# ---- design 1 ----
Figure 1. The metal 3 layer (design 1).
Drawn at 8 px/micron. Cells faint in the background.
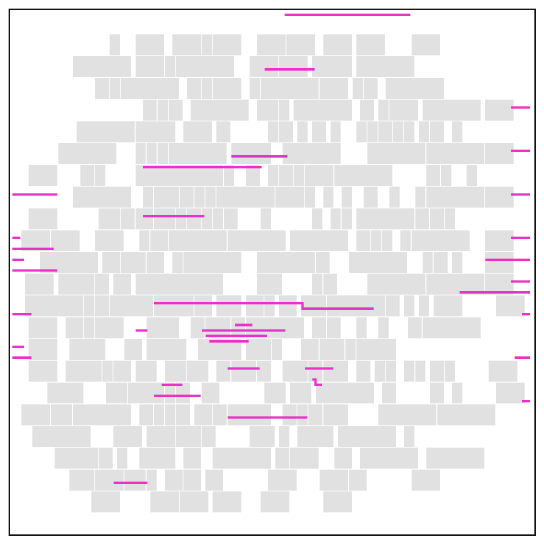

File: src/rtl/ram_loader_pkg.sv
// rtl/ram_loader_pkg.sv - shared constants and state encoding for the program RAM loader
//
// Holds the default RAM geometry so the loader, the RAM and its read path
// agree, plus the loader FSM state type.

package ram_loader_pkg;

  localparam int unsigned DEF_ADDR_W = 5;
  localparam int unsigned DEF_DATA_W = 16;

  typedef enum logic [1:0] {
    ST_IDLE  = 2'd0,
    ST_RECV  = 2'd1,
    ST_WRITE = 2'd2,
    ST_DONE  = 2'd3
  } state_e;

endpackage

File: src/rtl/byte_packer.sv
// rtl/byte_packer.sv - MSB-first byte-to-word shift assembler
//
// Ports:
//   clk, rst    : clock, synchronous active-high reset
//   clr         : discard any partial word and restart at byte 0
//   in_fire     : a byte transfers this cycle
//   in_byte     : the byte being transferred
//   word_next   : word as it will look once in_byte is shifted in
//   word_done   : in_fire on the last byte of a word

module byte_packer #(
  parameter int unsigned DATA_W = 16
) (
  input  logic              clk,
  input  logic              rst,
  input  logic              clr,
  input  logic              in_fire,
  input  logic [7:0]        in_byte,
  output logic [DATA_W-1:0] word_next,
  output logic              word_done
);

  localparam int unsigned NBYTES = DATA_W / 8;
  localparam int unsigned CW     = (NBYTES > 1) ? $clog2(NBYTES) : 1;

  logic [DATA_W-1:0] word_q, word_d;
  logic [CW-1:0]     cnt_q, cnt_d;

  // Earlier bytes move up one slice per new byte, so the first byte of a
  // word ends up in the top slice.
  assign word_next = (word_q << 8) | DATA_W'(in_byte);
  assign word_done = in_fire && (cnt_q == CW'(NBYTES - 1));

  always_comb begin
    word_d = word_q;
    cnt_d  = cnt_q;
    if (clr) begin
      word_d = '0;
      cnt_d  = '0;
    end else if (in_fire) begin
      word_d = word_next;
      cnt_d  = word_done ? '0 : cnt_q + CW'(1);
    end
  end

  always_ff @(posedge clk) begin
    if (rst) begin
      word_q <= '0;
      cnt_q  <= '0;
    end else begin
      word_q <= word_d;
      cnt_q  <= cnt_d;
    end
  end

endmodule

File: src/rtl/ram_stream_loader.sv
// rtl/ram_stream_loader.sv - byte-stream front-door loader for the program RAM
//
// Ports:
//   clk, rst               : clock, synchronous active-high reset
//   start                  : begin a load (only honoured in IDLE)
//   start_addr, word_count : first address and number of words, captured on start
//   in_valid, in_data      : byte stream in
//   in_ready               : byte accepted this cycle (decoded from state only)
//   ram_cs, ram_we         : one-cycle write strobe per assembled word
//   ram_addr, ram_wdata    : write address/data, held between writes
//   busy                   : load in progress
//   done                   : one-cycle completion pulse

module ram_stream_loader
  import ram_loader_pkg::*;
#(
  parameter int unsigned ADDR_W = DEF_ADDR_W,
  parameter int unsigned DATA_W = DEF_DATA_W
) (
  input  logic              clk,
  input  logic              rst,
  input  logic              start,
  input  logic [ADDR_W-1:0] start_addr,
  input  logic [ADDR_W:0]   word_count,
  input  logic              in_valid,
  input  logic [7:0]        in_data,
  output logic              in_ready,
  output logic              ram_cs,
  output logic              ram_we,
  output logic [ADDR_W-1:0] ram_addr,
  output logic [DATA_W-1:0] ram_wdata,
  output logic              busy,
  output logic              done
);

  state_e            state_q, state_d;
  logic [ADDR_W-1:0] addr_q, addr_d;
  logic [ADDR_W:0]   remain_q, remain_d;
  logic [ADDR_W-1:0] waddr_q, waddr_d;
  logic [DATA_W-1:0] wdata_q, wdata_d;

  logic              in_fire;
  logic [DATA_W-1:0] word_next;
  logic              word_done;

  assign in_fire = in_valid && in_ready;

  // The packer is held clear whenever the loader is idle, which both
  // starts every load at byte 0 and drops nothing that matters.
  byte_packer #(.DATA_W(DATA_W)) u_packer (
    .clk       (clk),
    .rst       (rst),
    .clr       (state_q == ST_IDLE),
    .in_fire   (in_fire),
    .in_byte   (in_data),
    .word_next (word_next),
    .word_done (word_done)
  );

  always_ff @(posedge clk) begin
    if (rst) begin
      state_q  <= ST_IDLE;
      addr_q   <= '0;
      remain_q <= '0;
      waddr_q  <= '0;
      wdata_q  <= '0;
    end else begin
      state_q  <= state_d;
      addr_q   <= addr_d;
      remain_q <= remain_d;
      waddr_q  <= waddr_d;
      wdata_q  <= wdata_d;
    end
  end

  always_comb begin
    state_d  = state_q;
    addr_d   = addr_q;
    remain_d = remain_q;
    waddr_d  = waddr_q;
    wdata_d  = wdata_q;
    case (state_q)
      ST_IDLE: begin
        if (start) begin
          addr_d   = start_addr;
          remain_d = word_count;
          state_d  = (word_count != '0) ? ST_RECV : ST_DONE;
        end
      end
      ST_RECV: begin
        // Latch the write port a cycle early so address/data are already
        // registered during WRITE and then simply hold afterwards.
        if (word_done) begin
          waddr_d = addr_q;
          wdata_d = word_next;
          state_d = ST_WRITE;
        end
      end
      ST_WRITE: begin
        addr_d   = addr_q + ADDR_W'(1);
        remain_d = remain_q - (ADDR_W+1)'(1);
        state_d  = (remain_q == (ADDR_W+1)'(1)) ? ST_DONE : ST_RECV;
      end
      ST_DONE: state_d = ST_IDLE;
      default: state_d = ST_IDLE;
    endcase
  end

  always_comb begin
    in_ready = 1'b0;
    ram_cs   = 1'b0;
    ram_we   = 1'b0;
    busy     = 1'b0;
    done     = 1'b0;
    case (state_q)
      ST_RECV: begin
        in_ready = 1'b1;
        busy     = 1'b1;
      end
      ST_WRITE: begin
        ram_cs = 1'b1;
        ram_we = 1'b1;
        busy   = 1'b1;
      end
      ST_DONE: done = 1'b1;
      default: ;
    endcase
  end

  assign ram_addr  = waddr_q;
  assign ram_wdata = wdata_q;

endmodule

File: config.mk
export PLATFORM = sky130hd
export DESIGN_NAME = ram_stream_loader
export DESIGN_NICKNAME = d
export VERILOG_FILES = /design/src/rtl/ram_loader_pkg.sv /design/src/rtl/byte_packer.sv /design/src/rtl/ram_stream_loader.sv
export SDC_FILE = /design/constraint.sdc
export NUM_CORES = 1
export LEC_CHECK = 0
export CORE_UTILIZATION = 49
export DETAILED_ROUTE_END_ITERATION = 12
export PLACE_DENSITY = 0.84
export REMOVE_ABC_BUFFERS = 1
export SYNTH_ARGS = -nofsm -noshare
export SYNTH_HDL_FRONTEND = slang
export SYNTH_SLANG_ARGS = --single-unit
File: constraint.sdc
create_clock -name clk -period 2 [get_ports clk]
set_input_delay 0.2 -clock clk [delete_from_list [all_inputs] [get_ports clk]]
set_output_delay 0.2 -clock clk [all_outputs]
set_load 0.02 [all_outputs]
# ---- design 2 ----
`src/rtl/mem_ctrl.sv`:
```
// Memory request responder: serves MEM loads/stores and IF fetches one byte at a time
// over a byte-wide synchronous-read RAM port, reporting completion with a source tag.
module mem_ctrl #(
    parameter int unsigned ADDR_W = 32,
    parameter int unsigned IF_LEN = 4
) (
    input  logic              clk,
    input  logic              rst,
    input  logic [1:0]        rw_in,
    input  logic [ADDR_W-1:0] addr_mem_in,
    input  logic [2:0]        data_length_in,
    input  logic [31:0]       data_mem_in,
    input  logic              if_req_in,
    input  logic [ADDR_W-1:0] if_addr_in,
    output logic              busy_out,
    output logic              done_out,
    output logic [1:0]        IF_or_MEM,
    output logic [31:0]       data_out,
    output logic [ADDR_W-1:0] ram_addr,
    output logic              ram_wr,
    output logic [7:0]        ram_dout,
    input  logic [7:0]        ram_din
);

    localparam logic [1:0] IDLE  = 2'd0;
    localparam logic [1:0] READ  = 2'd1;
    localparam logic [1:0] WRITE = 2'd2;
    localparam logic [1:0] DONE  = 2'd3;

    localparam logic [1:0] TAG_MEM = 2'b01;
    localparam logic [1:0] TAG_IF  = 2'b10;

    logic [1:0]        state_q, state_d;
    logic [ADDR_W-1:0] base_q;
    logic [2:0]        len_q;
    logic [2:0]        cnt_q;
    logic [2:0]        cap_q;
    logic [31:0]       sdata_q;
    logic [31:0]       data_q;
    logic [1:0]        tag_q;

    logic       mem_rd, mem_wr;
    logic [2:0] mem_len;
    logic       last_cap;

    assign mem_rd  = (rw_in == 2'b01);
    assign mem_wr  = (rw_in == 2'b10);
    // Unsupported lengths fall back to a full word.
    assign mem_len = (data_length_in == 3'd1 || data_length_in == 3'd2 ||
                      data_length_in == 3'd4) ? data_length_in : 3'd4;
    // A byte issued last cycle is on ram_din whenever capture lags issue.
    assign last_cap = (cap_q < cnt_q) && (cap_q == len_q - 3'd1);

    always_comb begin
        state_d = state_q;
        unique case (state_q)
            IDLE: begin
                if (mem_rd)         state_d = READ;
                else if (mem_wr)    state_d = WRITE;
                else if (if_req_in) state_d = READ;
            end
            READ:    if (last_cap) state_d = DONE;
            WRITE:   if (cnt_q == len_q - 3'd1) state_d = DONE;
            default: state_d = IDLE;
        endcase
    end

    always_ff @(posedge clk) begin
        if (rst) begin
            state_q <= IDLE;
            base_q  <= '0;
            len_q   <= '0;
            cnt_q   <= '0;
            cap_q   <= '0;
            sdata_q <= '0;
            data_q  <= '0;
            tag_q   <= '0;
        end else begin
            state_q <= state_d;
            unique case (state_q)
                IDLE: begin
                    cnt_q  <= '0;
                    cap_q  <= '0;
                    data_q <= '0;
                    if (mem_rd || mem_wr) begin
                        base_q  <= addr_mem_in;
                        len_q   <= mem_len;
                        sdata_q <= data_mem_in;
                        tag_q   <= TAG_MEM;
                    end else if (if_req_in) begin
                        base_q  <= if_addr_in;
                        len_q   <= 3'(IF_LEN);
                        sdata_q <= '0;
                        tag_q   <= TAG_IF;
                    end
                end
                READ: begin
                    if (cnt_q < len_q) cnt_q <= cnt_q + 3'd1;
                    if (cap_q < cnt_q) begin
                        data_q[{cap_q[1:0], 3'b000} +: 8] <= ram_din;
                        cap_q <= cap_q + 3'd1;
                    end
                end
                WRITE:   cnt_q <= cnt_q + 3'd1;
                default: ;
            endcase
        end
    end

    assign busy_out  = (state_q == READ) || (state_q == WRITE);
    assign done_out  = (state_q == DONE);
    assign IF_or_MEM = done_out ? tag_q : 2'b00;
    // data_q stays zero through a write, so DONE reports 0 for stores.
    assign data_out  = done_out ? data_q : 32'h0;
    assign ram_wr    = (state_q == WRITE);
    assign ram_addr  = busy_out ? base_q + ADDR_W'(cnt_q) : '0;
    assign ram_dout  = ram_wr ? sdata_q[{cnt_q[1:0], 3'b000} +: 8] : 8'h00;

endmodule

```
`config.mk`:
```
export PLATFORM = sky130hd
export DESIGN_NAME = mem_ctrl
export DESIGN_NICKNAME = d
export VERILOG_FILES = /design/src/rtl/mem_ctrl.sv
export SDC_FILE = /design/constraint.sdc
export NUM_CORES = 1
export LEC_CHECK = 0
export CAP_MARGIN = 20
export CORE_MARGIN = 2
export CORE_UTILIZATION = 32
export CTS_BUF_LIST = sky130_fd_sc_hd__clkbuf_4 sky130_fd_sc_hd__clkbuf_8
export CTS_CLUSTER_DIAMETER = 150
export DETAILED_ROUTE_END_ITERATION = 10
export GPL_TIMING_DRIVEN = 0
export HOLD_SLACK_MARGIN = 0.03
export PLACE_DENSITY_LB_ADDON = 0.15
export SLEW_MARGIN = 5
export SYNTH_ARGS = -nofsm -noshare
export SYNTH_HDL_FRONTEND = slang
export SYNTH_SLANG_ARGS = --single-unit
export TNS_END_PERCENT = 30
```
`constraint.sdc`:
```
create_clock -name clk -period 4.6 [get_ports clk]
set_input_delay 0.46 -clock clk [delete_from_list [all_inputs] [get_ports clk]]
set_output_delay 0.46 -clock clk [all_outputs]
set_load 0.05 [all_outputs]
```

## Gallery

Placement by cell class.
panel A
Drawn at 4 px/micron.
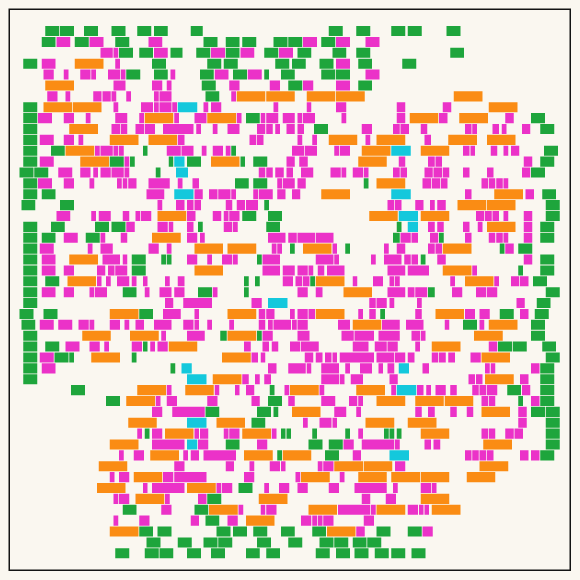
panel B
Drawn at 8 px/micron.
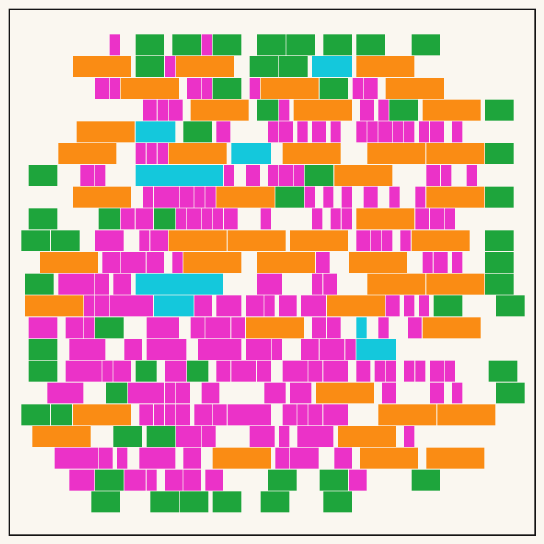
The one with the highest utilization is panel B.
The one with the most cells is panel A.
For design 1, see panel B.
For design 2, see panel A.

Key to panel A:
legend:
  remaining buffers and delay cells:
    colour: green
    cells: 232
    share_of_their_area: 26%
  sequential cells:
    colour: orange
    cells: 109
    share_of_their_area: 27%
  clock drivers and dummy loads:
    colour: cyan
    cells: 16
    share_of_their_area: 2.3%
  combinational and other logic:
    colour: magenta
    cells: 543
    share_of_their_area: 45%

Figure 2. Clock nets (design 1).
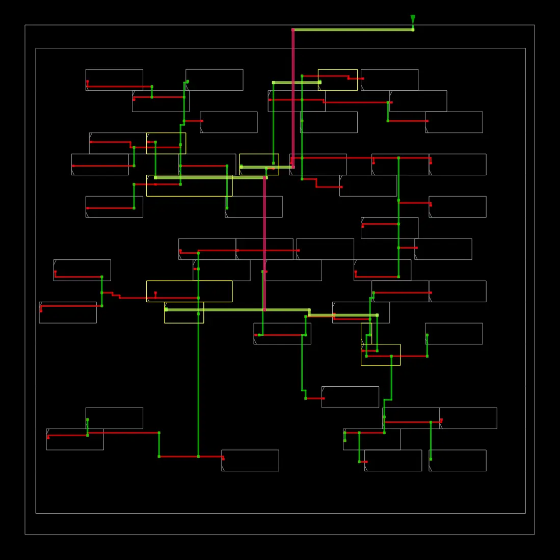
clock buffer count: 6
Num CTS Buffers: 5
Insertion Delay late pin: 0.30 ns
Clk power: 807 uW

## Picture notes: Figure 1
longest straight run: 18.4 microns
share of all routed wire: 4.2%

==> flow_summary.yaml, design 1 <==
# synthesis and place-and-route metrics
critical_path:
  timing.rr.end: "addr_q[3]"
  rrSetupSlack_ns: 0.26
  slowest_stage: "clkdlybuf4s50_1"
  critical_path_class: "reg -> out"
  critical_path_buf_inv_count: 2
  critPathTopFamily: "buffers and inverters"
  arrival_ns: 1.65
cts:
  cts_resized: 0
  post_cts_buffers: 0
  cts_buffer_depth: 2
  htreeDepth: 2
synthesis:
  most_common_cell: "nand2_1"
  syn_area_sq_mm: 0.00198
  synth-edff-count: 0
  yosysCellCount: 238
  ys_sh_simple_pct: 22.4
  synthAoiAreaFrac_pct: 20.5
  postSynthSeqShare_pct: 43.5
  adder_share_pct: 4.42
finish:
  largest_reg_flops: 16
  comb_cells: 170
  drive_gt1_share_pct: 8.74
  finalNonFillerCells: 334
  fin_nets: 315
  num-nonclk-buffers: 55
  n_antenna_cell: 0
global_routing:
  grt_max_degree: 22
  gr-total-overflow: 0
die:
  die_x_microns: 65.6
detailed_routing:
  drt_iter0_drc: 99
  vias: 1772
power:
  internal_power_uw: 1730
  switching_share_pct: 30.0
place:
  place_inst: 326
final_timing:
  layout_setup_ws_ns: 0.150
run_status:
  status: "finished clean"
Figure 3. Zoomed window (design 2).
Window x 80 to 130, y 80 to 130 microns. Cells in grey, sequential cells in the stronger grey; small squares are vias.
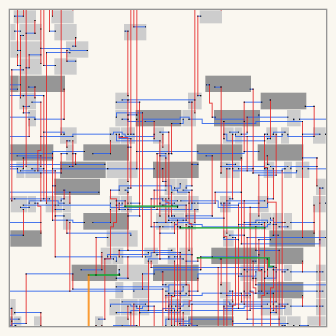
legend:
  metal 2:
    colour: red
  metal 4:
    colour: orange
  metal 3:
    colour: green
  metal 1:
    colour: blue
cells with their middle in the window: 121
sequential cells in the window: 21
netlist names of flops here include: `data_q` (16), `base_q` (5)
most frequent: dfxtp_1 (21), a21oi_1 (17)

Figure 4. I/O pins on the die edge (design 2).
Drawn at 3 px/micron. Pins as bars across the die edge, other pins in grey.
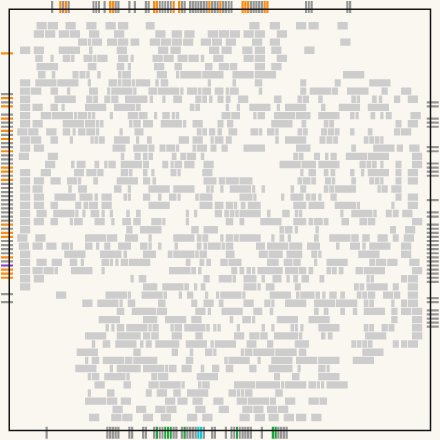
legend:
  `IF_or_MEM`:
    colour: cyan
    pins: 2
    direction: output
    edge: bottom
  `rst`:
    colour: purple
    pins: 1
    direction: input
    edge: left
  `addr_mem_in`:
    colour: orange
    pins: 32
    direction: input
    edge: 17 left, 15 top
  `ram_dout`:
    colour: green
    pins: 8
    direction: output
    edge: bottom
all pins by edge: 59 top, 48 left, 46 bottom, 36 right

==> flow_summary.yaml, design 2 <==
# synthesis and place-and-route metrics
final_timing:
  worstMarginPinSlew_ns: 0.882
  fmax_mhz: 228
  finalSetupTns_ns: 0
global_routing:
  use_met3_pct: 4.34
  grt_max_degree: 18
synthesis:
  top_area_share_pct: 36.9
  synth.top_cells.by_count: "nor2_1, dfxtp_1, and2_1"
  synthCells: 697
  topCellsByArea: "dfxtp_1, nor2_1, mux2i_1"
detailed_routing:
  wirelength_mm: 18.1
  drtPass1Iterations: 5
  route.met2.wl_mm: 8.80
place:
  portBuffers: 187
  place_inst: 1113
cts:
  cts_resized: 4
  cts_hold_buffers: 0
power:
  seqPwrFrac_pct: 36.5
  switchingPower_uw: 1600
  cellLeakagePower_uw: 0.00296
critical_path:
  r2r_cells: 8
  critical_path_class: "reg -> out"
finish:
  mostFrequentLayoutCells: "clkdlybuf4s50_1, nor2_1, dfxtp_1"
run_status:
  status: "finished clean"

# ---- design 3 ----
Figure 5. Signal metal coverage by tile (design 3).
Drawn at 4 px/micron. 11 x 11 tiles, from dark purple (low) to yellow (high), scaled to the fullest tile. Values are wire area over tile area, all layers added.
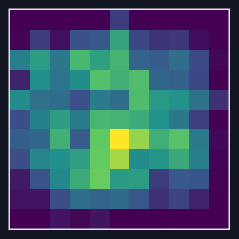

[config.mk]
export PLATFORM = sky130hd
export DESIGN_NAME = usrt_tx
export DESIGN_NICKNAME = d
export VERILOG_FILES = /design/src/rtl/usrt_tx.sv
export SDC_FILE = /design/constraint.sdc
export NUM_CORES = 1
export LEC_CHECK = 0
export ABC_AREA = 1
export CAP_MARGIN = 20
export CORE_MARGIN = 3
export CORE_UTILIZATION = 57
export CTS_BUF_LIST = sky130_fd_sc_hd__clkbuf_4 sky130_fd_sc_hd__clkbuf_8
export CTS_CLUSTER_SIZE = 25
export DETAILED_ROUTE_END_ITERATION = 12
export GPL_TIMING_DRIVEN = 0
export PLACE_DENSITY = 0.82
export SLEW_MARGIN = 20
export SYNTH_ARGS = -nofsm -noshare
export SYNTH_HDL_FRONTEND = slang
export SYNTH_SLANG_ARGS = --single-unit
[constraint.sdc]
create_clock -name i_Pclk -period 2.1 [get_ports i_Pclk]
set_input_delay 0.42 -clock i_Pclk [delete_from_list [all_inputs] [get_ports i_Pclk]]
set_output_delay 0.42 -clock i_Pclk [all_outputs]
set_load 0.03 [all_outputs]
[src/rtl/usrt_tx.sv]
// USRT transmit engine: one-deep holding register feeding a start/data/stop
// serializer with a gated serial clock. Define USRT_TX_PARITY_EN to add an even-parity bit.
module usrt_tx #(
    parameter int CLK_DIV   = 4,
    parameter int DATA_BITS = 8
) (
    input  logic                 i_Pclk,
    input  logic                 i_Rst,
    input  logic                 i_Tx_En,
    input  logic [DATA_BITS-1:0] i_Pwdata,
    output logic                 o_Usrt_Clk,
    output logic                 o_Usrt_Tx,
    output logic                 o_Tx_Busy,
    output logic                 o_Tx_Done,
    output logic                 o_Tx_Ovr
);

    localparam int DIV_W = (CLK_DIV > 1) ? $clog2(CLK_DIV) : 1;
    localparam int IDX_W = (DATA_BITS > 1) ? $clog2(DATA_BITS) : 1;
    localparam logic [DIV_W-1:0] DIV_LAST = DIV_W'(CLK_DIV - 1);
    localparam logic [IDX_W-1:0] IDX_LAST = IDX_W'(DATA_BITS - 1);

    localparam logic [2:0] IDLE   = 3'd0;
    localparam logic [2:0] START  = 3'd1;
    localparam logic [2:0] DATA   = 3'd2;
    localparam logic [2:0] STOP   = 3'd3;
`ifdef USRT_TX_PARITY_EN
    localparam logic [2:0] PARITY = 3'd4;
`endif

    logic [2:0]           state_q, state_d;
    logic [DIV_W-1:0]     div_q, div_d;
    logic                 half_q, half_d;
    logic [IDX_W-1:0]     idx_q, idx_d;
    logic                 hold_vld_q, hold_vld_d;
    logic [DATA_BITS-1:0] hold_q, hold_d;
    logic [DATA_BITS-1:0] shift_q, shift_d;
`ifdef USRT_TX_PARITY_EN
    logic                 par_q, par_d;
`endif
    logic                 clk_q, clk_d;
    logic                 tx_q, tx_d;
    logic                 busy_q, busy_d;
    logic                 done_q, done_d;
    logic                 ovr_q, ovr_d;

    logic                 div_wrap;
    logic                 bit_end;
    logic                 load;

    always_comb begin
        state_d    = state_q;
        div_d      = div_q;
        half_d     = half_q;
        idx_d      = idx_q;
        hold_vld_d = hold_vld_q;
        hold_d     = hold_q;
        shift_d    = shift_q;
`ifdef USRT_TX_PARITY_EN
        par_d      = par_q;
`endif
        clk_d      = clk_q;
        tx_d       = tx_q;
        done_d     = 1'b0;
        ovr_d      = 1'b0;
        load       = 1'b0;

        div_wrap = (div_q == DIV_LAST);
        bit_end  = div_wrap && half_q;

        if (state_q == IDLE) begin
            clk_d = 1'b1;
            tx_d  = 1'b1;
            load  = hold_vld_q;
        end else begin
            div_d = div_wrap ? '0 : div_q + 1'b1;
            // Rising clock mid-bit; the falling edge and the new data bit share the bit boundary.
            if (div_wrap && !half_q) begin
                half_d = 1'b1;
                clk_d  = 1'b1;
            end
            if (bit_end) begin
                half_d = 1'b0;
                clk_d  = 1'b0;
                case (state_q)
                    START: begin
                        state_d = DATA;
                        idx_d   = '0;
                        tx_d    = shift_q[0];
                        shift_d = {1'b0, shift_q[DATA_BITS-1:1]};
                    end
                    DATA: begin
                        if (idx_q == IDX_LAST) begin
`ifdef USRT_TX_PARITY_EN
                            state_d = PARITY;
                            tx_d    = par_q;
`else
                            state_d = STOP;
                            tx_d    = 1'b1;
`endif
                        end else begin
                            idx_d   = idx_q + 1'b1;
                            tx_d    = shift_q[0];
                            shift_d = {1'b0, shift_q[DATA_BITS-1:1]};
                        end
                    end
`ifdef USRT_TX_PARITY_EN
                    PARITY: begin
                        state_d = STOP;
                        tx_d    = 1'b1;
                    end
`endif
                    STOP: begin
                        done_d = 1'b1;
                        if (hold_vld_q) begin
                            load = 1'b1;
                        end else begin
                            state_d = IDLE;
                            tx_d    = 1'b1;
                            clk_d   = 1'b1;
                        end
                    end
                    default: begin
                        state_d = IDLE;
                        tx_d    = 1'b1;
                        clk_d   = 1'b1;
                    end
                endcase
            end
        end

        if (load) begin
            shift_d    = hold_q;
`ifdef USRT_TX_PARITY_EN
            par_d      = ^hold_q;
`endif
            hold_vld_d = 1'b0;
            state_d    = START;
            tx_d       = 1'b0;
            clk_d      = 1'b0;
            div_d      = '0;
            half_d     = 1'b0;
            idx_d      = '0;
        end

        // A write may refill the holding register on the same edge it empties.
        if (i_Tx_En) begin
            if (!hold_vld_q || load) begin
                hold_vld_d = 1'b1;
                hold_d     = i_Pwdata;
            end else begin
                ovr_d = 1'b1;
            end
        end

        busy_d = hold_vld_d || (state_d != IDLE);
    end

    always_ff @(posedge i_Pclk) begin
        if (i_Rst) begin
            state_q    <= IDLE;
            div_q      <= '0;
            half_q     <= 1'b0;
            idx_q      <= '0;
            hold_vld_q <= 1'b0;
            clk_q      <= 1'b1;
            tx_q       <= 1'b1;
            busy_q     <= 1'b0;
            done_q     <= 1'b0;
            ovr_q      <= 1'b0;
        end else begin
            state_q    <= state_d;
            div_q      <= div_d;
            half_q     <= half_d;
            idx_q      <= idx_d;
            hold_vld_q <= hold_vld_d;
            clk_q      <= clk_d;
            tx_q       <= tx_d;
            busy_q     <= busy_d;
            done_q     <= done_d;
            ovr_q      <= ovr_d;
        end
    end

    always_ff @(posedge i_Pclk) begin
        hold_q  <= hold_d;
        shift_q <= shift_d;
`ifdef USRT_TX_PARITY_EN
        par_q   <= par_d;
`endif
    end

    assign o_Usrt_Clk = clk_q;
    assign o_Usrt_Tx  = tx_q;
    assign o_Tx_Busy  = busy_q;
    assign o_Tx_Done  = done_q;
    assign o_Tx_Ovr   = ovr_q;

endmodule

# ---- design 4 ----
**src/rtl/configure.sv**
```systemverilog
// Build-time configuration for uart_tx_ctrl.
//   hardware       : 1 = full write / wait-done / clear handshake with uart_tx
//   uart_ctrl_data : write pushes a byte into the transmit FIFO
//   uart_ctrl_stat : status (count/empty/full/busy); also uart_tx's status address
//   uart_ctrl_ctrl : control (bit 0 = irq enable)
package configure;

    localparam logic        hardware       = 1'b1;
    localparam logic [63:0] uart_ctrl_data = 64'd0;
    localparam logic [63:0] uart_ctrl_stat = 64'd8;
    localparam logic [63:0] uart_ctrl_ctrl = 64'd16;

endpackage

```
**src/rtl/wires.sv**
```systemverilog
// Shared bus record types and the drain-FSM state encoding for uart_tx_ctrl.
//   mem_in_type          : request (valid, addr, wdata, wstrb)
//   mem_out_type         : response (ready, error, rdata)
//   uart_ctrl_state_type : drain FSM states
package wires;

    typedef struct packed {
        logic        mem_valid;
        logic [63:0] mem_addr;
        logic [63:0] mem_wdata;
        logic [7:0]  mem_wstrb;
    } mem_in_type;

    typedef struct packed {
        logic        mem_ready;
        logic        mem_error;
        logic [63:0] mem_rdata;
    } mem_out_type;

    typedef enum logic [2:0] {
        IDLE,
        SEND,
        WAIT_ACK,
        WAIT_DONE,
        CLEAR,
        CLEAR_ACK
    } uart_ctrl_state_type;

endpackage

```
**src/rtl/uart_fifo.sv**
```systemverilog
// Byte FIFO for the transmit path; head is presented combinationally.
//   clock, reset : system clock, synchronous active-low reset
//   push, wdata  : enqueue a byte (ignored when full)
//   pop          : dequeue the head (ignored when empty)
//   rdata        : current head
//   count        : occupancy, 0..depth
//   empty, full  : derived from the registered count
module uart_fifo #(
    parameter int depth = 16
) (
    input  logic                   clock,
    input  logic                   reset,
    input  logic                   push,
    input  logic                   pop,
    input  logic [7:0]             wdata,
    output logic [7:0]             rdata,
    output logic [$clog2(depth):0] count,
    output logic                   empty,
    output logic                   full
);

    localparam int aw = $clog2(depth);
    localparam int cw = aw + 1;
    localparam logic [aw:0] cap = depth[aw:0];

    logic [7:0]    mem [depth];
    logic [aw-1:0] wptr;
    logic [aw-1:0] rptr;
    logic          do_push;
    logic          do_pop;

    assign empty   = (count == '0);
    assign full    = (count == cap);
    assign do_push = push && !full;
    assign do_pop  = pop && !empty;
    assign rdata   = mem[rptr];

    // Storage is data only and is not reset.
    always_ff @(posedge clock) begin
        if (do_push) begin
            mem[wptr] <= wdata;
        end
    end

    // Pointers wrap naturally because depth is a power of two.
    always_ff @(posedge clock) begin
        if (!reset) begin
            wptr  <= '0;
            rptr  <= '0;
            count <= '0;
        end else begin
            if (do_push) begin
                wptr <= wptr + aw'(1);
            end
            if (do_pop) begin
                rptr <= rptr + aw'(1);
            end
            case ({do_push, do_pop})
                2'b10:   count <= count + cw'(1);
                2'b01:   count <= count - cw'(1);
                default: count <= count;
            endcase
        end
    end

endmodule

```
**src/rtl/uart_tx_ctrl.sv**
```systemverilog
// Buffered transmit controller in front of uart_tx: bytes written by the core
// are queued and handed to uart_tx one at a time with the full write,
// wait-for-done and clear-ready handshake.
//   clock, reset : system clock, synchronous active-low reset
//   ctrl_in/out  : register port from/to the core (data, status, control)
//   uart_out/in  : memory port to/from uart_tx
//   tx_irq_in    : uart_tx byte-done flag
//   irq          : FIFO drained and idle, gated by the irq enable bit
module uart_tx_ctrl
    import wires::*;
    import configure::*;
#(
    parameter int depth = 16
) (
    input  logic        clock,
    input  logic        reset,
    input  mem_in_type  ctrl_in,
    output mem_out_type ctrl_out,
    output mem_in_type  uart_out,
    input  mem_out_type uart_in,
    input  logic        tx_irq_in,
    output logic        irq
);

    localparam int cw = $clog2(depth) + 1;

    typedef struct packed {
        uart_ctrl_state_type state;
        logic                ie;
        logic                irq;
        mem_out_type         ctrl_out;
        mem_in_type          uart_out;
    } reg_type;

    localparam reg_type init_reg = '0;

    reg_type       r;
    reg_type       rin;
    logic          push;
    logic          pop;
    logic [7:0]    head;
    logic [cw-1:0] fifo_count;
    logic          fifo_empty;
    logic          fifo_full;
    logic          wr;
    logic [63:0]   status_word;
    logic          unused_bits;

    uart_fifo #(
        .depth(depth)
    ) fifo (
        .clock(clock),
        .reset(reset),
        .push (push),
        .pop  (pop),
        .wdata(ctrl_in.mem_wdata[7:0]),
        .rdata(head),
        .count(fifo_count),
        .empty(fifo_empty),
        .full (fifo_full)
    );

    assign wr          = |ctrl_in.mem_wstrb;
    assign status_word = {45'b0, (r.state != IDLE), fifo_full, fifo_empty, 16'(fifo_count)};
    assign unused_bits = ^{ctrl_in.mem_wdata[63:8], uart_in.mem_error, uart_in.mem_rdata};

    always_comb begin : comb
        reg_type v;
        v    = r;
        push = 1'b0;
        pop  = 1'b0;

        // Register port: response is registered, so it appears the cycle after the request.
        v.ctrl_out = '0;
        if (ctrl_in.mem_valid) begin
            v.ctrl_out.mem_ready = 1'b1;
            case (ctrl_in.mem_addr)
                uart_ctrl_data: begin
                    if (wr) begin
                        // Full is judged on the registered count, so a same-cycle pop does not make room.
                        if (fifo_full) begin
                            v.ctrl_out.mem_error = 1'b1;
                        end else begin
                            push = 1'b1;
                        end
                    end
                end
                uart_ctrl_stat: begin
                    if (!wr) begin
                        v.ctrl_out.mem_rdata = status_word;
                    end
                end
                uart_ctrl_ctrl: begin
                    if (wr) begin
                        v.ie = ctrl_in.mem_wdata[0];
                    end else begin
                        v.ctrl_out.mem_rdata = {63'b0, r.ie};
                    end
                end
                default: begin
                    v.ctrl_out.mem_error = 1'b1;
                end
            endcase
        end

        // Drain FSM: uart_out is loaded on entry to SEND/CLEAR, so each
        // request lasts exactly the one cycle spent in that state.
        v.uart_out = '0;
        case (r.state)
            IDLE: begin
                if (!fifo_empty) begin
                    v.state              = SEND;
                    v.uart_out.mem_valid = 1'b1;
                    v.uart_out.mem_addr  = uart_ctrl_data;
                    v.uart_out.mem_wstrb = 8'hFF;
                    v.uart_out.mem_wdata = {56'b0, head};
                end
            end
            SEND: begin
                pop     = 1'b1;
                v.state = WAIT_ACK;
            end
            WAIT_ACK: begin
                if (uart_in.mem_ready) begin
                    v.state = hardware ? WAIT_DONE : IDLE;
                end
            end
            WAIT_DONE: begin
                if (tx_irq_in) begin
                    // Reading uart_tx status clears its ready flag.
                    v.state              = CLEAR;
                    v.uart_out.mem_valid = 1'b1;
                    v.uart_out.mem_addr  = uart_ctrl_stat;
                end
            end
            CLEAR: begin
                v.state = CLEAR_ACK;
            end
            CLEAR_ACK: begin
                if (uart_in.mem_ready) begin
                    v.state = IDLE;
                end
            end
            default: begin
                v.state = IDLE;
            end
        endcase

        // The new enable takes effect on irq in the same edge it is written.
        v.irq = v.ie && fifo_empty && (r.state == IDLE);

        rin = v;
    end

    always_ff @(posedge clock) begin
        if (!reset) begin
            r <= init_reg;
        end else begin
            r <= rin;
        end
    end

    assign ctrl_out = r.ctrl_out;
    assign uart_out = r.uart_out;
    assign irq      = r.irq;

endmodule

```
**config.mk**
```make
export PLATFORM = sky130hd
export DESIGN_NAME = uart_tx_ctrl
export DESIGN_NICKNAME = d
export VERILOG_FILES = /design/src/rtl/configure.sv /design/src/rtl/wires.sv /design/src/rtl/uart_fifo.sv /design/src/rtl/uart_tx_ctrl.sv
export SDC_FILE = /design/constraint.sdc
export NUM_CORES = 1
export LEC_CHECK = 0
export CAP_MARGIN = 30
export CORE_AREA = 2 2 177 136
export CTS_CLUSTER_SIZE = 10
export DETAILED_ROUTE_END_ITERATION = 6
export DIE_AREA = 0 0 179 138
export GPL_ROUTABILITY_DRIVEN = 0
export HOLD_SLACK_MARGIN = 0.02
export PLACE_DENSITY = 0.76
export SETUP_SLACK_MARGIN = 0.4
export SLEW_MARGIN = 20
export SYNTH_ARGS = -nofsm -noshare
export SYNTH_HDL_FRONTEND = slang
export SYNTH_SLANG_ARGS = --single-unit
```
**constraint.sdc**
```tcl
create_clock -name clock -period 4.94 [get_ports clock]
set_clock_uncertainty 0.05 [all_clocks]
set_input_delay 1.482 -clock clock [delete_from_list [all_inputs] [get_ports clock]]
set_output_delay 1.482 -clock clock [all_outputs]
set_load 0.005 [all_outputs]
```
# ---- design 5 ----
[config.mk]
export PLATFORM = sky130hd
export DESIGN_NAME = fetch_sequencer
export DESIGN_NICKNAME = d
export VERILOG_FILES = /design/src/rtl/fetch_sequencer.sv
export SDC_FILE = /design/constraint.sdc
export NUM_CORES = 1
export LEC_CHECK = 0
export ABC_AREA = 1
export CAP_MARGIN = 0
export CORE_ASPECT_RATIO = 1.5
export CORE_MARGIN = 2
export CORE_UTILIZATION = 40
export DETAILED_ROUTE_END_ITERATION = 8
export SYNTH_ARGS = -nofsm -noshare
export SYNTH_HDL_FRONTEND = slang
export SYNTH_SLANG_ARGS = --single-unit
[constraint.sdc]
create_clock -name clk -period 6.35 [get_ports clk]
set_clock_uncertainty 0.05 [all_clocks]
set_input_delay 0.635 -clock clk [delete_from_list [all_inputs] [get_ports clk]]
set_output_delay 0.635 -clock clk [all_outputs]
set_load 0.01 [all_outputs]
[src/rtl/fetch_sequencer.sv]
// Instruction fetch front-end: walks the PC, issues single-outstanding word reads and buffers them in a prefetch FIFO.
// Optional statistics counters are built when FETCH_SEQ_STATS_EN is defined.
module fetch_sequencer #(
  parameter int                 ADDR_W   = 32,
  parameter int                 DEPTH    = 8,
  parameter logic [ADDR_W-1:0]  RESET_PC = '0
) (
  input  logic              clk,
  input  logic              rst,
  output logic              mem_req,
  output logic [ADDR_W-1:0] mem_addr,
  input  logic              mem_ack,
  input  logic [31:0]       mem_rdata,
  input  logic              redirect,
  input  logic [ADDR_W-1:0] redirect_pc,
  input  logic              stop,
  input  logic              next,
  output logic [31:0]       instr,
  output logic [ADDR_W-1:0] instr_pc,
  output logic              instr_valid,
`ifdef FETCH_SEQ_STATS_EN
  output logic [31:0]       stat_fetched,
  output logic [31:0]       stat_flushed,
  output logic [31:0]       stat_starve,
`endif
  output logic [1:0]        dbg_state
);

  localparam int PW = $clog2(DEPTH);
  localparam int CW = PW + 1;
  localparam logic [CW-1:0] DEPTH_C = CW'(DEPTH);

  typedef enum logic [1:0] {S_RUN, S_WAIT, S_DISCARD, S_STOPPED} state_t;

  state_t            state_q, state_d;
  logic [ADDR_W-1:0] pc_q, pc_d;
  logic              mem_req_q, mem_req_d;
  logic [ADDR_W-1:0] mem_addr_q, mem_addr_d;
  logic [PW-1:0]     rd_ptr_q, rd_ptr_d, wr_ptr_q, wr_ptr_d;
  logic [CW-1:0]     count_q, count_d;
  logic [31:0]       data_q [DEPTH];
  logic [ADDR_W-1:0] addr_q [DEPTH];

  logic              push, pop, ack_in, empty;
  logic [ADDR_W-1:0] redirect_addr;

  // Memory handshake: mem_req rises with a registered mem_addr and both hold
  // until the clock edge at which mem_ack=1; that edge completes the read.
  assign ack_in        = mem_ack && mem_req_q;
  assign redirect_addr = redirect_pc & ~(ADDR_W'(3));
  assign empty         = (count_q == '0);
  assign instr_valid   = !empty && !redirect;
  assign pop           = next && instr_valid;

  always_comb begin
    state_d    = state_q;
    pc_d       = pc_q;
    mem_req_d  = mem_req_q;
    mem_addr_d = mem_addr_q;
    push       = 1'b0;
    case (state_q)
      S_RUN: begin
        if (redirect) begin
          pc_d = redirect_addr;
        end else if (stop) begin
          state_d = S_STOPPED;
        end else if (count_q != DEPTH_C) begin
          mem_req_d  = 1'b1;
          mem_addr_d = pc_q;
          state_d    = S_WAIT;
        end
      end
      S_WAIT: begin
        if (redirect) begin
          // An ack in the redirect cycle retires the request; otherwise its data must be swallowed.
          pc_d = redirect_addr;
          if (ack_in) begin
            mem_req_d = 1'b0;
            state_d   = S_RUN;
          end else begin
            state_d = S_DISCARD;
          end
        end else if (ack_in) begin
          push      = 1'b1;
          pc_d      = pc_q + ADDR_W'(4);
          mem_req_d = 1'b0;
          state_d   = stop ? S_STOPPED : S_RUN;
        end
      end
      S_DISCARD: begin
        if (redirect) pc_d = redirect_addr;
        if (ack_in) begin
          mem_req_d = 1'b0;
          state_d   = S_RUN;
        end
      end
      S_STOPPED: begin
        if (redirect) begin
          pc_d    = redirect_addr;
          state_d = S_RUN;
        end else if (!stop) begin
          state_d = S_RUN;
        end
      end
      default: state_d = S_RUN;
    endcase
  end

  always_comb begin
    rd_ptr_d = rd_ptr_q;
    wr_ptr_d = wr_ptr_q;
    count_d  = count_q;
    if (redirect) begin
      rd_ptr_d = '0;
      wr_ptr_d = '0;
      count_d  = '0;
    end else begin
      if (push) wr_ptr_d = wr_ptr_q + PW'(1);
      if (pop)  rd_ptr_d = rd_ptr_q + PW'(1);
      count_d = count_q + CW'(push) - CW'(pop);
    end
  end

  always_ff @(posedge clk) begin
    if (!rst) begin
      state_q    <= S_RUN;
      pc_q       <= RESET_PC;
      mem_req_q  <= 1'b0;
      mem_addr_q <= RESET_PC;
      rd_ptr_q   <= '0;
      wr_ptr_q   <= '0;
      count_q    <= '0;
    end else begin
      state_q    <= state_d;
      pc_q       <= pc_d;
      mem_req_q  <= mem_req_d;
      mem_addr_q <= mem_addr_d;
      rd_ptr_q   <= rd_ptr_d;
      wr_ptr_q   <= wr_ptr_d;
      count_q    <= count_d;
    end
  end

  // Storage needs no reset: entries are only visible through count_q.
  always_ff @(posedge clk) begin
    if (push) begin
      data_q[wr_ptr_q] <= mem_rdata;
      addr_q[wr_ptr_q] <= mem_addr_q;
    end
  end

  assign mem_req   = mem_req_q;
  assign mem_addr  = mem_addr_q;
  assign instr     = empty ? 32'h0 : data_q[rd_ptr_q];
  assign instr_pc  = empty ? '0 : addr_q[rd_ptr_q];
  assign dbg_state = state_q;

`ifdef FETCH_SEQ_STATS_EN
  logic [31:0] fetched_q, flushed_q, starve_q;

  always_ff @(posedge clk) begin
    if (!rst) begin
      fetched_q <= '0;
      flushed_q <= '0;
      starve_q  <= '0;
    end else begin
      if (push && fetched_q != '1)        fetched_q <= fetched_q + 32'd1;
      if (redirect && flushed_q != '1)    flushed_q <= flushed_q + 32'd1;
      if (!instr_valid && starve_q != '1) starve_q  <= starve_q + 32'd1;
    end
  end

  assign stat_fetched = fetched_q;
  assign stat_flushed = flushed_q;
  assign stat_starve  = starve_q;
`else
  // Statistics counters are not built in this configuration.
`endif

endmodule
Figure 6. The metal 3 layer (design 3).
Drawn at 8 px/micron. Cells faint in the background.
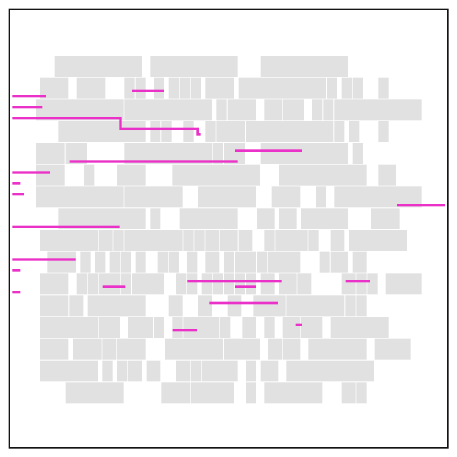
nets with wire on the layer: 18
share of all routed wire: 5.0%
wire length on this layer: 129 microns
longest straight run: 20.7 microns

Notes on Figure 5 above:
emptiest ninth of the die: upper right
nearly empty tiles: 22%
mean over tiles: 0.14
densest ninth of the die: centre
fullest tile: 0.44
Vias: 1,012
gr usage total: 20.4%
WL final: 2.58 mm
Routed WL per cell: 13.6 microns

==> flow_summary.yaml, design 3 <==
# synthesis and place-and-route metrics
final_timing:
  setup_viol: 0
  holdWs_ns: 0.484
  layout_setup_ws_ns: 0.196
  fin_crit_sh_pct: 90.7
  layout_min_cycle_time_ns: 1.90
global_routing:
  gr-total-overflow: 0
  antenna_found_initial: 0
  grt_pass1_wl_mm: 4.19
critical_path:
  max_stage_delay_ns: 0.39
  rrSetupSlack_ns: 0.20
  r2r_cells: 7
  critical_path_class: "reg -> reg"
die:
  rows: 16
  coreArea_sq_mm: 0.00210
finish:
  nFillCells: 156
  drive_gt1_share_pct: 15.3
  num-nonclk-buffers: 16
  comb_share_pct: 31.5
  final_core_util_pct: 77.1
  n_antenna_cell: 0
  nClkBuffers: 6
  inverters: 15
  dominant_cells: "sequential cells"
run_status:
  status: "finished clean"
power:
  p_comb_share_pct: 10.3
  p_clk_uw: 446
  seqPwrFrac_pct: 54.1
  cellLeakagePower_uw: 0.000685
  p_per_area_mw_per_mm2: 773
  internal_power_uw: 977
cts:
  htreeDepth: 2
place:
  place_inst: 183
detailed_routing:
  drc: 0
synthesis:
  synthCells: 141
  top_area_share_pct: 35.6
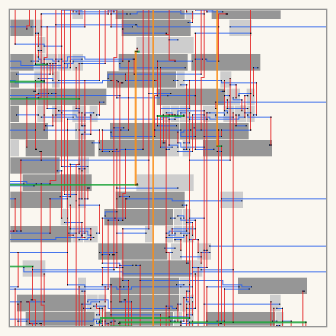
Figure 7: design 5, zoomed window.
Window x 125 to 175, y 199 to 249 microns. Cells in grey, sequential cells in the stronger grey; small squares are vias.
legend:
  metal 2:
    colour: red
  metal 1:
    colour: blue
  metal 4:
    colour: orange
  metal 3:
    colour: green
most frequent: edfxtp_1 (29), nor2_1 (25), o21ai_1 (11)
cells with their middle in the window: 87
netlist names of flops here include: `data_q` (29)
sequential cells in the window: 29

Figure 8. The metal 3 layer (design 5).
Drawn at 1.5 px/micron. Cells faint in the background.
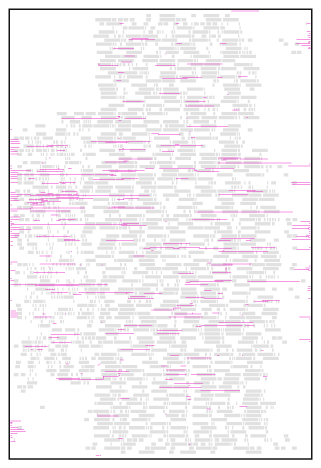
main direction: horizontal
longest straight run: 78.9 microns
wire length on this layer: 3,210 microns
share of all routed wire: 5.5%

==> flow_summary.yaml, design 5 <==
# synthesis and place-and-route metrics
cts:
  post_cts_buffers: 0
  cts_resized: 0
  htreeDepth: 2
  cts_buffers: 49
  cts_tree: "yes"
  cts.sinks: 572
  clk_pin_slew_ns: 0.06
hold_path:
  worstHoldPathType: "reg -> reg"
  holdPathStages: 2
final_timing:
  holdWs_ns: 0.443
  slew_violations: 0
  fin_crit_sh_pct: 70.5
  layout_min_cycle_time_ns: 4.48
  layout_setup_ws_ns: 1.87
  hold_violations: 0
die:
  fp_util_pct: 40.3
  coreArea_sq_mm: 0.0576
  dieHeight_microns: 299
finish:
  fin_area_sq_mm: 0.0270
  drive_gt1_share_pct: 5.24
  final_core_util_pct: 46.9
  clock_area_share_pct: 5.58
  num-nonclk-buffers: 187
  comb_cells: 1251
  largestRegisters: "data_q x256, addr_q x240"
detailed_routing:
  avgRoutedWirePerCell_microns: 20.0
critical_path:
  slowest_stage: "buf_4"
  arrival_ns: 3.79
  rrSetupSlack_ns: 2.94
  max_stage_delay_ns: 0.79
global_routing:
  use_met3_pct: 2.94
  gr-total-overflow: 0
  grtUsageMet2_pct: 34.1
place:
  dpl_cell_area_sq_mm: 0.0255
synthesis:
  largest_area_cell: "edfxtp_1"
  synthCells: 2005
  syn_area_per_cell_sq_um: 11.6
  yosysCellCount: 2005
  synthAoiAreaFrac_pct: 13.3
  topCellsByArea: "edfxtp_1, nor2_1, dfxtp_1"
power:
  seqPwrFrac_pct: 56.8
  p_seq_uw: 4340
run_status:
  status: "finished clean"
Figure 9. Zoomed window (design 4).
Window x 109 to 159, y 78 to 128 microns. Cells in grey, sequential cells in the stronger grey; small squares are vias.
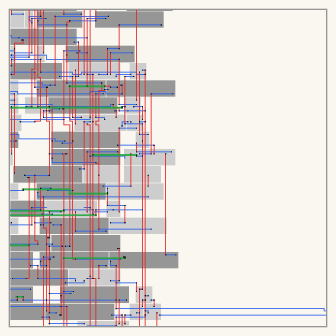
legend:
  metal 3:
    colour: green
  metal 1:
    colour: blue
  metal 2:
    colour: red
most frequent: edfxtp_1 (21), a211oi_1 (6), mux4_2 (5)
cells with their middle in the window: 46
sequential cells in the window: 22
netlist names of flops here include: `fifo.mem` (21), `uart_out` (1)

==> flow_summary.yaml, design 4 <==
# synthesis and place-and-route metrics
cts:
  cts_tree: "yes"
  cts_hold_buffers: 0
  cts_resized: 0
power:
  p_total_uw: 3040
  ir_worst_vdd_mv: 0.273
  p_comb_share_pct: 4.3
finish:
  comb_share_pct: 27.8
  final_core_util_pct: 41.5
  fin_nets: 928
  sh_seq_area_pct: 48.8
critical_path:
  max_stage_delay_ns: 0.59
  slowest_stage: "or4_4"
die:
  num_tap_cells: 306
detailed_routing:
  route.met2.wl_mm: 7.77
  wl_met3_mm: 1.03
  avgRoutedWirePerCell_microns: 14.9
synthesis:
  xor_area_share_pct: 0.734
final_timing:
  setup_viol: 0
hold_path:
  hp-start: "fifo.count[4]"
run_status:
  status: "finished clean"
place:
  dpl_cell_area_sq_mm: 0.00900

# ---- design 6 ----
Figure 10. Clock nets (design 6).
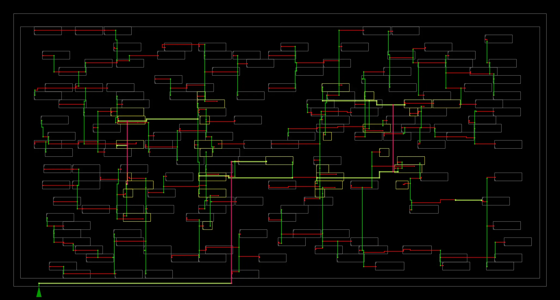

===== src/rtl/ack_nak_pkg.sv =====
// Shared types and default widths for the ACK/NAK generator and its timer.
package ack_nak_pkg;

  localparam int DEF_SEQ_W  = 8;
  localparam int DEF_DATA_W = 129;

  typedef enum logic [1:0] {
    ST_IDLE,
    ST_ACK_PEND,
    ST_NAK_WAIT
  } state_e;

  typedef enum logic [1:0] {
    IN_ORDER,
    DUP,
    AHEAD,
    BAD
  } pkt_class_e;

endpackage


===== src/rtl/ack_nak_timer.sv =====
// Forced-ACK timer: counts cycles spent in ACK_PEND and flags expiry.
// Only instantiated when ACK_TIMER_EN is defined.
module ack_nak_timer #(
  parameter int TIMEOUT = 64
) (
  input  logic clk,
  input  logic reset,
  input  logic run_i,
  input  logic clear_i,
  output logic expire_o
);

  localparam int CW = $clog2(TIMEOUT + 1);

  logic [CW-1:0] count_q, count_d;

  assign expire_o = run_i && (count_q == CW'(TIMEOUT - 1));

  always_comb begin
    count_d = count_q;
    if (clear_i || !run_i) begin
      count_d = '0;
    end else if (!expire_o) begin
      count_d = count_q + CW'(1);
    end
  end

  always_ff @(posedge clk or negedge reset) begin
    if (!reset) begin
      count_q <= '0;
    end else begin
      count_q <= count_d;
    end
  end

endmodule


===== src/rtl/ack_nak_gen.sv =====
// Receive-side ACK/NAK generator: in-order delivery, coalesced ACKs, single NAK per gap.
// Define ACK_TIMER_EN to enable threshold coalescing with a forced-ACK timeout.
module ack_nak_gen
  import ack_nak_pkg::*;
#(
  parameter int DATA_W      = DEF_DATA_W,
  parameter int SEQ_W       = DEF_SEQ_W,
  parameter int ACK_THRESH  = 4,
  parameter int ACK_TIMEOUT = 64
) (
  input  logic              clk,
  input  logic              reset,
  input  logic              rx_valid,
  input  logic [SEQ_W-1:0]  rx_seq,
  input  logic              rx_err,
  input  logic [DATA_W-1:0] rx_data,
  output logic [DATA_W-1:0] dout,
  output logic              dout_valid,
  output logic              ack,
  output logic              nak,
  output logic [SEQ_W-1:0]  ack_seq
);

`ifdef ACK_TIMER_EN
  localparam int THRESH = ACK_THRESH;
`else
  // Without the timer nothing may linger unacknowledged, so every packet acks at once.
  localparam int THRESH = (ACK_THRESH + ACK_TIMEOUT > 0) ? 1 : 1;
`endif
  localparam int PW = $clog2(THRESH + 1);

  state_e            state_q, state_d;
  logic [SEQ_W-1:0]  exp_seq_q, exp_seq_d;
  logic [PW-1:0]     pend_q, pend_d;
  logic [SEQ_W-1:0]  seq_diff;
  pkt_class_e        pkt_class;
  logic              deliver, send_ack, send_nak, tmr_expire;

  logic [DATA_W-1:0] dout_q, dout_d;
  logic              dv_q, dv_d;
  logic              ack_q, ack_d;
  logic              nak_q, nak_d;
  logic [SEQ_W-1:0]  ack_seq_q, ack_seq_d;

  // A negative modular distance means the transmitter is replaying old data.
  assign seq_diff = rx_seq - exp_seq_q;

  always_comb begin
    if (rx_err) begin
      pkt_class = BAD;
    end else if (seq_diff == '0) begin
      pkt_class = IN_ORDER;
    end else if (seq_diff[SEQ_W-1]) begin
      pkt_class = DUP;
    end else begin
      pkt_class = AHEAD;
    end
  end

`ifdef ACK_TIMER_EN
  ack_nak_timer #(
    .TIMEOUT (ACK_TIMEOUT)
  ) u_timer (
    .clk      (clk),
    .reset    (reset),
    .run_i    (state_q == ST_ACK_PEND),
    .clear_i  (send_ack || send_nak),
    .expire_o (tmr_expire)
  );
`else
  assign tmr_expire = 1'b0;
`endif

  // State register
  always_ff @(posedge clk or negedge reset) begin
    if (!reset) begin
      state_q   <= ST_IDLE;
      exp_seq_q <= '0;
      pend_q    <= '0;
      dout_q    <= '0;
      dv_q      <= 1'b0;
      ack_q     <= 1'b0;
      nak_q     <= 1'b0;
      ack_seq_q <= '1;
    end else begin
      state_q   <= state_d;
      exp_seq_q <= exp_seq_d;
      pend_q    <= pend_d;
      dout_q    <= dout_d;
      dv_q      <= dv_d;
      ack_q     <= ack_d;
      nak_q     <= nak_d;
      ack_seq_q <= ack_seq_d;
    end
  end

  // Next-state logic
  always_comb begin
    state_d   = state_q;
    exp_seq_d = exp_seq_q;
    pend_d    = pend_q;
    deliver   = 1'b0;
    send_nak  = 1'b0;
    send_ack  = 1'b0;

    if (rx_valid) begin
      case (state_q)
        ST_NAK_WAIT: begin
          if (pkt_class == IN_ORDER) begin
            deliver = 1'b1;
            pend_d  = PW'(1);
            state_d = ST_ACK_PEND;
          end
        end
        default: begin
          case (pkt_class)
            IN_ORDER: begin
              deliver = 1'b1;
              pend_d  = pend_q + PW'(1);
              state_d = ST_ACK_PEND;
            end
            DUP: begin
              // A replay means the transmitter missed our ACK; make sure one goes out.
              if (pend_q == '0) begin
                pend_d = PW'(1);
              end
              state_d = ST_ACK_PEND;
            end
            default: begin
              send_nak = 1'b1;
              pend_d   = '0;
              state_d  = ST_NAK_WAIT;
            end
          endcase
        end
      endcase
    end

    if (deliver) begin
      exp_seq_d = exp_seq_q + SEQ_W'(1);
    end

    if (!send_nak && ((pend_d == PW'(THRESH)) || tmr_expire)) begin
      send_ack = 1'b1;
      pend_d   = '0;
      state_d  = ST_IDLE;
    end
  end

  // Output logic
  always_comb begin
    dv_d      = deliver;
    dout_d    = deliver ? rx_data : dout_q;
    ack_d     = send_ack;
    nak_d     = send_nak;
    ack_seq_d = ack_seq_q;
    if (send_ack || send_nak) begin
      ack_seq_d = exp_seq_d - SEQ_W'(1);
    end
  end

  assign dout       = dout_q;
  assign dout_valid = dv_q;
  assign ack        = ack_q;
  assign nak        = nak_q;
  assign ack_seq    = ack_seq_q;

endmodule


===== config.mk =====
export PLATFORM = sky130hd
export DESIGN_NAME = ack_nak_gen
export DESIGN_NICKNAME = d
export VERILOG_FILES = /design/src/rtl/ack_nak_pkg.sv /design/src/rtl/ack_nak_timer.sv /design/src/rtl/ack_nak_gen.sv
export SDC_FILE = /design/constraint.sdc
export NUM_CORES = 1
export LEC_CHECK = 0
export ABC_AREA = 0
export CORE_ASPECT_RATIO = 0.5
export CORE_MARGIN = 2
export CORE_UTILIZATION = 42
export CTS_BUF_LIST = sky130_fd_sc_hd__clkbuf_16
export CTS_CLUSTER_SIZE = 14
export DETAILED_ROUTE_END_ITERATION = 10
export PLACE_DENSITY_LB_ADDON = 0.08
export SLEW_MARGIN = 20
export SYNTH_ARGS = -nofsm -noshare
export SYNTH_HDL_FRONTEND = slang
export SYNTH_SLANG_ARGS = --single-unit

===== constraint.sdc =====
create_clock -name clk -period 4.16 [get_ports clk]
set_input_delay 0.832 -clock clk [delete_from_list [all_inputs] [get_ports clk]]
set_output_delay 0.832 -clock clk [all_outputs]
set_load 0.03 [all_outputs]

# ---- design 7 ----
$ cat src/rtl/pc_stack_counter_pkg.sv
// Shared definitions for the program counter and its return-address stack:
// command encoding, command priority decode and stack-pointer sizing.
package pc_stack_counter_pkg;

    typedef enum logic [2:0] {
        CMD_HOLD = 3'd0,
        CMD_INC  = 3'd1,
        CMD_RET  = 3'd2,
        CMD_CALL = 3'd3,
        CMD_LOAD = 3'd4
    } cmd_e;

    // sp counts 0..DEPTH inclusive, so it needs one bit more than the index
    function automatic int sp_width(input int depth);
        return $clog2(depth) + 1;
    endfunction

    // Priority load > call > ret > inc > hold
    function automatic cmd_e decode_cmd(input logic load, input logic call,
                                        input logic ret, input logic inc);
        cmd_e cmd;
        if (load) begin
            cmd = CMD_LOAD;
        end else if (call) begin
            cmd = CMD_CALL;
        end else if (ret) begin
            cmd = CMD_RET;
        end else if (inc) begin
            cmd = CMD_INC;
        end else begin
            cmd = CMD_HOLD;
        end
        return cmd;
    endfunction

endpackage

$ cat src/rtl/pc_stack_counter_ret_stack.sv
// ret_stack: DEPTH x WIDTH LIFO of return addresses with top-of-stack read.
// Push while full and pop while empty are ignored; contents are not reset.
module ret_stack
    import pc_stack_counter_pkg::*;
#(
    parameter int unsigned WIDTH = 16,
    parameter int unsigned DEPTH = 8
) (
    input  logic             clk,
    input  logic             rst_n,
    input  logic             push,
    input  logic             pop,
    input  logic [WIDTH-1:0] din,
    output logic [WIDTH-1:0] top,
    output logic             full,
    output logic             empty
);

    localparam int SPW = sp_width(DEPTH);

    logic [WIDTH-1:0] mem_q [DEPTH];
    logic [SPW-1:0]   sp_q;
    logic [SPW-1:0]   sp_d;
    logic [SPW-2:0]   wr_idx_s;
    logic [SPW-2:0]   top_idx_s;

    assign full      = (sp_q == SPW'(DEPTH));
    assign empty     = (sp_q == SPW'(0));
    assign wr_idx_s  = sp_q[SPW-2:0];
    // With sp==DEPTH the low bits wrap to 0, so minus one still lands on DEPTH-1
    assign top_idx_s = sp_q[SPW-2:0] - (SPW-1)'(1);
    assign top       = mem_q[top_idx_s];

    // Stack pointer next-state
    always_comb begin
        sp_d = sp_q;
        if (push && !full) begin
            sp_d = sp_q + SPW'(1);
        end else if (pop && !empty) begin
            sp_d = sp_q - SPW'(1);
        end else begin
            sp_d = sp_q;
        end
    end

    // Stack pointer register
    always_ff @(posedge clk) begin
        if (!rst_n) begin
            sp_q <= SPW'(0);
        end else begin
            sp_q <= sp_d;
        end
    end

    // Entry storage
    always_ff @(posedge clk) begin
        if (rst_n && push && !full) begin
            mem_q[wr_idx_s] <= din;
        end
    end

endmodule

$ cat src/rtl/pc_stack_counter.sv
// Program counter with return-address stack (load/call/ret/inc).
// Define PC_STACK_ERR_EN to add the sticky err output for stack faults.
module pc_stack_counter
    import pc_stack_counter_pkg::*;
#(
    parameter int unsigned WIDTH     = 16,
    parameter int unsigned STEP      = 1,
    parameter int unsigned DEPTH     = 8,
    parameter int unsigned RESET_VEC = 0
) (
    input  logic             clk,
    input  logic             rst_n,
    input  logic             load,
    input  logic             call,
    input  logic             ret,
    input  logic             inc,
    input  logic [WIDTH-1:0] addr,
    output logic [WIDTH-1:0] pc,
    output logic             wrap,
    output logic             full,
`ifdef PC_STACK_ERR_EN
    output logic             empty,
    output logic             err
`else
    output logic             empty
`endif
);

    localparam logic [WIDTH-1:0] STEP_W      = WIDTH'(STEP);
    localparam logic [WIDTH-1:0] RESET_VEC_W = WIDTH'(RESET_VEC);

    cmd_e             cmd_s;
    logic [WIDTH:0]   sum_s;
    logic [WIDTH-1:0] top_s;
    logic             push_s;
    logic             pop_s;
    logic             fault_s;
    logic [WIDTH-1:0] pc_q;
    logic [WIDTH-1:0] pc_d;
    logic             wrap_q;
    logic             wrap_d;

    assign cmd_s  = decode_cmd(load, call, ret, inc);
    // Carry out of the MSB drives wrap; the pushed return address ignores it
    assign sum_s  = {1'b0, pc_q} + {1'b0, STEP_W};
    assign push_s = (cmd_s == CMD_CALL);
    assign pop_s  = (cmd_s == CMD_RET);
    assign fault_s = (push_s && full) || (pop_s && empty);

    ret_stack #(
        .WIDTH (WIDTH),
        .DEPTH (DEPTH)
    ) u_ret_stack (
        .clk   (clk),
        .rst_n (rst_n),
        .push  (push_s),
        .pop   (pop_s),
        .din   (sum_s[WIDTH-1:0]),
        .top   (top_s),
        .full  (full),
        .empty (empty)
    );

    // Next pc and wrap from the decoded command
    always_comb begin
        pc_d   = pc_q;
        wrap_d = 1'b0;
        case (cmd_s)
            CMD_LOAD: pc_d = addr;
            CMD_CALL: pc_d = full ? pc_q : addr;
            CMD_RET:  pc_d = empty ? pc_q : top_s;
            CMD_INC: begin
                pc_d   = sum_s[WIDTH-1:0];
                wrap_d = sum_s[WIDTH];
            end
            CMD_HOLD: pc_d = pc_q;
            default:  pc_d = pc_q;
        endcase
    end

    // pc and wrap registers
    always_ff @(posedge clk) begin
        if (!rst_n) begin
            pc_q   <= RESET_VEC_W;
            wrap_q <= 1'b0;
        end else begin
            pc_q   <= pc_d;
            wrap_q <= wrap_d;
        end
    end

    assign pc   = pc_q;
    assign wrap = wrap_q;

`ifdef PC_STACK_ERR_EN
    logic err_q;
    logic err_d;

    // Sticky fault flag
    always_comb begin
        err_d = err_q;
        if (fault_s) begin
            err_d = 1'b1;
        end else begin
            err_d = err_q;
        end
    end

    // Fault flag register
    always_ff @(posedge clk) begin
        if (!rst_n) begin
            err_q <= 1'b0;
        end else begin
            err_q <= err_d;
        end
    end

    assign err = err_q;
`else
    logic unused_fault_s;
    assign unused_fault_s = fault_s;
`endif

endmodule

$ cat config.mk
export PLATFORM = sky130hd
export DESIGN_NAME = pc_stack_counter
export DESIGN_NICKNAME = d
export VERILOG_FILES = /design/src/rtl/pc_stack_counter_pkg.sv /design/src/rtl/pc_stack_counter_ret_stack.sv /design/src/rtl/pc_stack_counter.sv
export SDC_FILE = /design/constraint.sdc
export NUM_CORES = 1
export LEC_CHECK = 0
export CAP_MARGIN = 40
export CORE_MARGIN = 3
export CORE_UTILIZATION = 30
export DETAILED_ROUTE_END_ITERATION = 12
export SLEW_MARGIN = 20
export SYNTH_ARGS = -nofsm -noshare
export SYNTH_HDL_FRONTEND = slang
export SYNTH_SLANG_ARGS = --single-unit
$ cat constraint.sdc
create_clock -name clk -period 3.49 [get_ports clk]
set_input_delay 0.698 -clock clk [delete_from_list [all_inputs] [get_ports clk]]
set_output_delay 0.698 -clock clk [all_outputs]
set_load 0.05 [all_outputs]
# ---- design 8 ----
===== src/rtl/ika87ad_pkg.sv =====
// Shared definitions for the IKA87AD opcode fetch path: prefix bytes, opcode
// pages, special opcodes and the fetch state encoding.
package ika87ad_pkg;

  localparam logic [2:0] PAGE_BASE = 3'd0;
  localparam logic [2:0] PAGE_48   = 3'd1;
  localparam logic [2:0] PAGE_60   = 3'd2;
  localparam logic [2:0] PAGE_64   = 3'd3;
  localparam logic [2:0] PAGE_70   = 3'd4;
  localparam logic [2:0] PAGE_74   = 3'd5;

  localparam logic [7:0] PFX_48 = 8'h48;
  localparam logic [7:0] PFX_60 = 8'h60;
  localparam logic [7:0] PFX_64 = 8'h64;
  localparam logic [7:0] PFX_70 = 8'h70;
  localparam logic [7:0] PFX_74 = 8'h74;

  localparam logic [7:0] OPC_HARDI = 8'h73;
  localparam logic [7:0] OPC_NOP   = 8'h00;

  localparam logic [1:0] LEN_INJ = 2'd0;
  localparam logic [1:0] LEN_ONE = 2'd1;
  localparam logic [1:0] LEN_TWO = 2'd2;

  typedef enum logic [1:0] {
    ST_IDLE   = 2'd0,
    ST_FETCH1 = 2'd1,
    ST_FETCH2 = 2'd2,
    ST_ISSUE  = 2'd3
  } fetch_state_t;

endpackage


===== src/rtl/ika87ad_prefix_map.sv =====
// Classifies an instruction byte as a page prefix and returns its page number.
// Purely combinational so the disassembler/trace logic can share it.
module ika87ad_prefix_map
  import ika87ad_pkg::*;
(
  input  logic [7:0] i_byte,
  output logic       o_is_prefix,
  output logic [2:0] o_page
);

  // Byte to {is_prefix, page} lookup.
  always_comb begin
    o_is_prefix = 1'b1;
    o_page      = PAGE_BASE;
    case (i_byte)
      PFX_48:  o_page = PAGE_48;
      PFX_60:  o_page = PAGE_60;
      PFX_64:  o_page = PAGE_64;
      PFX_70:  o_page = PAGE_70;
      PFX_74:  o_page = PAGE_74;
      default: begin
        o_is_prefix = 1'b0;
        o_page      = PAGE_BASE;
      end
    endcase
  end

endmodule


===== src/rtl/ika87ad_opfetch.sv =====
// Opcode fetch and prefix assembler: reads opcode bytes, folds prefixes into a
// page number, injects the hardware-interrupt opcode and applies skip.
module ika87ad_opfetch
  import ika87ad_pkg::*;
(
  input  logic       i_EMUCLK,
  input  logic       i_RST_n,
  input  logic       i_NEXT,
  output logic       o_BUS_RD,
  input  logic       i_BUS_ACK,
  input  logic [7:0] i_BUS_DATA,
  output logic       o_PC_INC,
  input  logic       i_INT_REQ,
  output logic       o_INT_ACK,
  input  logic       i_SKIP_SET,
  output logic [7:0] o_OPCODE,
  output logic [2:0] o_OPCODE_PAGE,
  output logic       o_OP_VALID,
  output logic       o_OP_SKIP,
  output logic [1:0] o_OP_LEN
);

  fetch_state_t r_state;
  logic         r_bus_rd;
  logic         r_pc_inc;
  logic         r_int_ack;
  logic         r_op_valid;
  logic         r_op_skip;
  logic         r_skip;
  logic [7:0]   r_opcode;
  logic [2:0]   r_page;
  logic [2:0]   r_pfx_page;
  logic [1:0]   r_len;

  logic         w_is_prefix;
  logic [2:0]   w_pfx_page;
  logic         w_start;
  logic         w_skip_nxt;
  logic         w_inject;

  ika87ad_prefix_map u_prefix_map (
    .i_byte      (i_BUS_DATA),
    .o_is_prefix (w_is_prefix),
    .o_page      (w_pfx_page)
  );

  // Skip flag as it stands after this edge: set wins over the ISSUE clear, and
  // interrupt injection is held off whenever that value is set.
  assign w_start    = i_NEXT & ((r_state == ST_IDLE) | (r_state == ST_ISSUE));
  assign w_skip_nxt = i_SKIP_SET | (r_skip & (r_state != ST_ISSUE));
  assign w_inject   = i_INT_REQ & ~w_skip_nxt;

  // Fetch sequencer with registered bus, pulse and opcode outputs.
  always_ff @(posedge i_EMUCLK) begin
    if (!i_RST_n) begin
      r_state    <= ST_IDLE;
      r_bus_rd   <= 1'b0;
      r_pc_inc   <= 1'b0;
      r_int_ack  <= 1'b0;
      r_op_valid <= 1'b0;
      r_op_skip  <= 1'b0;
      r_skip     <= 1'b0;
      r_opcode   <= OPC_NOP;
      r_page     <= PAGE_BASE;
      r_pfx_page <= PAGE_BASE;
      r_len      <= LEN_INJ;
    end else begin
      r_pc_inc   <= 1'b0;
      r_int_ack  <= 1'b0;
      r_op_valid <= 1'b0;
      r_skip     <= w_skip_nxt;
      case (r_state)
        ST_IDLE, ST_ISSUE: begin
          if (w_start && w_inject) begin
            r_state    <= ST_ISSUE;
            r_opcode   <= OPC_HARDI;
            r_page     <= PAGE_BASE;
            r_len      <= LEN_INJ;
            r_op_skip  <= 1'b0;
            r_op_valid <= 1'b1;
            r_int_ack  <= 1'b1;
          end else if (w_start) begin
            r_state  <= ST_FETCH1;
            r_bus_rd <= 1'b1;
          end else begin
            r_state <= ST_IDLE;
          end
        end
        ST_FETCH1: begin
          if (i_BUS_ACK) begin
            r_pc_inc <= 1'b1;
            if (w_is_prefix) begin
              r_pfx_page <= w_pfx_page;
              r_state    <= ST_FETCH2;
            end else begin
              r_opcode   <= i_BUS_DATA;
              r_page     <= PAGE_BASE;
              r_len      <= LEN_ONE;
              r_op_skip  <= w_skip_nxt;
              r_op_valid <= 1'b1;
              r_bus_rd   <= 1'b0;
              r_state    <= ST_ISSUE;
            end
          end else begin
            r_state <= ST_FETCH1;
          end
        end
        ST_FETCH2: begin
          // The second byte is always the opcode, even if it looks like a prefix.
          if (i_BUS_ACK) begin
            r_pc_inc   <= 1'b1;
            r_opcode   <= i_BUS_DATA;
            r_page     <= r_pfx_page;
            r_len      <= LEN_TWO;
            r_op_skip  <= w_skip_nxt;
            r_op_valid <= 1'b1;
            r_bus_rd   <= 1'b0;
            r_state    <= ST_ISSUE;
          end else begin
            r_state <= ST_FETCH2;
          end
        end
        default: begin
          r_state  <= ST_IDLE;
          r_bus_rd <= 1'b0;
        end
      endcase
    end
  end

  assign o_BUS_RD      = r_bus_rd;
  assign o_PC_INC      = r_pc_inc;
  assign o_INT_ACK     = r_int_ack;
  assign o_OP_VALID    = r_op_valid;
  assign o_OP_SKIP     = r_op_skip;
  assign o_OPCODE      = r_opcode;
  assign o_OPCODE_PAGE = r_page;
  assign o_OP_LEN      = r_len;

endmodule


===== config.mk =====
export PLATFORM = sky130hd
export DESIGN_NAME = ika87ad_opfetch
export DESIGN_NICKNAME = d
export VERILOG_FILES = /design/src/rtl/ika87ad_pkg.sv /design/src/rtl/ika87ad_prefix_map.sv /design/src/rtl/ika87ad_opfetch.sv
export SDC_FILE = /design/constraint.sdc
export NUM_CORES = 1
export LEC_CHECK = 0
export ABC_CLOCK_PERIOD_IN_PS = 5200
export CAP_MARGIN = 20
export CORE_UTILIZATION = 50
export CTS_BUF_LIST = sky130_fd_sc_hd__clkbuf_2
export CTS_CLUSTER_DIAMETER = 30
export DETAILED_ROUTE_END_ITERATION = 8
export PLACE_DENSITY = 0.85
export SYNTH_ARGS = -nofsm -noshare
export SYNTH_HDL_FRONTEND = slang
export SYNTH_HIERARCHICAL = 1
export SYNTH_SLANG_ARGS = --single-unit

===== constraint.sdc =====
create_clock -name i_EMUCLK -period 5.2 [get_ports i_EMUCLK]
set_input_delay 0.78 -clock i_EMUCLK [delete_from_list [all_inputs] [get_ports i_EMUCLK]]
set_output_delay 0.78 -clock i_EMUCLK [all_outputs]
set_load 0.005 [all_outputs]

# ---- design 9 ----
--- src/rtl/pc_sequencer.sv ---
// rtl/pc_sequencer.sv - program counter with return-address stack feeding the ICU
// Optional stack overflow/underflow trap: define PC_SEQ_STACK_TRAP_EN.
module pc_sequencer #(
  parameter int ADDR_W = 8,
  parameter int DEPTH  = 4
) (
  input  logic                       clk,
  input  logic                       rst,
  input  logic                       jmp,
  input  logic                       rtn,
  input  logic                       halt,
  input  logic [ADDR_W-1:0]          jmp_addr,
  output logic [ADDR_W-1:0]          pc,
  output logic [$clog2(DEPTH+1)-1:0] depth,
  output logic                       full,
  output logic                       empty,
  output logic                       err
);

  localparam int CNT_W = $clog2(DEPTH+1);
  localparam int IDX_W = $clog2(DEPTH);
  localparam logic [CNT_W-1:0] CNT_MAX  = CNT_W'(DEPTH);
  localparam logic [IDX_W-1:0] IDX_LAST = IDX_W'(DEPTH-1);

  logic [ADDR_W-1:0] stack_mem [DEPTH];
  logic [IDX_W-1:0]  top;
  logic [IDX_W-1:0]  top_inc;
  logic [IDX_W-1:0]  top_dec;
  logic [IDX_W-1:0]  top_nxt;
  logic [ADDR_W-1:0] pc_inc;
  logic [ADDR_W-1:0] pc_nxt;
  logic [CNT_W-1:0]  depth_nxt;
  logic              push;
  logic              frozen;
`ifdef PC_SEQ_STACK_TRAP_EN
  logic              fault;
`endif

  // top is the next free slot; it wraps so a full stack overwrites its oldest entry
  assign pc_inc  = pc + ADDR_W'(1);
  assign top_inc = (top == IDX_LAST) ? '0 : top + IDX_W'(1);
  assign top_dec = (top == '0) ? IDX_LAST : top - IDX_W'(1);
  assign full    = (depth == CNT_MAX);
  assign empty   = (depth == '0);
  assign frozen  = halt | err;

  always_comb begin
    pc_nxt    = pc;
    top_nxt   = top;
    depth_nxt = depth;
    push      = 1'b0;
`ifdef PC_SEQ_STACK_TRAP_EN
    fault     = 1'b0;
`endif
    if (!frozen) begin
      if (rtn) begin
        if (empty) begin
`ifdef PC_SEQ_STACK_TRAP_EN
          fault = 1'b1;
`else
          pc_nxt = '0;
`endif
        end else begin
          pc_nxt    = stack_mem[top_dec];
          top_nxt   = top_dec;
          depth_nxt = depth - CNT_W'(1);
        end
      end else if (jmp) begin
`ifdef PC_SEQ_STACK_TRAP_EN
        if (full) begin
          fault = 1'b1;
        end else begin
          push      = 1'b1;
          pc_nxt    = jmp_addr;
          top_nxt   = top_inc;
          depth_nxt = depth + CNT_W'(1);
        end
`else
        push    = 1'b1;
        pc_nxt  = jmp_addr;
        top_nxt = top_inc;
        if (!full) begin
          depth_nxt = depth + CNT_W'(1);
        end
`endif
      end else begin
        pc_nxt = pc_inc;
      end
    end
  end

  always_ff @(posedge clk or negedge rst) begin
    if (!rst) begin
      pc    <= '0;
      top   <= '0;
      depth <= '0;
    end else begin
      pc    <= pc_nxt;
      top   <= top_nxt;
      depth <= depth_nxt;
    end
  end

  // Entries are meaningful only while counted in depth, so they carry no reset
  always_ff @(posedge clk) begin
    if (push) begin
      stack_mem[top] <= pc_inc;
    end
  end

`ifdef PC_SEQ_STACK_TRAP_EN
  always_ff @(posedge clk or negedge rst) begin
    if (!rst) begin
      err <= 1'b0;
    end else if (fault) begin
      err <= 1'b1;
    end
  end
`else
  assign err = 1'b0;
`endif

endmodule
--- config.mk ---
export PLATFORM = sky130hd
export DESIGN_NAME = pc_sequencer
export DESIGN_NICKNAME = d
export VERILOG_FILES = /design/src/rtl/pc_sequencer.sv
export SDC_FILE = /design/constraint.sdc
export NUM_CORES = 1
export LEC_CHECK = 0
export ABC_AREA = 1
export CAP_MARGIN = 25
export CORE_ASPECT_RATIO = 0.6
export CORE_MARGIN = 8
export CORE_UTILIZATION = 50
export CTS_CLUSTER_DIAMETER = 80
export DETAILED_ROUTE_END_ITERATION = 16
export GPL_TIMING_DRIVEN = 0
export PLACE_DENSITY_LB_ADDON = 0.2
export RECOVER_POWER = 25
export SYNTH_ARGS = -nofsm -noshare
export SYNTH_HDL_FRONTEND = slang
export SYNTH_SLANG_ARGS = --single-unit
--- constraint.sdc ---
create_clock -name clk -period 1.75 [get_ports clk]
set_clock_uncertainty 0.05 [all_clocks]
set_input_delay 0.35 -clock clk [delete_from_list [all_inputs] [get_ports clk]]
set_output_delay 0.35 -clock clk [all_outputs]
set_load 0.01 [all_outputs]
Figure 11. Signal metal coverage by tile (design 9).
Drawn at 2 px/micron. 21 x 14 tiles, from dark purple (low) to yellow (high), scaled to the fullest tile. Values are wire area over tile area, all layers added.
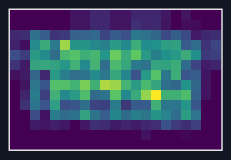
nearly empty tiles: 26%
densest ninth of the die: centre
mean over tiles: 0.12
fullest tile: 0.46
WL final: 5.58 mm
Vias: 1,936
Routed WL per cell: 14.3 microns
gr usage total: 15.5%

==> flow_summary.yaml, design 9 <==
# synthesis and place-and-route metrics
run_status:
  status: "finished clean"
die:
  dieHeight_microns: 69.8
  coreArea_sq_mm: 0.00461
  chipArea_sq_mm: 0.00737
global_routing:
  met1_usage_pct: 20.8
  grt_pass1_vias: 1804
synthesis:
  ys_area_sq_mm: 0.00241
  synthArstFlopShare_pct: 28.9
  syn_nets: 300
  netlist_logic_family_top: "simple AND/OR/NAND/NOR gates"
  synthCells: 281
  synth_cell_type_count: 29
critical_path:
  critPathRequiredTime_ns: 1.35
  crit_cells: 1
  critPathMaxFanout: 5
  rrSetupSlack_ns: 0.11
  crit_path_start_kind: "flip-flop"
  r2r_cells: 12
cts:
  cts_root_buf: "clkbuf_8"
  post_cts_buffers: 9
  htreeDepth: 2
finish:
  fin_area_sq_mm: 0.00313
  sh_seq_area_pct: 41.2
  inverters: 49
  mostFrequentLayoutCells: "nand2_1, inv_1, edfxtp_1"
  num-nonclk-buffers: 44
  comb_cells: 182
  nFillCells: 368
place:
  gp_congestion: 0.834
detailed_routing:
  wirelength_met1_mm: 2.59
final_timing:
  layout_min_cycle_time_ns: 1.70
  finalSetupTns_ns: 0
  fin_crit_sh_pct: 97.0
  fmax_mhz: 589
job:
  maxCapViolations: 0
power:
  pwr-share-clk_pct: 15.7
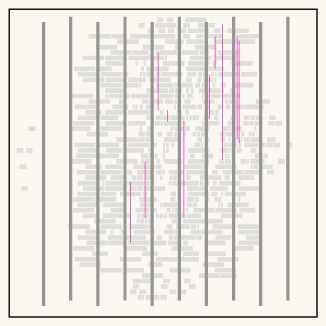
Figure 12: design 7, the metal 4 layer.
Drawn at 2 px/micron. Supply wires on this layer in grey. Cells faint in the background.
main direction: vertical
wire length on this layer: 347 microns
longest straight run: 67.3 microns
nets with wire on the layer: 7
share of all routed wire: 2.1%

==> flow_summary.yaml, design 7 <==
# synthesis and place-and-route metrics
finish:
  dominant_cells: "sequential cells"
  nFlopsAndLatches: 149
  buf_share_pct: 7.31
  fin_nets: 503
  fin_area_sq_mm: 0.00791
  mi_logic_area_sq_mm: 0.00210
  area_growth_syn_to_layout_pct: 21.7
  final_common_cell: "edfxtp_1"
synthesis:
  netlist_logic_family_top: "multiplexers"
  synthMuxAreaShare_pct: 11.2
  synthArstFlopShare_pct: 0
run_status:
  status: "finished clean"
die:
  chipArea_sq_mm: 0.0235
  coreArea_sq_mm: 0.0212
  dieHeight_microns: 153
final_timing:
  layout_min_cycle_time_ns: 3.02
  worstMarginPinSlew_ns: 0.813
  finalSetupTns_ns: 0
critical_path:
  crit_path_start_kind: "flip-flop"
  rrSetupSlack_ns: 0.53
  critical_path_buf_inv_count: 3
  critical_path_class: "reg -> out"
global_routing:
  grtUsageMet2_pct: 23.9
  grt_pass1_vias: 4163
  grt_max_degree: 39
cts:
  clk_latency_ns: 0.42
hold_path:
  hp-start: "pc[15]"
detailed_routing:
  drc: 0
Figure 13. Clock nets (design 8).
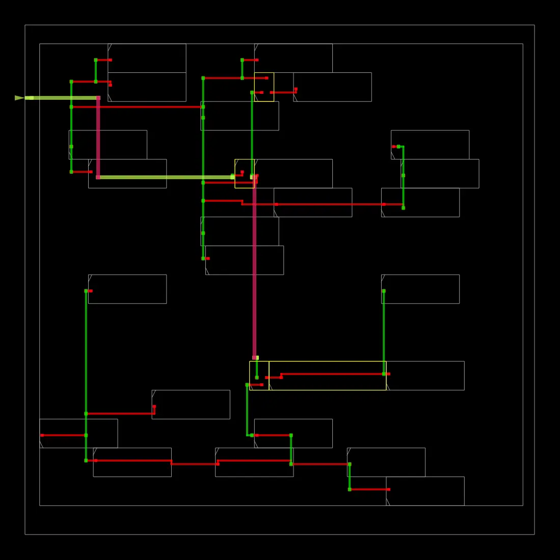
Clk power: 121 uW
Num Clock Sinks: 24
worst clock skew: 0.00405 ns
Insertion Delay late pin: 0.33 ns
Flop Count: 24

==> flow_summary.yaml, design 8 <==
# synthesis and place-and-route metrics
synthesis:
  synthMuxAreaShare_pct: 7.57
  top_area_share_pct: 45.4
  flop_cell: "dfxtp_1"
  topCellsByArea: "dfxtp_1, mux2i_1, nand2_1"
power:
  p_total_uw: 428
  internal_power_uw: 321
finish:
  mi_logic_area_sq_um: 523
  clock_area_share_pct: 3.18
  final_core_util_pct: 71.4
  largest_reg_flops: 8
  num-nonclk-buffers: 31
run_status:
  status: "finished clean"
place:
  portBuffers: 31
  place_inst: 161
cts:
  post_cts_buffers: 0
final_timing:
  hold_violations: 0
  holdWs_ns: 0.474
critical_path:
  crit_path_start_kind: "primary input"
  critPathRequiredTime_ns: 5.49
  max_stage_delay_ns: 0.55
  slowest_stage: "or4b_1"
global_routing:
  antenna_found_initial: 0
detailed_routing:
  vias: 879
Figure 14. Zoomed window (design 6).
Window x 109 to 159, y 41 to 91 microns. Cells in grey, sequential cells in the stronger grey; small squares are vias.
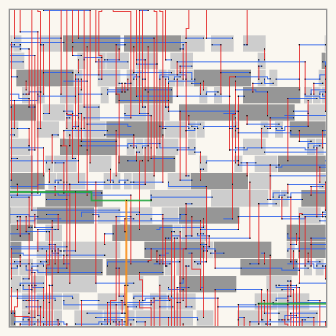
legend:
  metal 2:
    colour: red
  metal 4:
    colour: orange
  metal 1:
    colour: blue
  metal 3:
    colour: green
cells with their middle in the window: 155
sequential cells in the window: 26
netlist names of flops here include: `dout` (18), `ack_seq` (3), `exp_seq_q` (3)
most frequent: nand2_1 (54), clkdlybuf4s50_1 (31), dfrtp_1 (23)

About Figure 10:
Flop Count: 151
Insertion Delay late pin: 0.41 ns
Clk power: 1490 uW
clock buffer count: 17

==> flow_summary.yaml, design 6 <==
# synthesis and place-and-route metrics
synthesis:
  top_area_share_pct: 55.7
  synthAoiAreaFrac_pct: 3.27
power:
  switching_share_pct: 26.7
  ir_worst_vdd_mv: 0.247
  seqPwrFrac_pct: 43.5
  combinationalPower_uw: 549
finish:
  largest_reg_flops: 129
  fin_nets: 1150
final_timing:
  layout_setup_ws_ns: 0.347
  rsz0062_at_grt: "false"
run_status:
  status: "finished clean"
die:
  die_x_microns: 179
detailed_routing:
  drtPass1Iterations: 4
  ant_nets: 0
global_routing:
  grt_max_degree: 130
  met1_usage_pct: 25.6
critical_path:
  critPathRequiredTime_ns: 4.50
place:
  portBuffers: 280

# ---- design 10 ----
Figure 15. Zoomed window (design 10).
Window x 72 to 122, y 72 to 122 microns. Cells in grey, sequential cells in the stronger grey; small squares are vias.
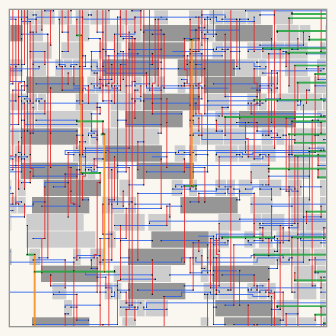

## config.mk

```make
export PLATFORM = sky130hd
export DESIGN_NAME = memory_responder_flat
export DESIGN_NICKNAME = d
export VERILOG_FILES = /design/src/rtl/memory_responder_if.sv /design/src/rtl/memory_responder.sv /design/src/flat_wrapper.sv
export SDC_FILE = /design/constraint.sdc
export NUM_CORES = 1
export LEC_CHECK = 0
export ABC_CLOCK_PERIOD_IN_PS = 2500
export CORE_MARGIN = 3
export CORE_UTILIZATION = 43
export DETAILED_ROUTE_END_ITERATION = 8
export PLACE_DENSITY = 0.8
export REMOVE_ABC_BUFFERS = 1
export SLEW_MARGIN = 30
export SYNTH_ARGS = -nofsm -noshare
export SYNTH_HDL_FRONTEND = slang
export SYNTH_SLANG_ARGS = --single-unit
```

## constraint.sdc

```tcl
create_clock -name CLK -period 2.5 [get_ports CLK]
set_input_delay 0.5 -clock CLK [delete_from_list [all_inputs] [get_ports CLK]]
set_output_delay 0.5 -clock CLK [all_outputs]
set_load 0.03 [all_outputs]
```

## src/rtl/memory_responder_if.sv

```systemverilog
// Request/response bundle between the CPU request unit, the memory responder and the RAM model.
// The slave modport is the responder's view; the master modport is the requestor/RAM side.
interface memory_responder_if;
    // Instruction fetch port
    logic        imemREN;
    logic [31:0] imemaddr;
    logic [31:0] imemload;
    logic        ihit;

    // Data port
    logic        dmemREN;
    logic        dmemWEN;
    logic [31:0] dmemaddr;
    logic [31:0] dmemstore;
    logic [31:0] dmemload;
    logic        dhit;

    // Single-ported RAM side
    logic        ramREN;
    logic        ramWEN;
    logic [31:0] ramaddr;
    logic [31:0] ramstore;
    logic [31:0] ramload;
    logic        ram_ready;

    // Sticky timeout indication
    logic        err;

    modport slave (
        input  imemREN, imemaddr,
        input  dmemREN, dmemWEN, dmemaddr, dmemstore,
        input  ramload, ram_ready,
        output imemload, ihit,
        output dmemload, dhit,
        output ramREN, ramWEN, ramaddr, ramstore,
        output err
    );

    modport master (
        output imemREN, imemaddr,
        output dmemREN, dmemWEN, dmemaddr, dmemstore,
        output ramload, ram_ready,
        input  imemload, ihit,
        input  dmemload, dhit,
        input  ramREN, ramWEN, ramaddr, ramstore,
        input  err
    );
endinterface

```

## src/rtl/memory_responder.sv

```systemverilog
// Memory responder: arbitrates instruction fetches and data reads/writes onto one RAM port,
// returns one-cycle ihit/dhit pulses with the load word, and force-completes stalled accesses
// after TIMEOUT cycles (returning ERR_WORD and setting a sticky err flag).
module memory_responder #(
    parameter int unsigned TIMEOUT  = 16,
    parameter logic [31:0] ERR_WORD = 32'hBAD1BAD1
) (
    input logic                CLK,
    input logic                nRST,
    memory_responder_if.slave  bus
);

    // Grant FSM encoding
    localparam logic [1:0] StIdle = 2'd0;
    localparam logic [1:0] StIacc = 2'd1;
    localparam logic [1:0] StDacc = 2'd2;
    localparam logic [1:0] StHold = 2'd3;

    // Last access cycle index before a stalled access is forced to complete
    localparam logic [7:0] TcntLast = 8'(TIMEOUT - 1);

    logic [1:0]  state_q,     state_d;
    logic        gnt_data_q,  gnt_data_d;
    logic        last_data_q, last_data_d;
    logic        req_wen_q,   req_wen_d;
    logic [31:0] addr_q,      addr_d;
    logic [31:0] store_q,     store_d;
    logic [7:0]  tcnt_q,      tcnt_d;
    logic [31:0] imemload_q,  imemload_d;
    logic [31:0] dmemload_q,  dmemload_d;
    logic        ihit_q,      ihit_d;
    logic        dhit_q,      dhit_d;
    logic        err_q,       err_d;

    // Combinational helpers for the arbitration and completion decisions
    logic        dreq;
    logic        grant_data;
    logic        in_acc;
    logic        timed_out;
    logic        acc_done;
    logic [31:0] load_word;

    // Next-state logic: grant in IDLE, wait for ram_ready or timeout in ACC, one HOLD cycle
    always_comb begin
        state_d     = state_q;
        gnt_data_d  = gnt_data_q;
        last_data_d = last_data_q;
        req_wen_d   = req_wen_q;
        addr_d      = addr_q;
        store_d     = store_q;
        tcnt_d      = tcnt_q;
        imemload_d  = imemload_q;
        dmemload_d  = dmemload_q;
        ihit_d      = 1'b0;
        dhit_d      = 1'b0;
        err_d       = err_q;

        dreq       = bus.dmemREN | bus.dmemWEN;
        // On a tie the side not served last time wins; a lone request always wins
        grant_data = dreq & ~(bus.imemREN & last_data_q);
        in_acc     = (state_q == StIacc) || (state_q == StDacc);
        // ram_ready has priority over the timeout in the same cycle
        timed_out  = in_acc & ~bus.ram_ready & (tcnt_q == TcntLast);
        acc_done   = in_acc & (bus.ram_ready | timed_out);
        load_word  = bus.ram_ready ? bus.ramload : ERR_WORD;

        case (state_q)
            StIdle: begin
                if (dreq || bus.imemREN) begin
                    gnt_data_d  = grant_data;
                    last_data_d = grant_data;
                    req_wen_d   = bus.dmemWEN;
                    addr_d      = grant_data ? bus.dmemaddr : bus.imemaddr;
                    store_d     = bus.dmemstore;
                    tcnt_d      = 8'd0;
                    state_d     = grant_data ? StDacc : StIacc;
                end
            end

            StIacc, StDacc: begin
                if (acc_done) begin
                    if (gnt_data_q) begin
                        dhit_d = 1'b1;
                        // Writes complete without touching the data load register
                        if (!req_wen_q) begin
                            dmemload_d = load_word;
                        end
                    end else begin
                        ihit_d     = 1'b1;
                        imemload_d = load_word;
                    end
                    if (timed_out) begin
                        err_d = 1'b1;
                    end
                    state_d = StHold;
                end else begin
                    tcnt_d = tcnt_q + 8'd1;
                end
            end

            StHold: begin
                // Give the requestor one edge to drop its request before re-arbitrating
                state_d = StIdle;
            end

            default: begin
                state_d = StIdle;
            end
        endcase
    end

    // State registers; reset aborts any access in flight
    always_ff @(posedge CLK or negedge nRST) begin
        if (!nRST) begin
            state_q     <= StIdle;
            gnt_data_q  <= 1'b0;
            last_data_q <= 1'b0;
            req_wen_q   <= 1'b0;
            addr_q      <= 32'd0;
            store_q     <= 32'd0;
            tcnt_q      <= 8'd0;
            imemload_q  <= 32'd0;
            dmemload_q  <= 32'd0;
            ihit_q      <= 1'b0;
            dhit_q      <= 1'b0;
            err_q       <= 1'b0;
        end else begin
            state_q     <= state_d;
            gnt_data_q  <= gnt_data_d;
            last_data_q <= last_data_d;
            req_wen_q   <= req_wen_d;
            addr_q      <= addr_d;
            store_q     <= store_d;
            tcnt_q      <= tcnt_d;
            imemload_q  <= imemload_d;
            dmemload_q  <= dmemload_d;
            ihit_q      <= ihit_d;
            dhit_q      <= dhit_d;
            err_q       <= err_d;
        end
    end

    // RAM strobes and bus come from registers only, gated to zero outside the ACC states
    always_comb begin
        bus.ramREN   = 1'b0;
        bus.ramWEN   = 1'b0;
        bus.ramaddr  = 32'd0;
        bus.ramstore = 32'd0;
        if (state_q == StIacc) begin
            bus.ramREN   = 1'b1;
            bus.ramaddr  = addr_q;
            bus.ramstore = store_q;
        end else if (state_q == StDacc) begin
            bus.ramREN   = ~req_wen_q;
            bus.ramWEN   = req_wen_q;
            bus.ramaddr  = addr_q;
            bus.ramstore = store_q;
        end
    end

    // Requestor-facing outputs
    always_comb begin
        bus.imemload = imemload_q;
        bus.dmemload = dmemload_q;
        bus.ihit     = ihit_q;
        bus.dhit     = dhit_q;
        bus.err      = err_q;
    end

    // Only one access is ever in flight, so the two hits are mutually exclusive
    a_hits_exclusive: assert property (@(posedge CLK) disable iff (!nRST) !(ihit_q && dhit_q));

    // A hit is only ever presented in the HOLD cycle
    a_hit_in_hold: assert property (@(posedge CLK) disable iff (!nRST)
        (ihit_q || dhit_q) |-> (state_q == StHold));

endmodule

```

## src/flat_wrapper.sv

```systemverilog
// flat-port wrapper written by rule: the top's interface ports become plain ports
module memory_responder_flat 
#(
    parameter int unsigned TIMEOUT  = 16,
    parameter logic [31:0] ERR_WORD = 32'hBAD1BAD1
)
  (CLK, nRST, bus_imemREN, bus_imemaddr, bus_dmemREN, bus_dmemWEN, bus_dmemaddr, bus_dmemstore, bus_ramload, bus_ram_ready, bus_imemload, bus_ihit, bus_dmemload, bus_dhit, bus_ramREN, bus_ramWEN, bus_ramaddr, bus_ramstore, bus_err);
  memory_responder_if bus_i ();
  input logic CLK;
  input logic nRST;
  input wire logic [$bits(bus_i.imemREN)-1:0] bus_imemREN;
  input wire logic [$bits(bus_i.imemaddr)-1:0] bus_imemaddr;
  input wire logic [$bits(bus_i.dmemREN)-1:0] bus_dmemREN;
  input wire logic [$bits(bus_i.dmemWEN)-1:0] bus_dmemWEN;
  input wire logic [$bits(bus_i.dmemaddr)-1:0] bus_dmemaddr;
  input wire logic [$bits(bus_i.dmemstore)-1:0] bus_dmemstore;
  input wire logic [$bits(bus_i.ramload)-1:0] bus_ramload;
  input wire logic [$bits(bus_i.ram_ready)-1:0] bus_ram_ready;
  output wire logic [$bits(bus_i.imemload)-1:0] bus_imemload;
  output wire logic [$bits(bus_i.ihit)-1:0] bus_ihit;
  output wire logic [$bits(bus_i.dmemload)-1:0] bus_dmemload;
  output wire logic [$bits(bus_i.dhit)-1:0] bus_dhit;
  output wire logic [$bits(bus_i.ramREN)-1:0] bus_ramREN;
  output wire logic [$bits(bus_i.ramWEN)-1:0] bus_ramWEN;
  output wire logic [$bits(bus_i.ramaddr)-1:0] bus_ramaddr;
  output wire logic [$bits(bus_i.ramstore)-1:0] bus_ramstore;
  output wire logic [$bits(bus_i.err)-1:0] bus_err;
  assign bus_i.imemREN = bus_imemREN;
  assign bus_i.imemaddr = bus_imemaddr;
  assign bus_i.dmemREN = bus_dmemREN;
  assign bus_i.dmemWEN = bus_dmemWEN;
  assign bus_i.dmemaddr = bus_dmemaddr;
  assign bus_i.dmemstore = bus_dmemstore;
  assign bus_i.ramload = bus_ramload;
  assign bus_i.ram_ready = bus_ram_ready;
  assign bus_imemload = bus_i.imemload;
  assign bus_ihit = bus_i.ihit;
  assign bus_dmemload = bus_i.dmemload;
  assign bus_dhit = bus_i.dhit;
  assign bus_ramREN = bus_i.ramREN;
  assign bus_ramWEN = bus_i.ramWEN;
  assign bus_ramaddr = bus_i.ramaddr;
  assign bus_ramstore = bus_i.ramstore;
  assign bus_err = bus_i.err;
  memory_responder #(.TIMEOUT(TIMEOUT), .ERR_WORD(ERR_WORD)) u_core (.CLK(CLK), .nRST(nRST), .bus(bus_i));
endmodule
```

# ---- design 11 ----
[config.mk]
export PLATFORM = sky130hd
export DESIGN_NAME = mc_controller
export DESIGN_NICKNAME = d
export VERILOG_FILES = /design/src/rtl/mc_controller_pkg.sv /design/src/rtl/mc_wait_timer.sv /design/src/rtl/mc_controller.sv
export SDC_FILE = /design/constraint.sdc
export NUM_CORES = 1
export LEC_CHECK = 0
export CORE_ASPECT_RATIO = 1.2
export CORE_MARGIN = 2
export CORE_UTILIZATION = 30
export DETAILED_ROUTE_END_ITERATION = 12
export PLACE_DENSITY = 0.53
export SLEW_MARGIN = 10
export SYNTH_ARGS = -nofsm -noshare
export SYNTH_HDL_FRONTEND = slang
export SYNTH_SLANG_ARGS = --single-unit
[constraint.sdc]
create_clock -name clk -period 2 [get_ports clk]
set_clock_uncertainty 0.05 [all_clocks]
set_input_delay 0.4 -clock clk [delete_from_list [all_inputs] [get_ports clk]]
set_output_delay 0.4 -clock clk [all_outputs]
set_load 0.01 [all_outputs]
[src/rtl/mc_controller_pkg.sv]
// Shared opcode and state encodings for the multicycle accumulator-CPU controller.
package mc_controller_pkg;

  localparam int unsigned STATE_W = 4;

  localparam logic [2:0] OP_HLT = 3'd0;
  localparam logic [2:0] OP_SKZ = 3'd1;
  localparam logic [2:0] OP_ADD = 3'd2;
  localparam logic [2:0] OP_AND = 3'd3;
  localparam logic [2:0] OP_XOR = 3'd4;
  localparam logic [2:0] OP_LDA = 3'd5;
  localparam logic [2:0] OP_STO = 3'd6;
  localparam logic [2:0] OP_JMP = 3'd7;

  localparam logic [STATE_W-1:0] S_INST_ADDR  = 4'd0;
  localparam logic [STATE_W-1:0] S_INST_FETCH = 4'd1;
  localparam logic [STATE_W-1:0] S_INST_LOAD  = 4'd2;
  localparam logic [STATE_W-1:0] S_OP_ADDR    = 4'd3;
  localparam logic [STATE_W-1:0] S_OP_FETCH   = 4'd4;
  localparam logic [STATE_W-1:0] S_ALU_OP     = 4'd5;
  localparam logic [STATE_W-1:0] S_STORE      = 4'd6;
  localparam logic [STATE_W-1:0] S_NEXT       = 4'd7;
  localparam logic [STATE_W-1:0] S_HALTED     = 4'd8;
  localparam logic [STATE_W-1:0] S_FAULT      = 4'd9;

  // Opcodes that read an operand from memory and load the accumulator
  function automatic logic is_ac_op(input logic [2:0] op);
    return (op == OP_ADD) || (op == OP_AND) || (op == OP_XOR) || (op == OP_LDA);
  endfunction

endpackage

[src/rtl/mc_wait_timer.sv]
// Memory wait-state counter; flags a timeout when a stalled access reaches MEM_TIMEOUT cycles.
module mc_wait_timer #(
  parameter int unsigned MEM_TIMEOUT = 15
) (
  input  logic clk,
  input  logic rst,
  input  logic waiting,
  input  logic mem_ready,
  output logic timeout_c
);

  localparam int unsigned CNT_W = (MEM_TIMEOUT == 0) ? 1 : $clog2(MEM_TIMEOUT + 1);
  localparam logic [CNT_W-1:0] CNT_MAX  = '1;
  localparam logic [CNT_W-1:0] CNT_LAST = (MEM_TIMEOUT == 0) ? '0 : CNT_W'(MEM_TIMEOUT - 1);

  logic [CNT_W-1:0] cnt_q;
  logic             stalled_c;

  assign stalled_c = waiting && !mem_ready;
  // A ready arriving on the last allowed cycle clears stalled_c, so it beats the timeout
  assign timeout_c = (MEM_TIMEOUT != 0) && stalled_c && (cnt_q == CNT_LAST);

  always_ff @(posedge clk or posedge rst) begin
    if (rst) begin
      cnt_q <= '0;
    end else if (!stalled_c || timeout_c) begin
      cnt_q <= '0;
    end else if (cnt_q != CNT_MAX) begin
      cnt_q <= cnt_q + CNT_W'(1);
    end
  end

endmodule

[src/rtl/mc_controller.sv]
// Multicycle controller with memory handshake, wait timeout fault, skip distance and halt state.
// Optional single-step debug input enabled by macro CTRL_STEP_EN.
module mc_controller
  import mc_controller_pkg::*;
#(
  parameter int unsigned OPC_W       = 3,
  parameter int unsigned PC_INC_W    = 2,
  parameter int unsigned SKIP_DIST   = 2,
  parameter int unsigned MEM_TIMEOUT = 15
) (
  input  logic                clk,
  input  logic                rst,
  input  logic [OPC_W-1:0]    opcode,
  input  logic                zero,
  input  logic                mem_ready,
`ifdef CTRL_STEP_EN
  input  logic                step,
`endif
  output logic                sel,
  output logic                rd,
  output logic                ld_ir,
  output logic                ld_ac,
  output logic                ld_pc,
  output logic                wr,
  output logic                data_e,
  output logic [PC_INC_W-1:0] inc_pc,
  output logic                halt,
  output logic                mem_err,
  output logic [STATE_W-1:0]  state
);

  logic [STATE_W-1:0] state_q, state_nxt;
  logic               skip_next_q;
  logic               mem_err_q;
  logic               op_ok, step_ok, waiting, timeout_c;
  logic [2:0]         op;
  logic               is_hlt, is_skz, is_ac, is_sto, is_jmp;

`ifdef CTRL_STEP_EN
  assign step_ok = step;
`else
  assign step_ok = 1'b1;
`endif

  // Nonzero upper opcode bits decode as a NOP
  generate
    if (OPC_W > 3) begin : g_wide_op
      assign op_ok = (opcode[OPC_W-1:3] == '0);
    end else begin : g_narrow_op
      assign op_ok = 1'b1;
    end
  endgenerate

  assign op     = opcode[2:0];
  assign is_hlt = op_ok && (op == OP_HLT);
  assign is_skz = op_ok && (op == OP_SKZ);
  assign is_ac  = op_ok && is_ac_op(op);
  assign is_sto = op_ok && (op == OP_STO);
  assign is_jmp = op_ok && (op == OP_JMP);

  assign waiting = (state_q == S_INST_FETCH) ||
                   ((state_q == S_OP_FETCH) && is_ac) ||
                   ((state_q == S_STORE) && is_sto);

  mc_wait_timer #(.MEM_TIMEOUT(MEM_TIMEOUT)) u_wait_timer (
    .clk       (clk),
    .rst       (rst),
    .waiting   (waiting),
    .mem_ready (mem_ready),
    .timeout_c (timeout_c)
  );

  always_ff @(posedge clk or posedge rst) begin
    if (rst) begin
      state_q     <= S_INST_ADDR;
      skip_next_q <= 1'b0;
      mem_err_q   <= 1'b0;
    end else begin
      state_q <= state_nxt;
      if (state_q == S_ALU_OP) begin
        skip_next_q <= is_skz && zero;
      end else if ((state_q == S_NEXT) && step_ok) begin
        skip_next_q <= 1'b0;
      end
      if (state_nxt == S_FAULT) begin
        mem_err_q <= 1'b1;
      end
    end
  end

  // Next-state logic; waiting states advance on mem_ready or fault on timeout
  always_comb begin
    state_nxt = state_q;
    case (state_q)
      S_INST_ADDR:  state_nxt = S_INST_FETCH;
      S_INST_FETCH: begin
        if (mem_ready)      state_nxt = S_INST_LOAD;
        else if (timeout_c) state_nxt = S_FAULT;
      end
      S_INST_LOAD:  state_nxt = S_OP_ADDR;
      S_OP_ADDR:    state_nxt = S_OP_FETCH;
      S_OP_FETCH: begin
        if (!is_ac || mem_ready) state_nxt = S_ALU_OP;
        else if (timeout_c)      state_nxt = S_FAULT;
      end
      S_ALU_OP:     state_nxt = is_hlt ? S_NEXT : S_STORE;
      S_STORE: begin
        if (!is_sto || mem_ready) state_nxt = S_NEXT;
        else if (timeout_c)       state_nxt = S_FAULT;
      end
      S_NEXT: begin
        if (step_ok) state_nxt = is_hlt ? S_HALTED : S_INST_ADDR;
      end
      S_HALTED:     state_nxt = S_HALTED;
      S_FAULT:      state_nxt = S_FAULT;
      default:      state_nxt = S_FAULT;
    endcase
  end

  always_comb begin
    sel    = 1'b0;
    rd     = 1'b0;
    ld_ir  = 1'b0;
    ld_ac  = 1'b0;
    ld_pc  = 1'b0;
    wr     = 1'b0;
    data_e = 1'b0;
    inc_pc = '0;
    halt   = 1'b0;
    case (state_q)
      S_INST_ADDR:  sel = 1'b1;
      S_INST_FETCH: begin
        sel = 1'b1;
        rd  = 1'b1;
      end
      S_INST_LOAD: begin
        sel   = 1'b1;
        rd    = 1'b1;
        ld_ir = 1'b1;
      end
      S_OP_FETCH:   rd    = is_ac;
      S_ALU_OP:     ld_pc = is_jmp;
      S_STORE: begin
        ld_ac  = is_ac;
        wr     = is_sto;
        data_e = is_sto;
      end
      S_NEXT: begin
        if (step_ok) begin
          if (skip_next_q)            inc_pc = PC_INC_W'(SKIP_DIST);
          else if (is_hlt || is_jmp)  inc_pc = '0;
          else                        inc_pc = PC_INC_W'(1);
        end
      end
      S_HALTED:     halt = 1'b1;
      S_FAULT:      halt = 1'b1;
      default:      halt = 1'b0;
    endcase
  end

  assign mem_err = mem_err_q;
  assign state   = state_q;

endmodule


## Gallery

I/O pins on the die edge.
image #1
Drawn at 3 px/micron. Pins as bars across the die edge, other pins in grey.
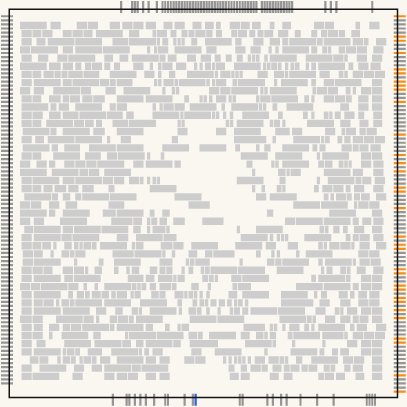
image #2
Drawn at 6 px/micron. Pins as bars across the die edge, other pins in grey.
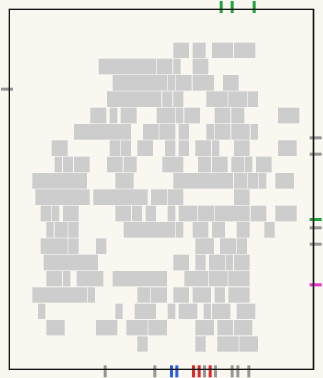
Design 11 is image #2.
Design 10 is image #1.

Figure 16. Clock nets (design 10).
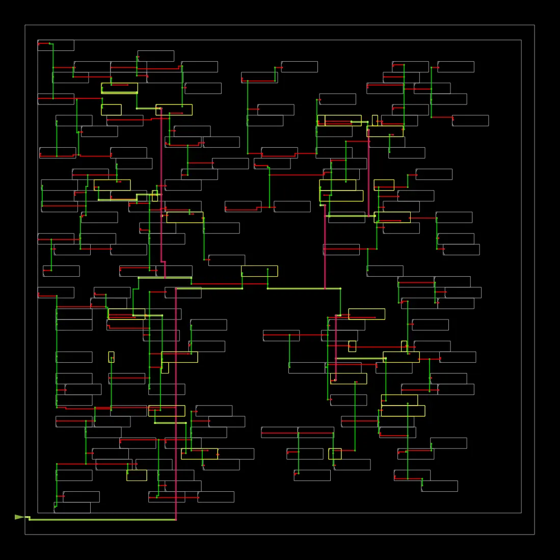
clock buffer count: 24
worst clock skew: 0.00934 ns
Num Clock Sinks: 143

Figure 17. The metal 3 layer (design 10).
Drawn at 4 px/micron. Cells faint in the background.
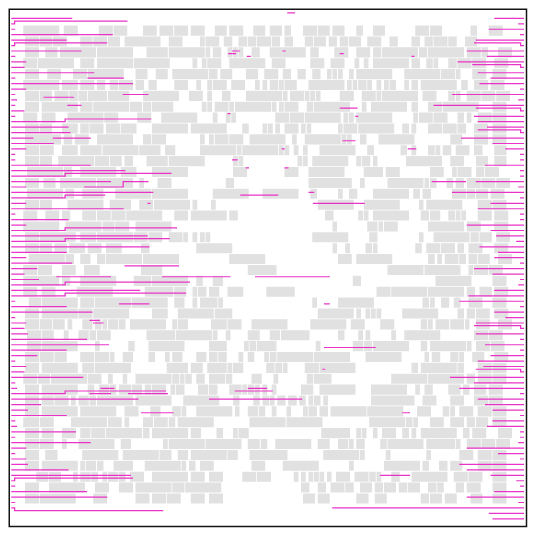
wire length on this layer: 2,290 microns
share of all routed wire: 12%
nets with wire on the layer: 205
Vias: 5,524
WL final: 19.0 mm
met3 usage in global routing: 11.3%

Notes on Figure 15 above:
legend:
  metal 2:
    colour: red
  metal 1:
    colour: blue
  metal 3:
    colour: green
  metal 4:
    colour: orange
netlist names of flops here include: `u_core.addr_q` (14), `u_core.store_q` (11)
cells with their middle in the window: 177
most frequent: nand2_1 (48), clkdlybuf4s50_1 (30), nor2b_1 (28)
sequential cells in the window: 25

==> flow_summary.yaml, design 10 <==
# synthesis and place-and-route metrics
die:
  die_x_microns: 129
  fp_util_pct: 44.4
  chipArea_sq_mm: 0.0166
synthesis:
  topCellsByArea: "dfrtp_1, nand2_1, nor2b_1"
  ys_sh_simple_pct: 19.5
  postSynthSeqShare_pct: 55.1
  synthAoiAreaFrac_pct: 12.0
  xor_area_share_pct: 0.270
  ys_area_sq_mm: 0.00650
  ys.flops: 143
  flop_cell: "dfrtp_1"
run_status:
  status: "finished clean"
final_timing:
  fmax_mhz: 412
  finalSetupTns_ns: 0
  holdWs_ns: 0.0353
  layout_min_cycle_time_ns: 2.43
finish:
  fin_area_sq_mm: 0.00990
  seqCellArea_sq_mm: 0.00358
  finalNonFillerCells: 1088
  dominant_cells: "sequential cells"
  clock_area_share_pct: 5.71
power:
  seqPwrFrac_pct: 28.5
  internal_power_uw: 7790
  power_leader: "combinational cells"
global_routing:
  grt_pass1_wl_mm: 29.6
  grt_usage_pct: 23.1
  grt_max_degree: 80
cts:
  cts_tree: "yes"
  cts_buffers: 17
  clk_pin_slew_ns: 0.06
critical_path:
  critical_path_class: "reg -> out"
  critical_path_buf_inv_count: 3
detailed_routing:
  wl_met3_mm: 2.29
place:
  portBuffers: 266
Figure 18. The metal 3 layer (design 11).
Drawn at 8 px/micron. Cells faint in the background.
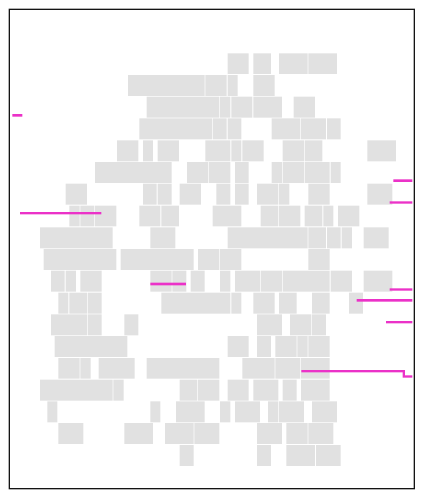
nets with wire on the layer: 8
wire length on this layer: 46.0 microns
main direction: horizontal
longest straight run: 12.6 microns
share of all routed wire: 2.3%
met3 usage in global routing: 1.75%
WL final: 2.04 mm
Vias: 831

==> flow_summary.yaml, design 11 <==
# synthesis and place-and-route metrics
run_status:
  status: "finished clean"
global_routing:
  grt_max_degree: 12
  grt_pass1_vias: 846
critical_path:
  r2r-start: "state[0]"
  crit_cells: 4
  critPathTopFamily: "flip-flops"
  critical_path_class: "reg -> out"
cts:
  cts_hold_buffers: 0
  cts.sinks: 10
  cts_root_buf: "clkbuf_4"
job:
  openroad.warnings: 27
synthesis:
  synth_warnings: 0
  ys_area_sq_um: 777
  synthCells: 91
hold_path:
  worstHoldPathType: "in -> async"
die:
  ios: 22
  coreArea_sq_mm: 0.00250
  num_tap_cells: 33
finish:
  drive_gt1_share_pct: 29.4
  final_core_util_pct: 48.3
  area_growth_syn_to_layout_pct: 55.4
  buf_share_pct: 31.4
power:
  ir_worst_vdd_mv: 0.397
  p_total_uw: 1030
final_timing:
  rsz0062_at_grt: "false"
  fmax_mhz: 524
place:
  gp_congestion: 0.836

# ---- design 12 ----
Figure 19. I/O pins on the die edge (design 12).
Drawn at 4 px/micron. Pins as bars across the die edge, other pins in grey.
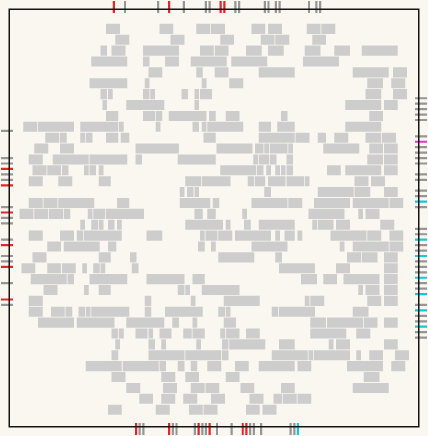
===== config.mk =====
export PLATFORM = sky130hd
export DESIGN_NAME = vram_arbiter_flat
export DESIGN_NICKNAME = d
export VERILOG_FILES = /design/src/rtl/vram_arbiter_pkg.sv /design/src/rtl/vram_arbiter_if.sv /design/src/rtl/vram_issue_pipe.sv /design/src/rtl/vram_arbiter.sv /design/src/flat_wrapper.sv
export SDC_FILE = /design/constraint.sdc
export NUM_CORES = 1
export LEC_CHECK = 0
export CORE_AREA = 2 2 100 102
export CTS_BUF_LIST = sky130_fd_sc_hd__clkbuf_2
export CTS_CLUSTER_SIZE = 40
export DETAILED_ROUTE_END_ITERATION = 8
export DIE_AREA = 0 0 102 104
export GPL_TIMING_DRIVEN = 0
export PLACE_DENSITY = 0.56
export SYNTH_ARGS = -nofsm -noshare
export SYNTH_HDL_FRONTEND = slang
export SYNTH_SLANG_ARGS = --single-unit

===== constraint.sdc =====
create_clock -name clk -period 7.1 [get_ports clk]
set_input_delay 2.13 -clock clk [delete_from_list [all_inputs] [get_ports clk]]
set_output_delay 2.13 -clock clk [all_outputs]
set_load 0.02 [all_outputs]

===== src/rtl/vram_arbiter_pkg.sv =====
// -----------------------------------------------------------------------------
// vram_arbiter_pkg
//   Shared types and constants for the VRAM arbiter slice.
//   - cpu_state_t : CPU access FSM states
//   - tag_t       : owner tag carried down the VRAM issue pipeline
//   - FB_W/FB_H   : nominal framebuffer dimensions
//   - BLANK_COLOR_DEF : default colour driven outside the visible area
//   - disp_key()  : forms the display VRAM address from pixel coordinates
// -----------------------------------------------------------------------------
package vram_arbiter_pkg;

  typedef enum logic [1:0] {
    C_IDLE = 2'd0,
    C_RD1  = 2'd1,
    C_RD2  = 2'd2,
    C_ACK  = 2'd3
  } cpu_state_t;

  typedef enum logic [1:0] {
    TAG_NONE = 2'd0,
    TAG_DISP = 2'd1,
    TAG_CPU  = 2'd2
  } tag_t;

  localparam int FB_W = 200;
  localparam int FB_H = 150;

  localparam logic [7:0] BLANK_COLOR_DEF = 8'h00;

  // Display address is simply the row/column pair, row in the upper byte.
  function automatic logic [15:0] disp_key(input logic [7:0] v, input logic [7:0] h);
    return {v, h};
  endfunction

endpackage


===== src/rtl/vram_arbiter_if.sv =====
// -----------------------------------------------------------------------------
// vram_arbiter_if
//   CPU MMIO request/acknowledge bus into the VRAM arbiter.
//   master (CPU side)     : drives cpu_req, cpu_we, cpu_addr, cpu_wdata
//   slave  (arbiter side) : drives cpu_rdata, cpu_ack
//   cpu_req and the command fields are held stable until cpu_ack pulses.
// -----------------------------------------------------------------------------
interface vram_arbiter_if #(
  parameter int ADDR_W = 16,
  parameter int DATA_W = 8
);

  logic              cpu_req;
  logic              cpu_we;
  logic [ADDR_W-1:0] cpu_addr;
  logic [DATA_W-1:0] cpu_wdata;
  logic [DATA_W-1:0] cpu_rdata;
  logic              cpu_ack;

  modport master (
    output cpu_req, cpu_we, cpu_addr, cpu_wdata,
    input  cpu_rdata, cpu_ack
  );

  modport slave (
    input  cpu_req, cpu_we, cpu_addr, cpu_wdata,
    output cpu_rdata, cpu_ack
  );

endinterface


===== src/rtl/vram_issue_pipe.sv =====
// -----------------------------------------------------------------------------
// vram_issue_pipe
//   Two-stage tag/valid shift register tracking who owns each VRAM access.
//   Stage 1 loads on the issue edge, stage 2 one edge later, so cap_tag names
//   the owner of the data currently on vram_rdata.
//   Ports: clk, rst (async, active high), issue_tag (in), cap_tag (out).
// -----------------------------------------------------------------------------
module vram_issue_pipe
  import vram_arbiter_pkg::*;
(
  input  logic clk,
  input  logic rst,
  input  tag_t issue_tag,
  output tag_t cap_tag
);

  tag_t s1_tag_reg;
  tag_t s2_tag_reg;
  logic s1_valid_reg;
  logic s2_valid_reg;

  always_ff @(posedge clk or posedge rst) begin
    if (rst) begin
      s1_tag_reg   <= TAG_NONE;
      s2_tag_reg   <= TAG_NONE;
      s1_valid_reg <= 1'b0;
      s2_valid_reg <= 1'b0;
    end else begin
      s1_tag_reg   <= issue_tag;
      s1_valid_reg <= (issue_tag != TAG_NONE);
      s2_tag_reg   <= s1_tag_reg;
      s2_valid_reg <= s1_valid_reg;
    end
  end

  assign cap_tag = s2_valid_reg ? s2_tag_reg : TAG_NONE;

endmodule


===== src/rtl/vram_arbiter.sv =====
// -----------------------------------------------------------------------------
// vram_arbiter
//   Shares one synchronous single-port VRAM between VGA scan-out and CPU MMIO.
//   Display fetches always win the slot; CPU reads/writes take idle slots.
//   Ports:
//     clk, rst                 clock, async active-high reset
//     disp_h, disp_v, disp_vis pixel coordinates and visible flag from timing gen
//     disp_color               registered pixel colour to the DAC path
//     cpu                      CPU request/ack bus (slave side)
//     vram_addr/we/wdata       registered VRAM command
//     vram_rdata               VRAM read data, valid the cycle after the address edge
// -----------------------------------------------------------------------------
module vram_arbiter
  import vram_arbiter_pkg::*;
#(
  parameter int                ADDR_W      = 16,
  parameter int                DATA_W      = 8,
  parameter logic [DATA_W-1:0] BLANK_COLOR = DATA_W'(BLANK_COLOR_DEF)
) (
  input  logic              clk,
  input  logic              rst,
  input  logic [7:0]        disp_h,
  input  logic [7:0]        disp_v,
  input  logic              disp_vis,
  output logic [DATA_W-1:0] disp_color,
  vram_arbiter_if.slave     cpu,
  output logic [ADDR_W-1:0] vram_addr,
  output logic              vram_we,
  output logic [DATA_W-1:0] vram_wdata,
  input  logic [DATA_W-1:0] vram_rdata
);

  logic [ADDR_W-1:0] pix_key;
  logic [ADDR_W-1:0] last_key_reg;
  logic              disp_pending;
  logic              cpu_grant;
  tag_t              issue_tag;
  tag_t              cap_tag;
  cpu_state_t        state_reg;
  cpu_state_t        state_next;
  logic [DATA_W-1:0] cpu_rdata_reg;

  assign pix_key = ADDR_W'(disp_key(disp_v, disp_h));

  // A coordinate change is detected and issued in the same cycle: the display
  // owns every slot it asks for, so a pending fetch never has to wait. That is
  // what gives the 3-edge change-to-colour latency.
  assign disp_pending = disp_vis && (pix_key != last_key_reg);
  assign cpu_grant    = !disp_pending && (state_reg == C_IDLE) && cpu.cpu_req;

  always_comb begin
    issue_tag = TAG_NONE;
    if (disp_pending) begin
      issue_tag = TAG_DISP;
    end else if (cpu_grant) begin
      issue_tag = TAG_CPU;
    end
  end

  // Issue stage: at most one VRAM operation per edge. last_key resets to
  // all-ones so the first visible pixel always triggers a fetch.
  always_ff @(posedge clk or posedge rst) begin
    if (rst) begin
      vram_addr    <= '0;
      vram_we      <= 1'b0;
      vram_wdata   <= '0;
      last_key_reg <= '1;
    end else begin
      vram_we <= 1'b0;
      if (disp_pending) begin
        vram_addr    <= pix_key;
        last_key_reg <= pix_key;
      end else if (cpu_grant) begin
        vram_addr  <= cpu.cpu_addr;
        vram_we    <= cpu.cpu_we;
        vram_wdata <= cpu.cpu_wdata;
      end
    end
  end

  vram_issue_pipe u_issue_pipe (
    .clk       (clk),
    .rst       (rst),
    .issue_tag (issue_tag),
    .cap_tag   (cap_tag)
  );

  // Blanking overrides immediately; otherwise only display-owned data lands.
  always_ff @(posedge clk or posedge rst) begin
    if (rst) begin
      disp_color <= BLANK_COLOR;
    end else if (!disp_vis) begin
      disp_color <= BLANK_COLOR;
    end else if (cap_tag == TAG_DISP) begin
      disp_color <= vram_rdata;
    end
  end

  // CPU FSM: state register
  always_ff @(posedge clk or posedge rst) begin
    if (rst) begin
      state_reg <= C_IDLE;
    end else begin
      state_reg <= state_next;
    end
  end

  // CPU FSM: next state. Writes complete as soon as they are issued; reads
  // wait two edges for the RAM data to come back.
  always_comb begin
    state_next = state_reg;
    case (state_reg)
      C_IDLE:  if (cpu_grant) state_next = cpu.cpu_we ? C_ACK : C_RD1;
      C_RD1:   state_next = C_RD2;
      C_RD2:   state_next = C_ACK;
      C_ACK:   state_next = C_IDLE;
      default: state_next = C_IDLE;
    endcase
  end

  // CPU FSM: outputs
  always_comb begin
    cpu.cpu_ack = (state_reg == C_ACK);
  end

  // In C_RD2 vram_rdata holds the word addressed at the grant edge; a display
  // fetch issued in the meantime only reaches vram_rdata one edge later.
  always_ff @(posedge clk or posedge rst) begin
    if (rst) begin
      cpu_rdata_reg <= '0;
    end else if (state_reg == C_RD2) begin
      cpu_rdata_reg <= vram_rdata;
    end
  end

  assign cpu.cpu_rdata = cpu_rdata_reg;

endmodule


===== src/flat_wrapper.sv =====
// flat-port wrapper written by rule: the top's interface ports become plain ports
module vram_arbiter_flat import vram_arbiter_pkg::*;
#(
  parameter int                ADDR_W      = 16,
  parameter int                DATA_W      = 8,
  parameter logic [DATA_W-1:0] BLANK_COLOR = DATA_W'(BLANK_COLOR_DEF)
)
  (clk, rst, disp_h, disp_v, disp_vis, disp_color, vram_addr, vram_we, vram_wdata, vram_rdata, cpu_cpu_req, cpu_cpu_we, cpu_cpu_addr, cpu_cpu_wdata, cpu_cpu_rdata, cpu_cpu_ack);
  vram_arbiter_if #(.ADDR_W(ADDR_W), .DATA_W(DATA_W)) cpu_i ();
  input  logic clk;
  input  logic rst;
  input  logic [7:0] disp_h;
  input  logic [7:0] disp_v;
  input  logic disp_vis;
  output logic [DATA_W-1:0] disp_color;
  output logic [ADDR_W-1:0] vram_addr;
  output logic vram_we;
  output logic [DATA_W-1:0] vram_wdata;
  input  logic [DATA_W-1:0] vram_rdata;
  input wire logic [$bits(cpu_i.cpu_req)-1:0] cpu_cpu_req;
  input wire logic [$bits(cpu_i.cpu_we)-1:0] cpu_cpu_we;
  input wire logic [$bits(cpu_i.cpu_addr)-1:0] cpu_cpu_addr;
  input wire logic [$bits(cpu_i.cpu_wdata)-1:0] cpu_cpu_wdata;
  output wire logic [$bits(cpu_i.cpu_rdata)-1:0] cpu_cpu_rdata;
  output wire logic [$bits(cpu_i.cpu_ack)-1:0] cpu_cpu_ack;
  assign cpu_i.cpu_req = cpu_cpu_req;
  assign cpu_i.cpu_we = cpu_cpu_we;
  assign cpu_i.cpu_addr = cpu_cpu_addr;
  assign cpu_i.cpu_wdata = cpu_cpu_wdata;
  assign cpu_cpu_rdata = cpu_i.cpu_rdata;
  assign cpu_cpu_ack = cpu_i.cpu_ack;
  vram_arbiter #(.ADDR_W(ADDR_W), .DATA_W(DATA_W), .BLANK_COLOR(BLANK_COLOR)) u_core (.clk(clk), .rst(rst), .disp_h(disp_h), .disp_v(disp_v), .disp_vis(disp_vis), .disp_color(disp_color), .cpu(cpu_i), .vram_addr(vram_addr), .vram_we(vram_we), .vram_wdata(vram_wdata), .vram_rdata(vram_rdata));
endmodule

==> flow_summary.yaml <==
# synthesis and place-and-route metrics
critical_path:
  critical_path_class: "reg -> out"
  crit_path_start_kind: "flip-flop"
  arrival_ns: 1.75
  end_kind: "primary output"
  max_stage_delay_ns: 0.61
  crit_path_end: "cpu_cpu_ack"
cts:
  cts_root_buf: "clkbuf_2"
  cts_hold_buffers: 0
  cts_buffers: 9
job:
  openroad.warnings: 29
global_routing:
  met1_usage_pct: 18.4
  grt_pass1_wl_mm: 11.0
  gr-total-overflow: 0
  grt_usage_pct: 13.3
run_status:
  status: "finished clean"
power:
  p_per_area_mw_per_mm2: 300
  seqPwrFrac_pct: 42.0
  pwr-share-clk_pct: 17.9
  p_comb_share_pct: 40.1
final_timing:
  layout_setup_ws_ns: 3.22
  slew_violations: 0
  holdWs_ns: 0.372
finish:
  fin_area_sq_mm: 0.00400
  finalNonFillerCells: 474
  clock_area_share_pct: 2.44
  nFillCells: 981
  mi_logic_area_sq_mm: 0.00102
  inverters: 21
  sh_seq_area_pct: 41.1
  n_antenna_cell: 0
  comb_share_pct: 25.6
detailed_routing:
  vias: 2061
synthesis:
  ys_area_sq_mm: 0.00280
  synth_cell_type_count: 28
  yosysCellCount: 232
  largest_area_cell: "dfrtp_1"
  topCellsByArea: "dfrtp_1, dfstp_2, mux2i_1"
die:
  fp_util_pct: 29.3
  die_x_microns: 102
place:
  pre_cts_ws_ns: 2.86
About Figure 19:
legend:
  `cpu_cpu_addr`:
    colour: red
    pins: 16
    direction: input
    edge: 6 left, 6 bottom, 4 top
  `cpu_cpu_we`:
    colour: magenta
    pins: 1
    direction: input
    edge: right
  `disp_color`:
    colour: cyan
    pins: 8
    direction: output
    edge: 7 right, 1 bottom
all pins by edge: 37 right, 21 bottom, 19 left, 18 top
Port Buf Inserts: 94
DIE HEIGHT: 104 microns



==> layout pictures side by side <==
Placement by cell class.
shot_01.png
Drawn at 6 px/micron.
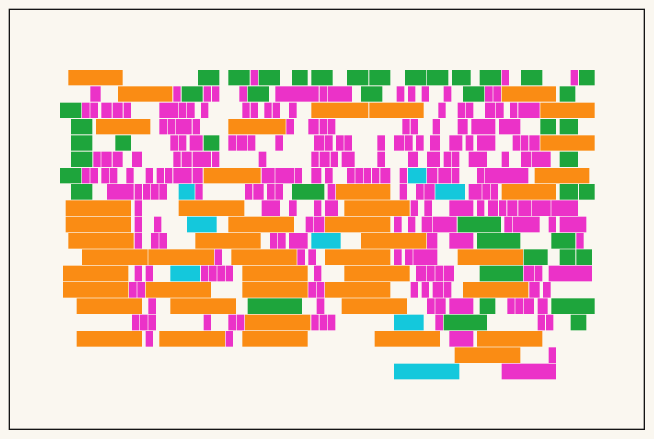
shot_02.png
Drawn at 3 px/micron.
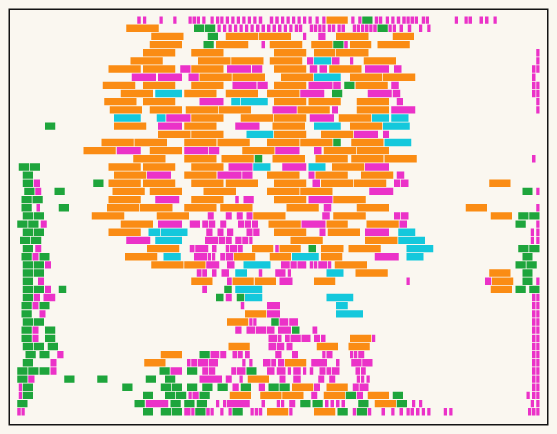
shot_03.png
Drawn at 10 px/micron.
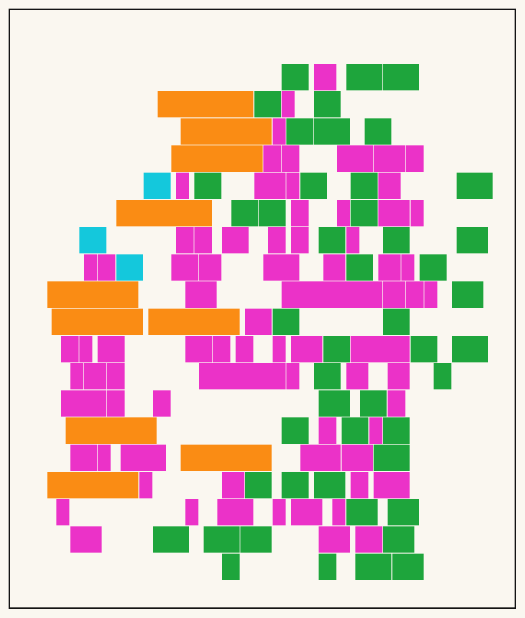
shot_04.png
Drawn at 4 px/micron.
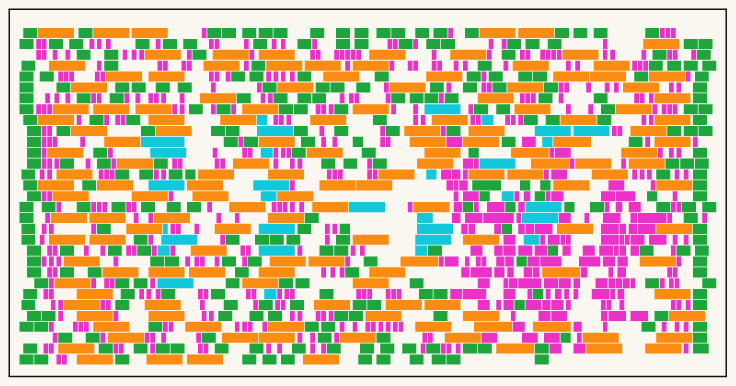
shot_05.png
Drawn at 12 px/micron.
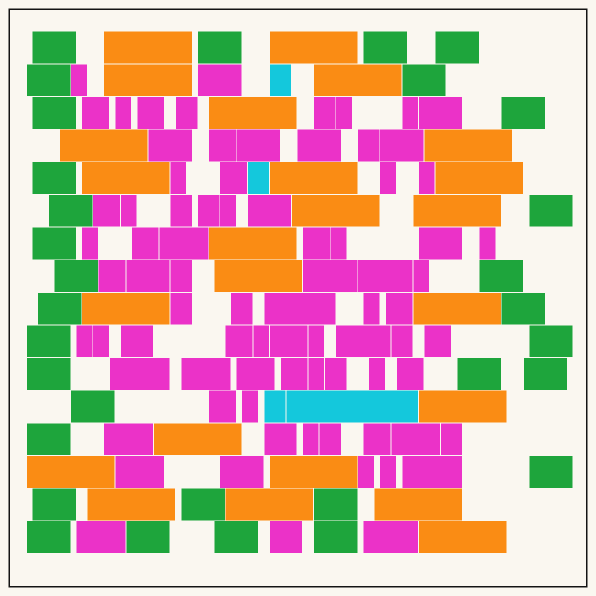
shot_06.png
Drawn at 10 px/micron.
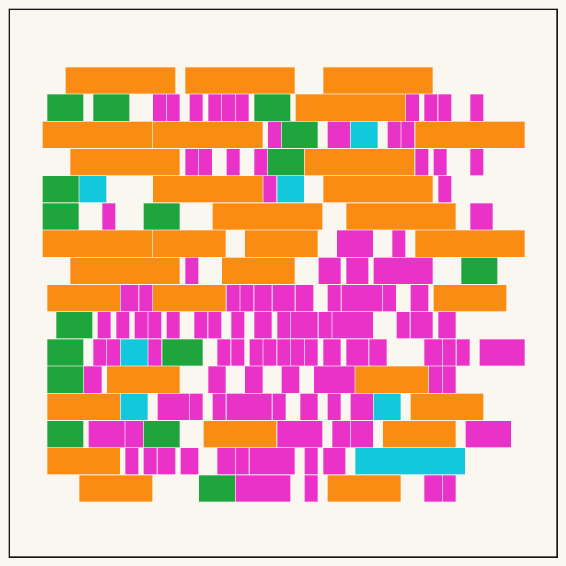
design 8 -> shot_05.png
design 6 -> shot_04.png
design 3 -> shot_06.png
design 4 -> shot_02.png
design 9 -> shot_01.png
design 11 -> shot_03.png
Of these, most cells: shot_04.png
Of these, largest die: shot_02.png

Key to shot_01.png:
legend:
  sequential cells:
    colour: orange
    cells: 45
    share_of_their_area: 42%
  clock drivers and dummy loads:
    colour: cyan
    cells: 8
    share_of_their_area: 3.8%
  combinational and other logic:
    colour: magenta
    cells: 231
    share_of_their_area: 38%
  remaining buffers and delay cells:
    colour: green
    cells: 44
    share_of_their_area: 16%


==> gallery <==
Signal metal coverage by tile.
(a)
Drawn at 6 px/micron. 10 x 10 tiles, from dark purple (low) to yellow (high), scaled to the fullest tile. Values are wire area over tile area, all layers added.
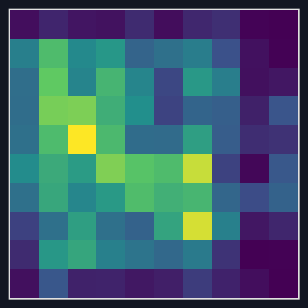
(b)
Drawn at 4 px/micron. 10 x 12 tiles, from dark purple (low) to yellow (high), scaled to the fullest tile. Values are wire area over tile area, all layers added.
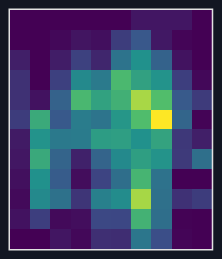
(c)
Drawn at 4 px/micron. 13 x 13 tiles, from dark purple (low) to yellow (high), scaled to the fullest tile. Values are wire area over tile area, all layers added.
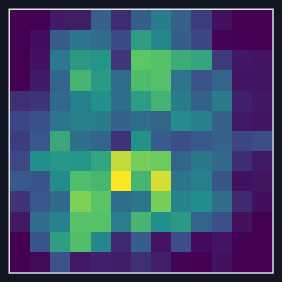
| from | picture |
|---|---|
| design 11 | (b) |
| design 1 | (c) |
| design 8 | (a) |
The one with the largest die is (c).
The one with the smallest die is (a).

No activity file was given, so power comes from the tool's default toggle rates.
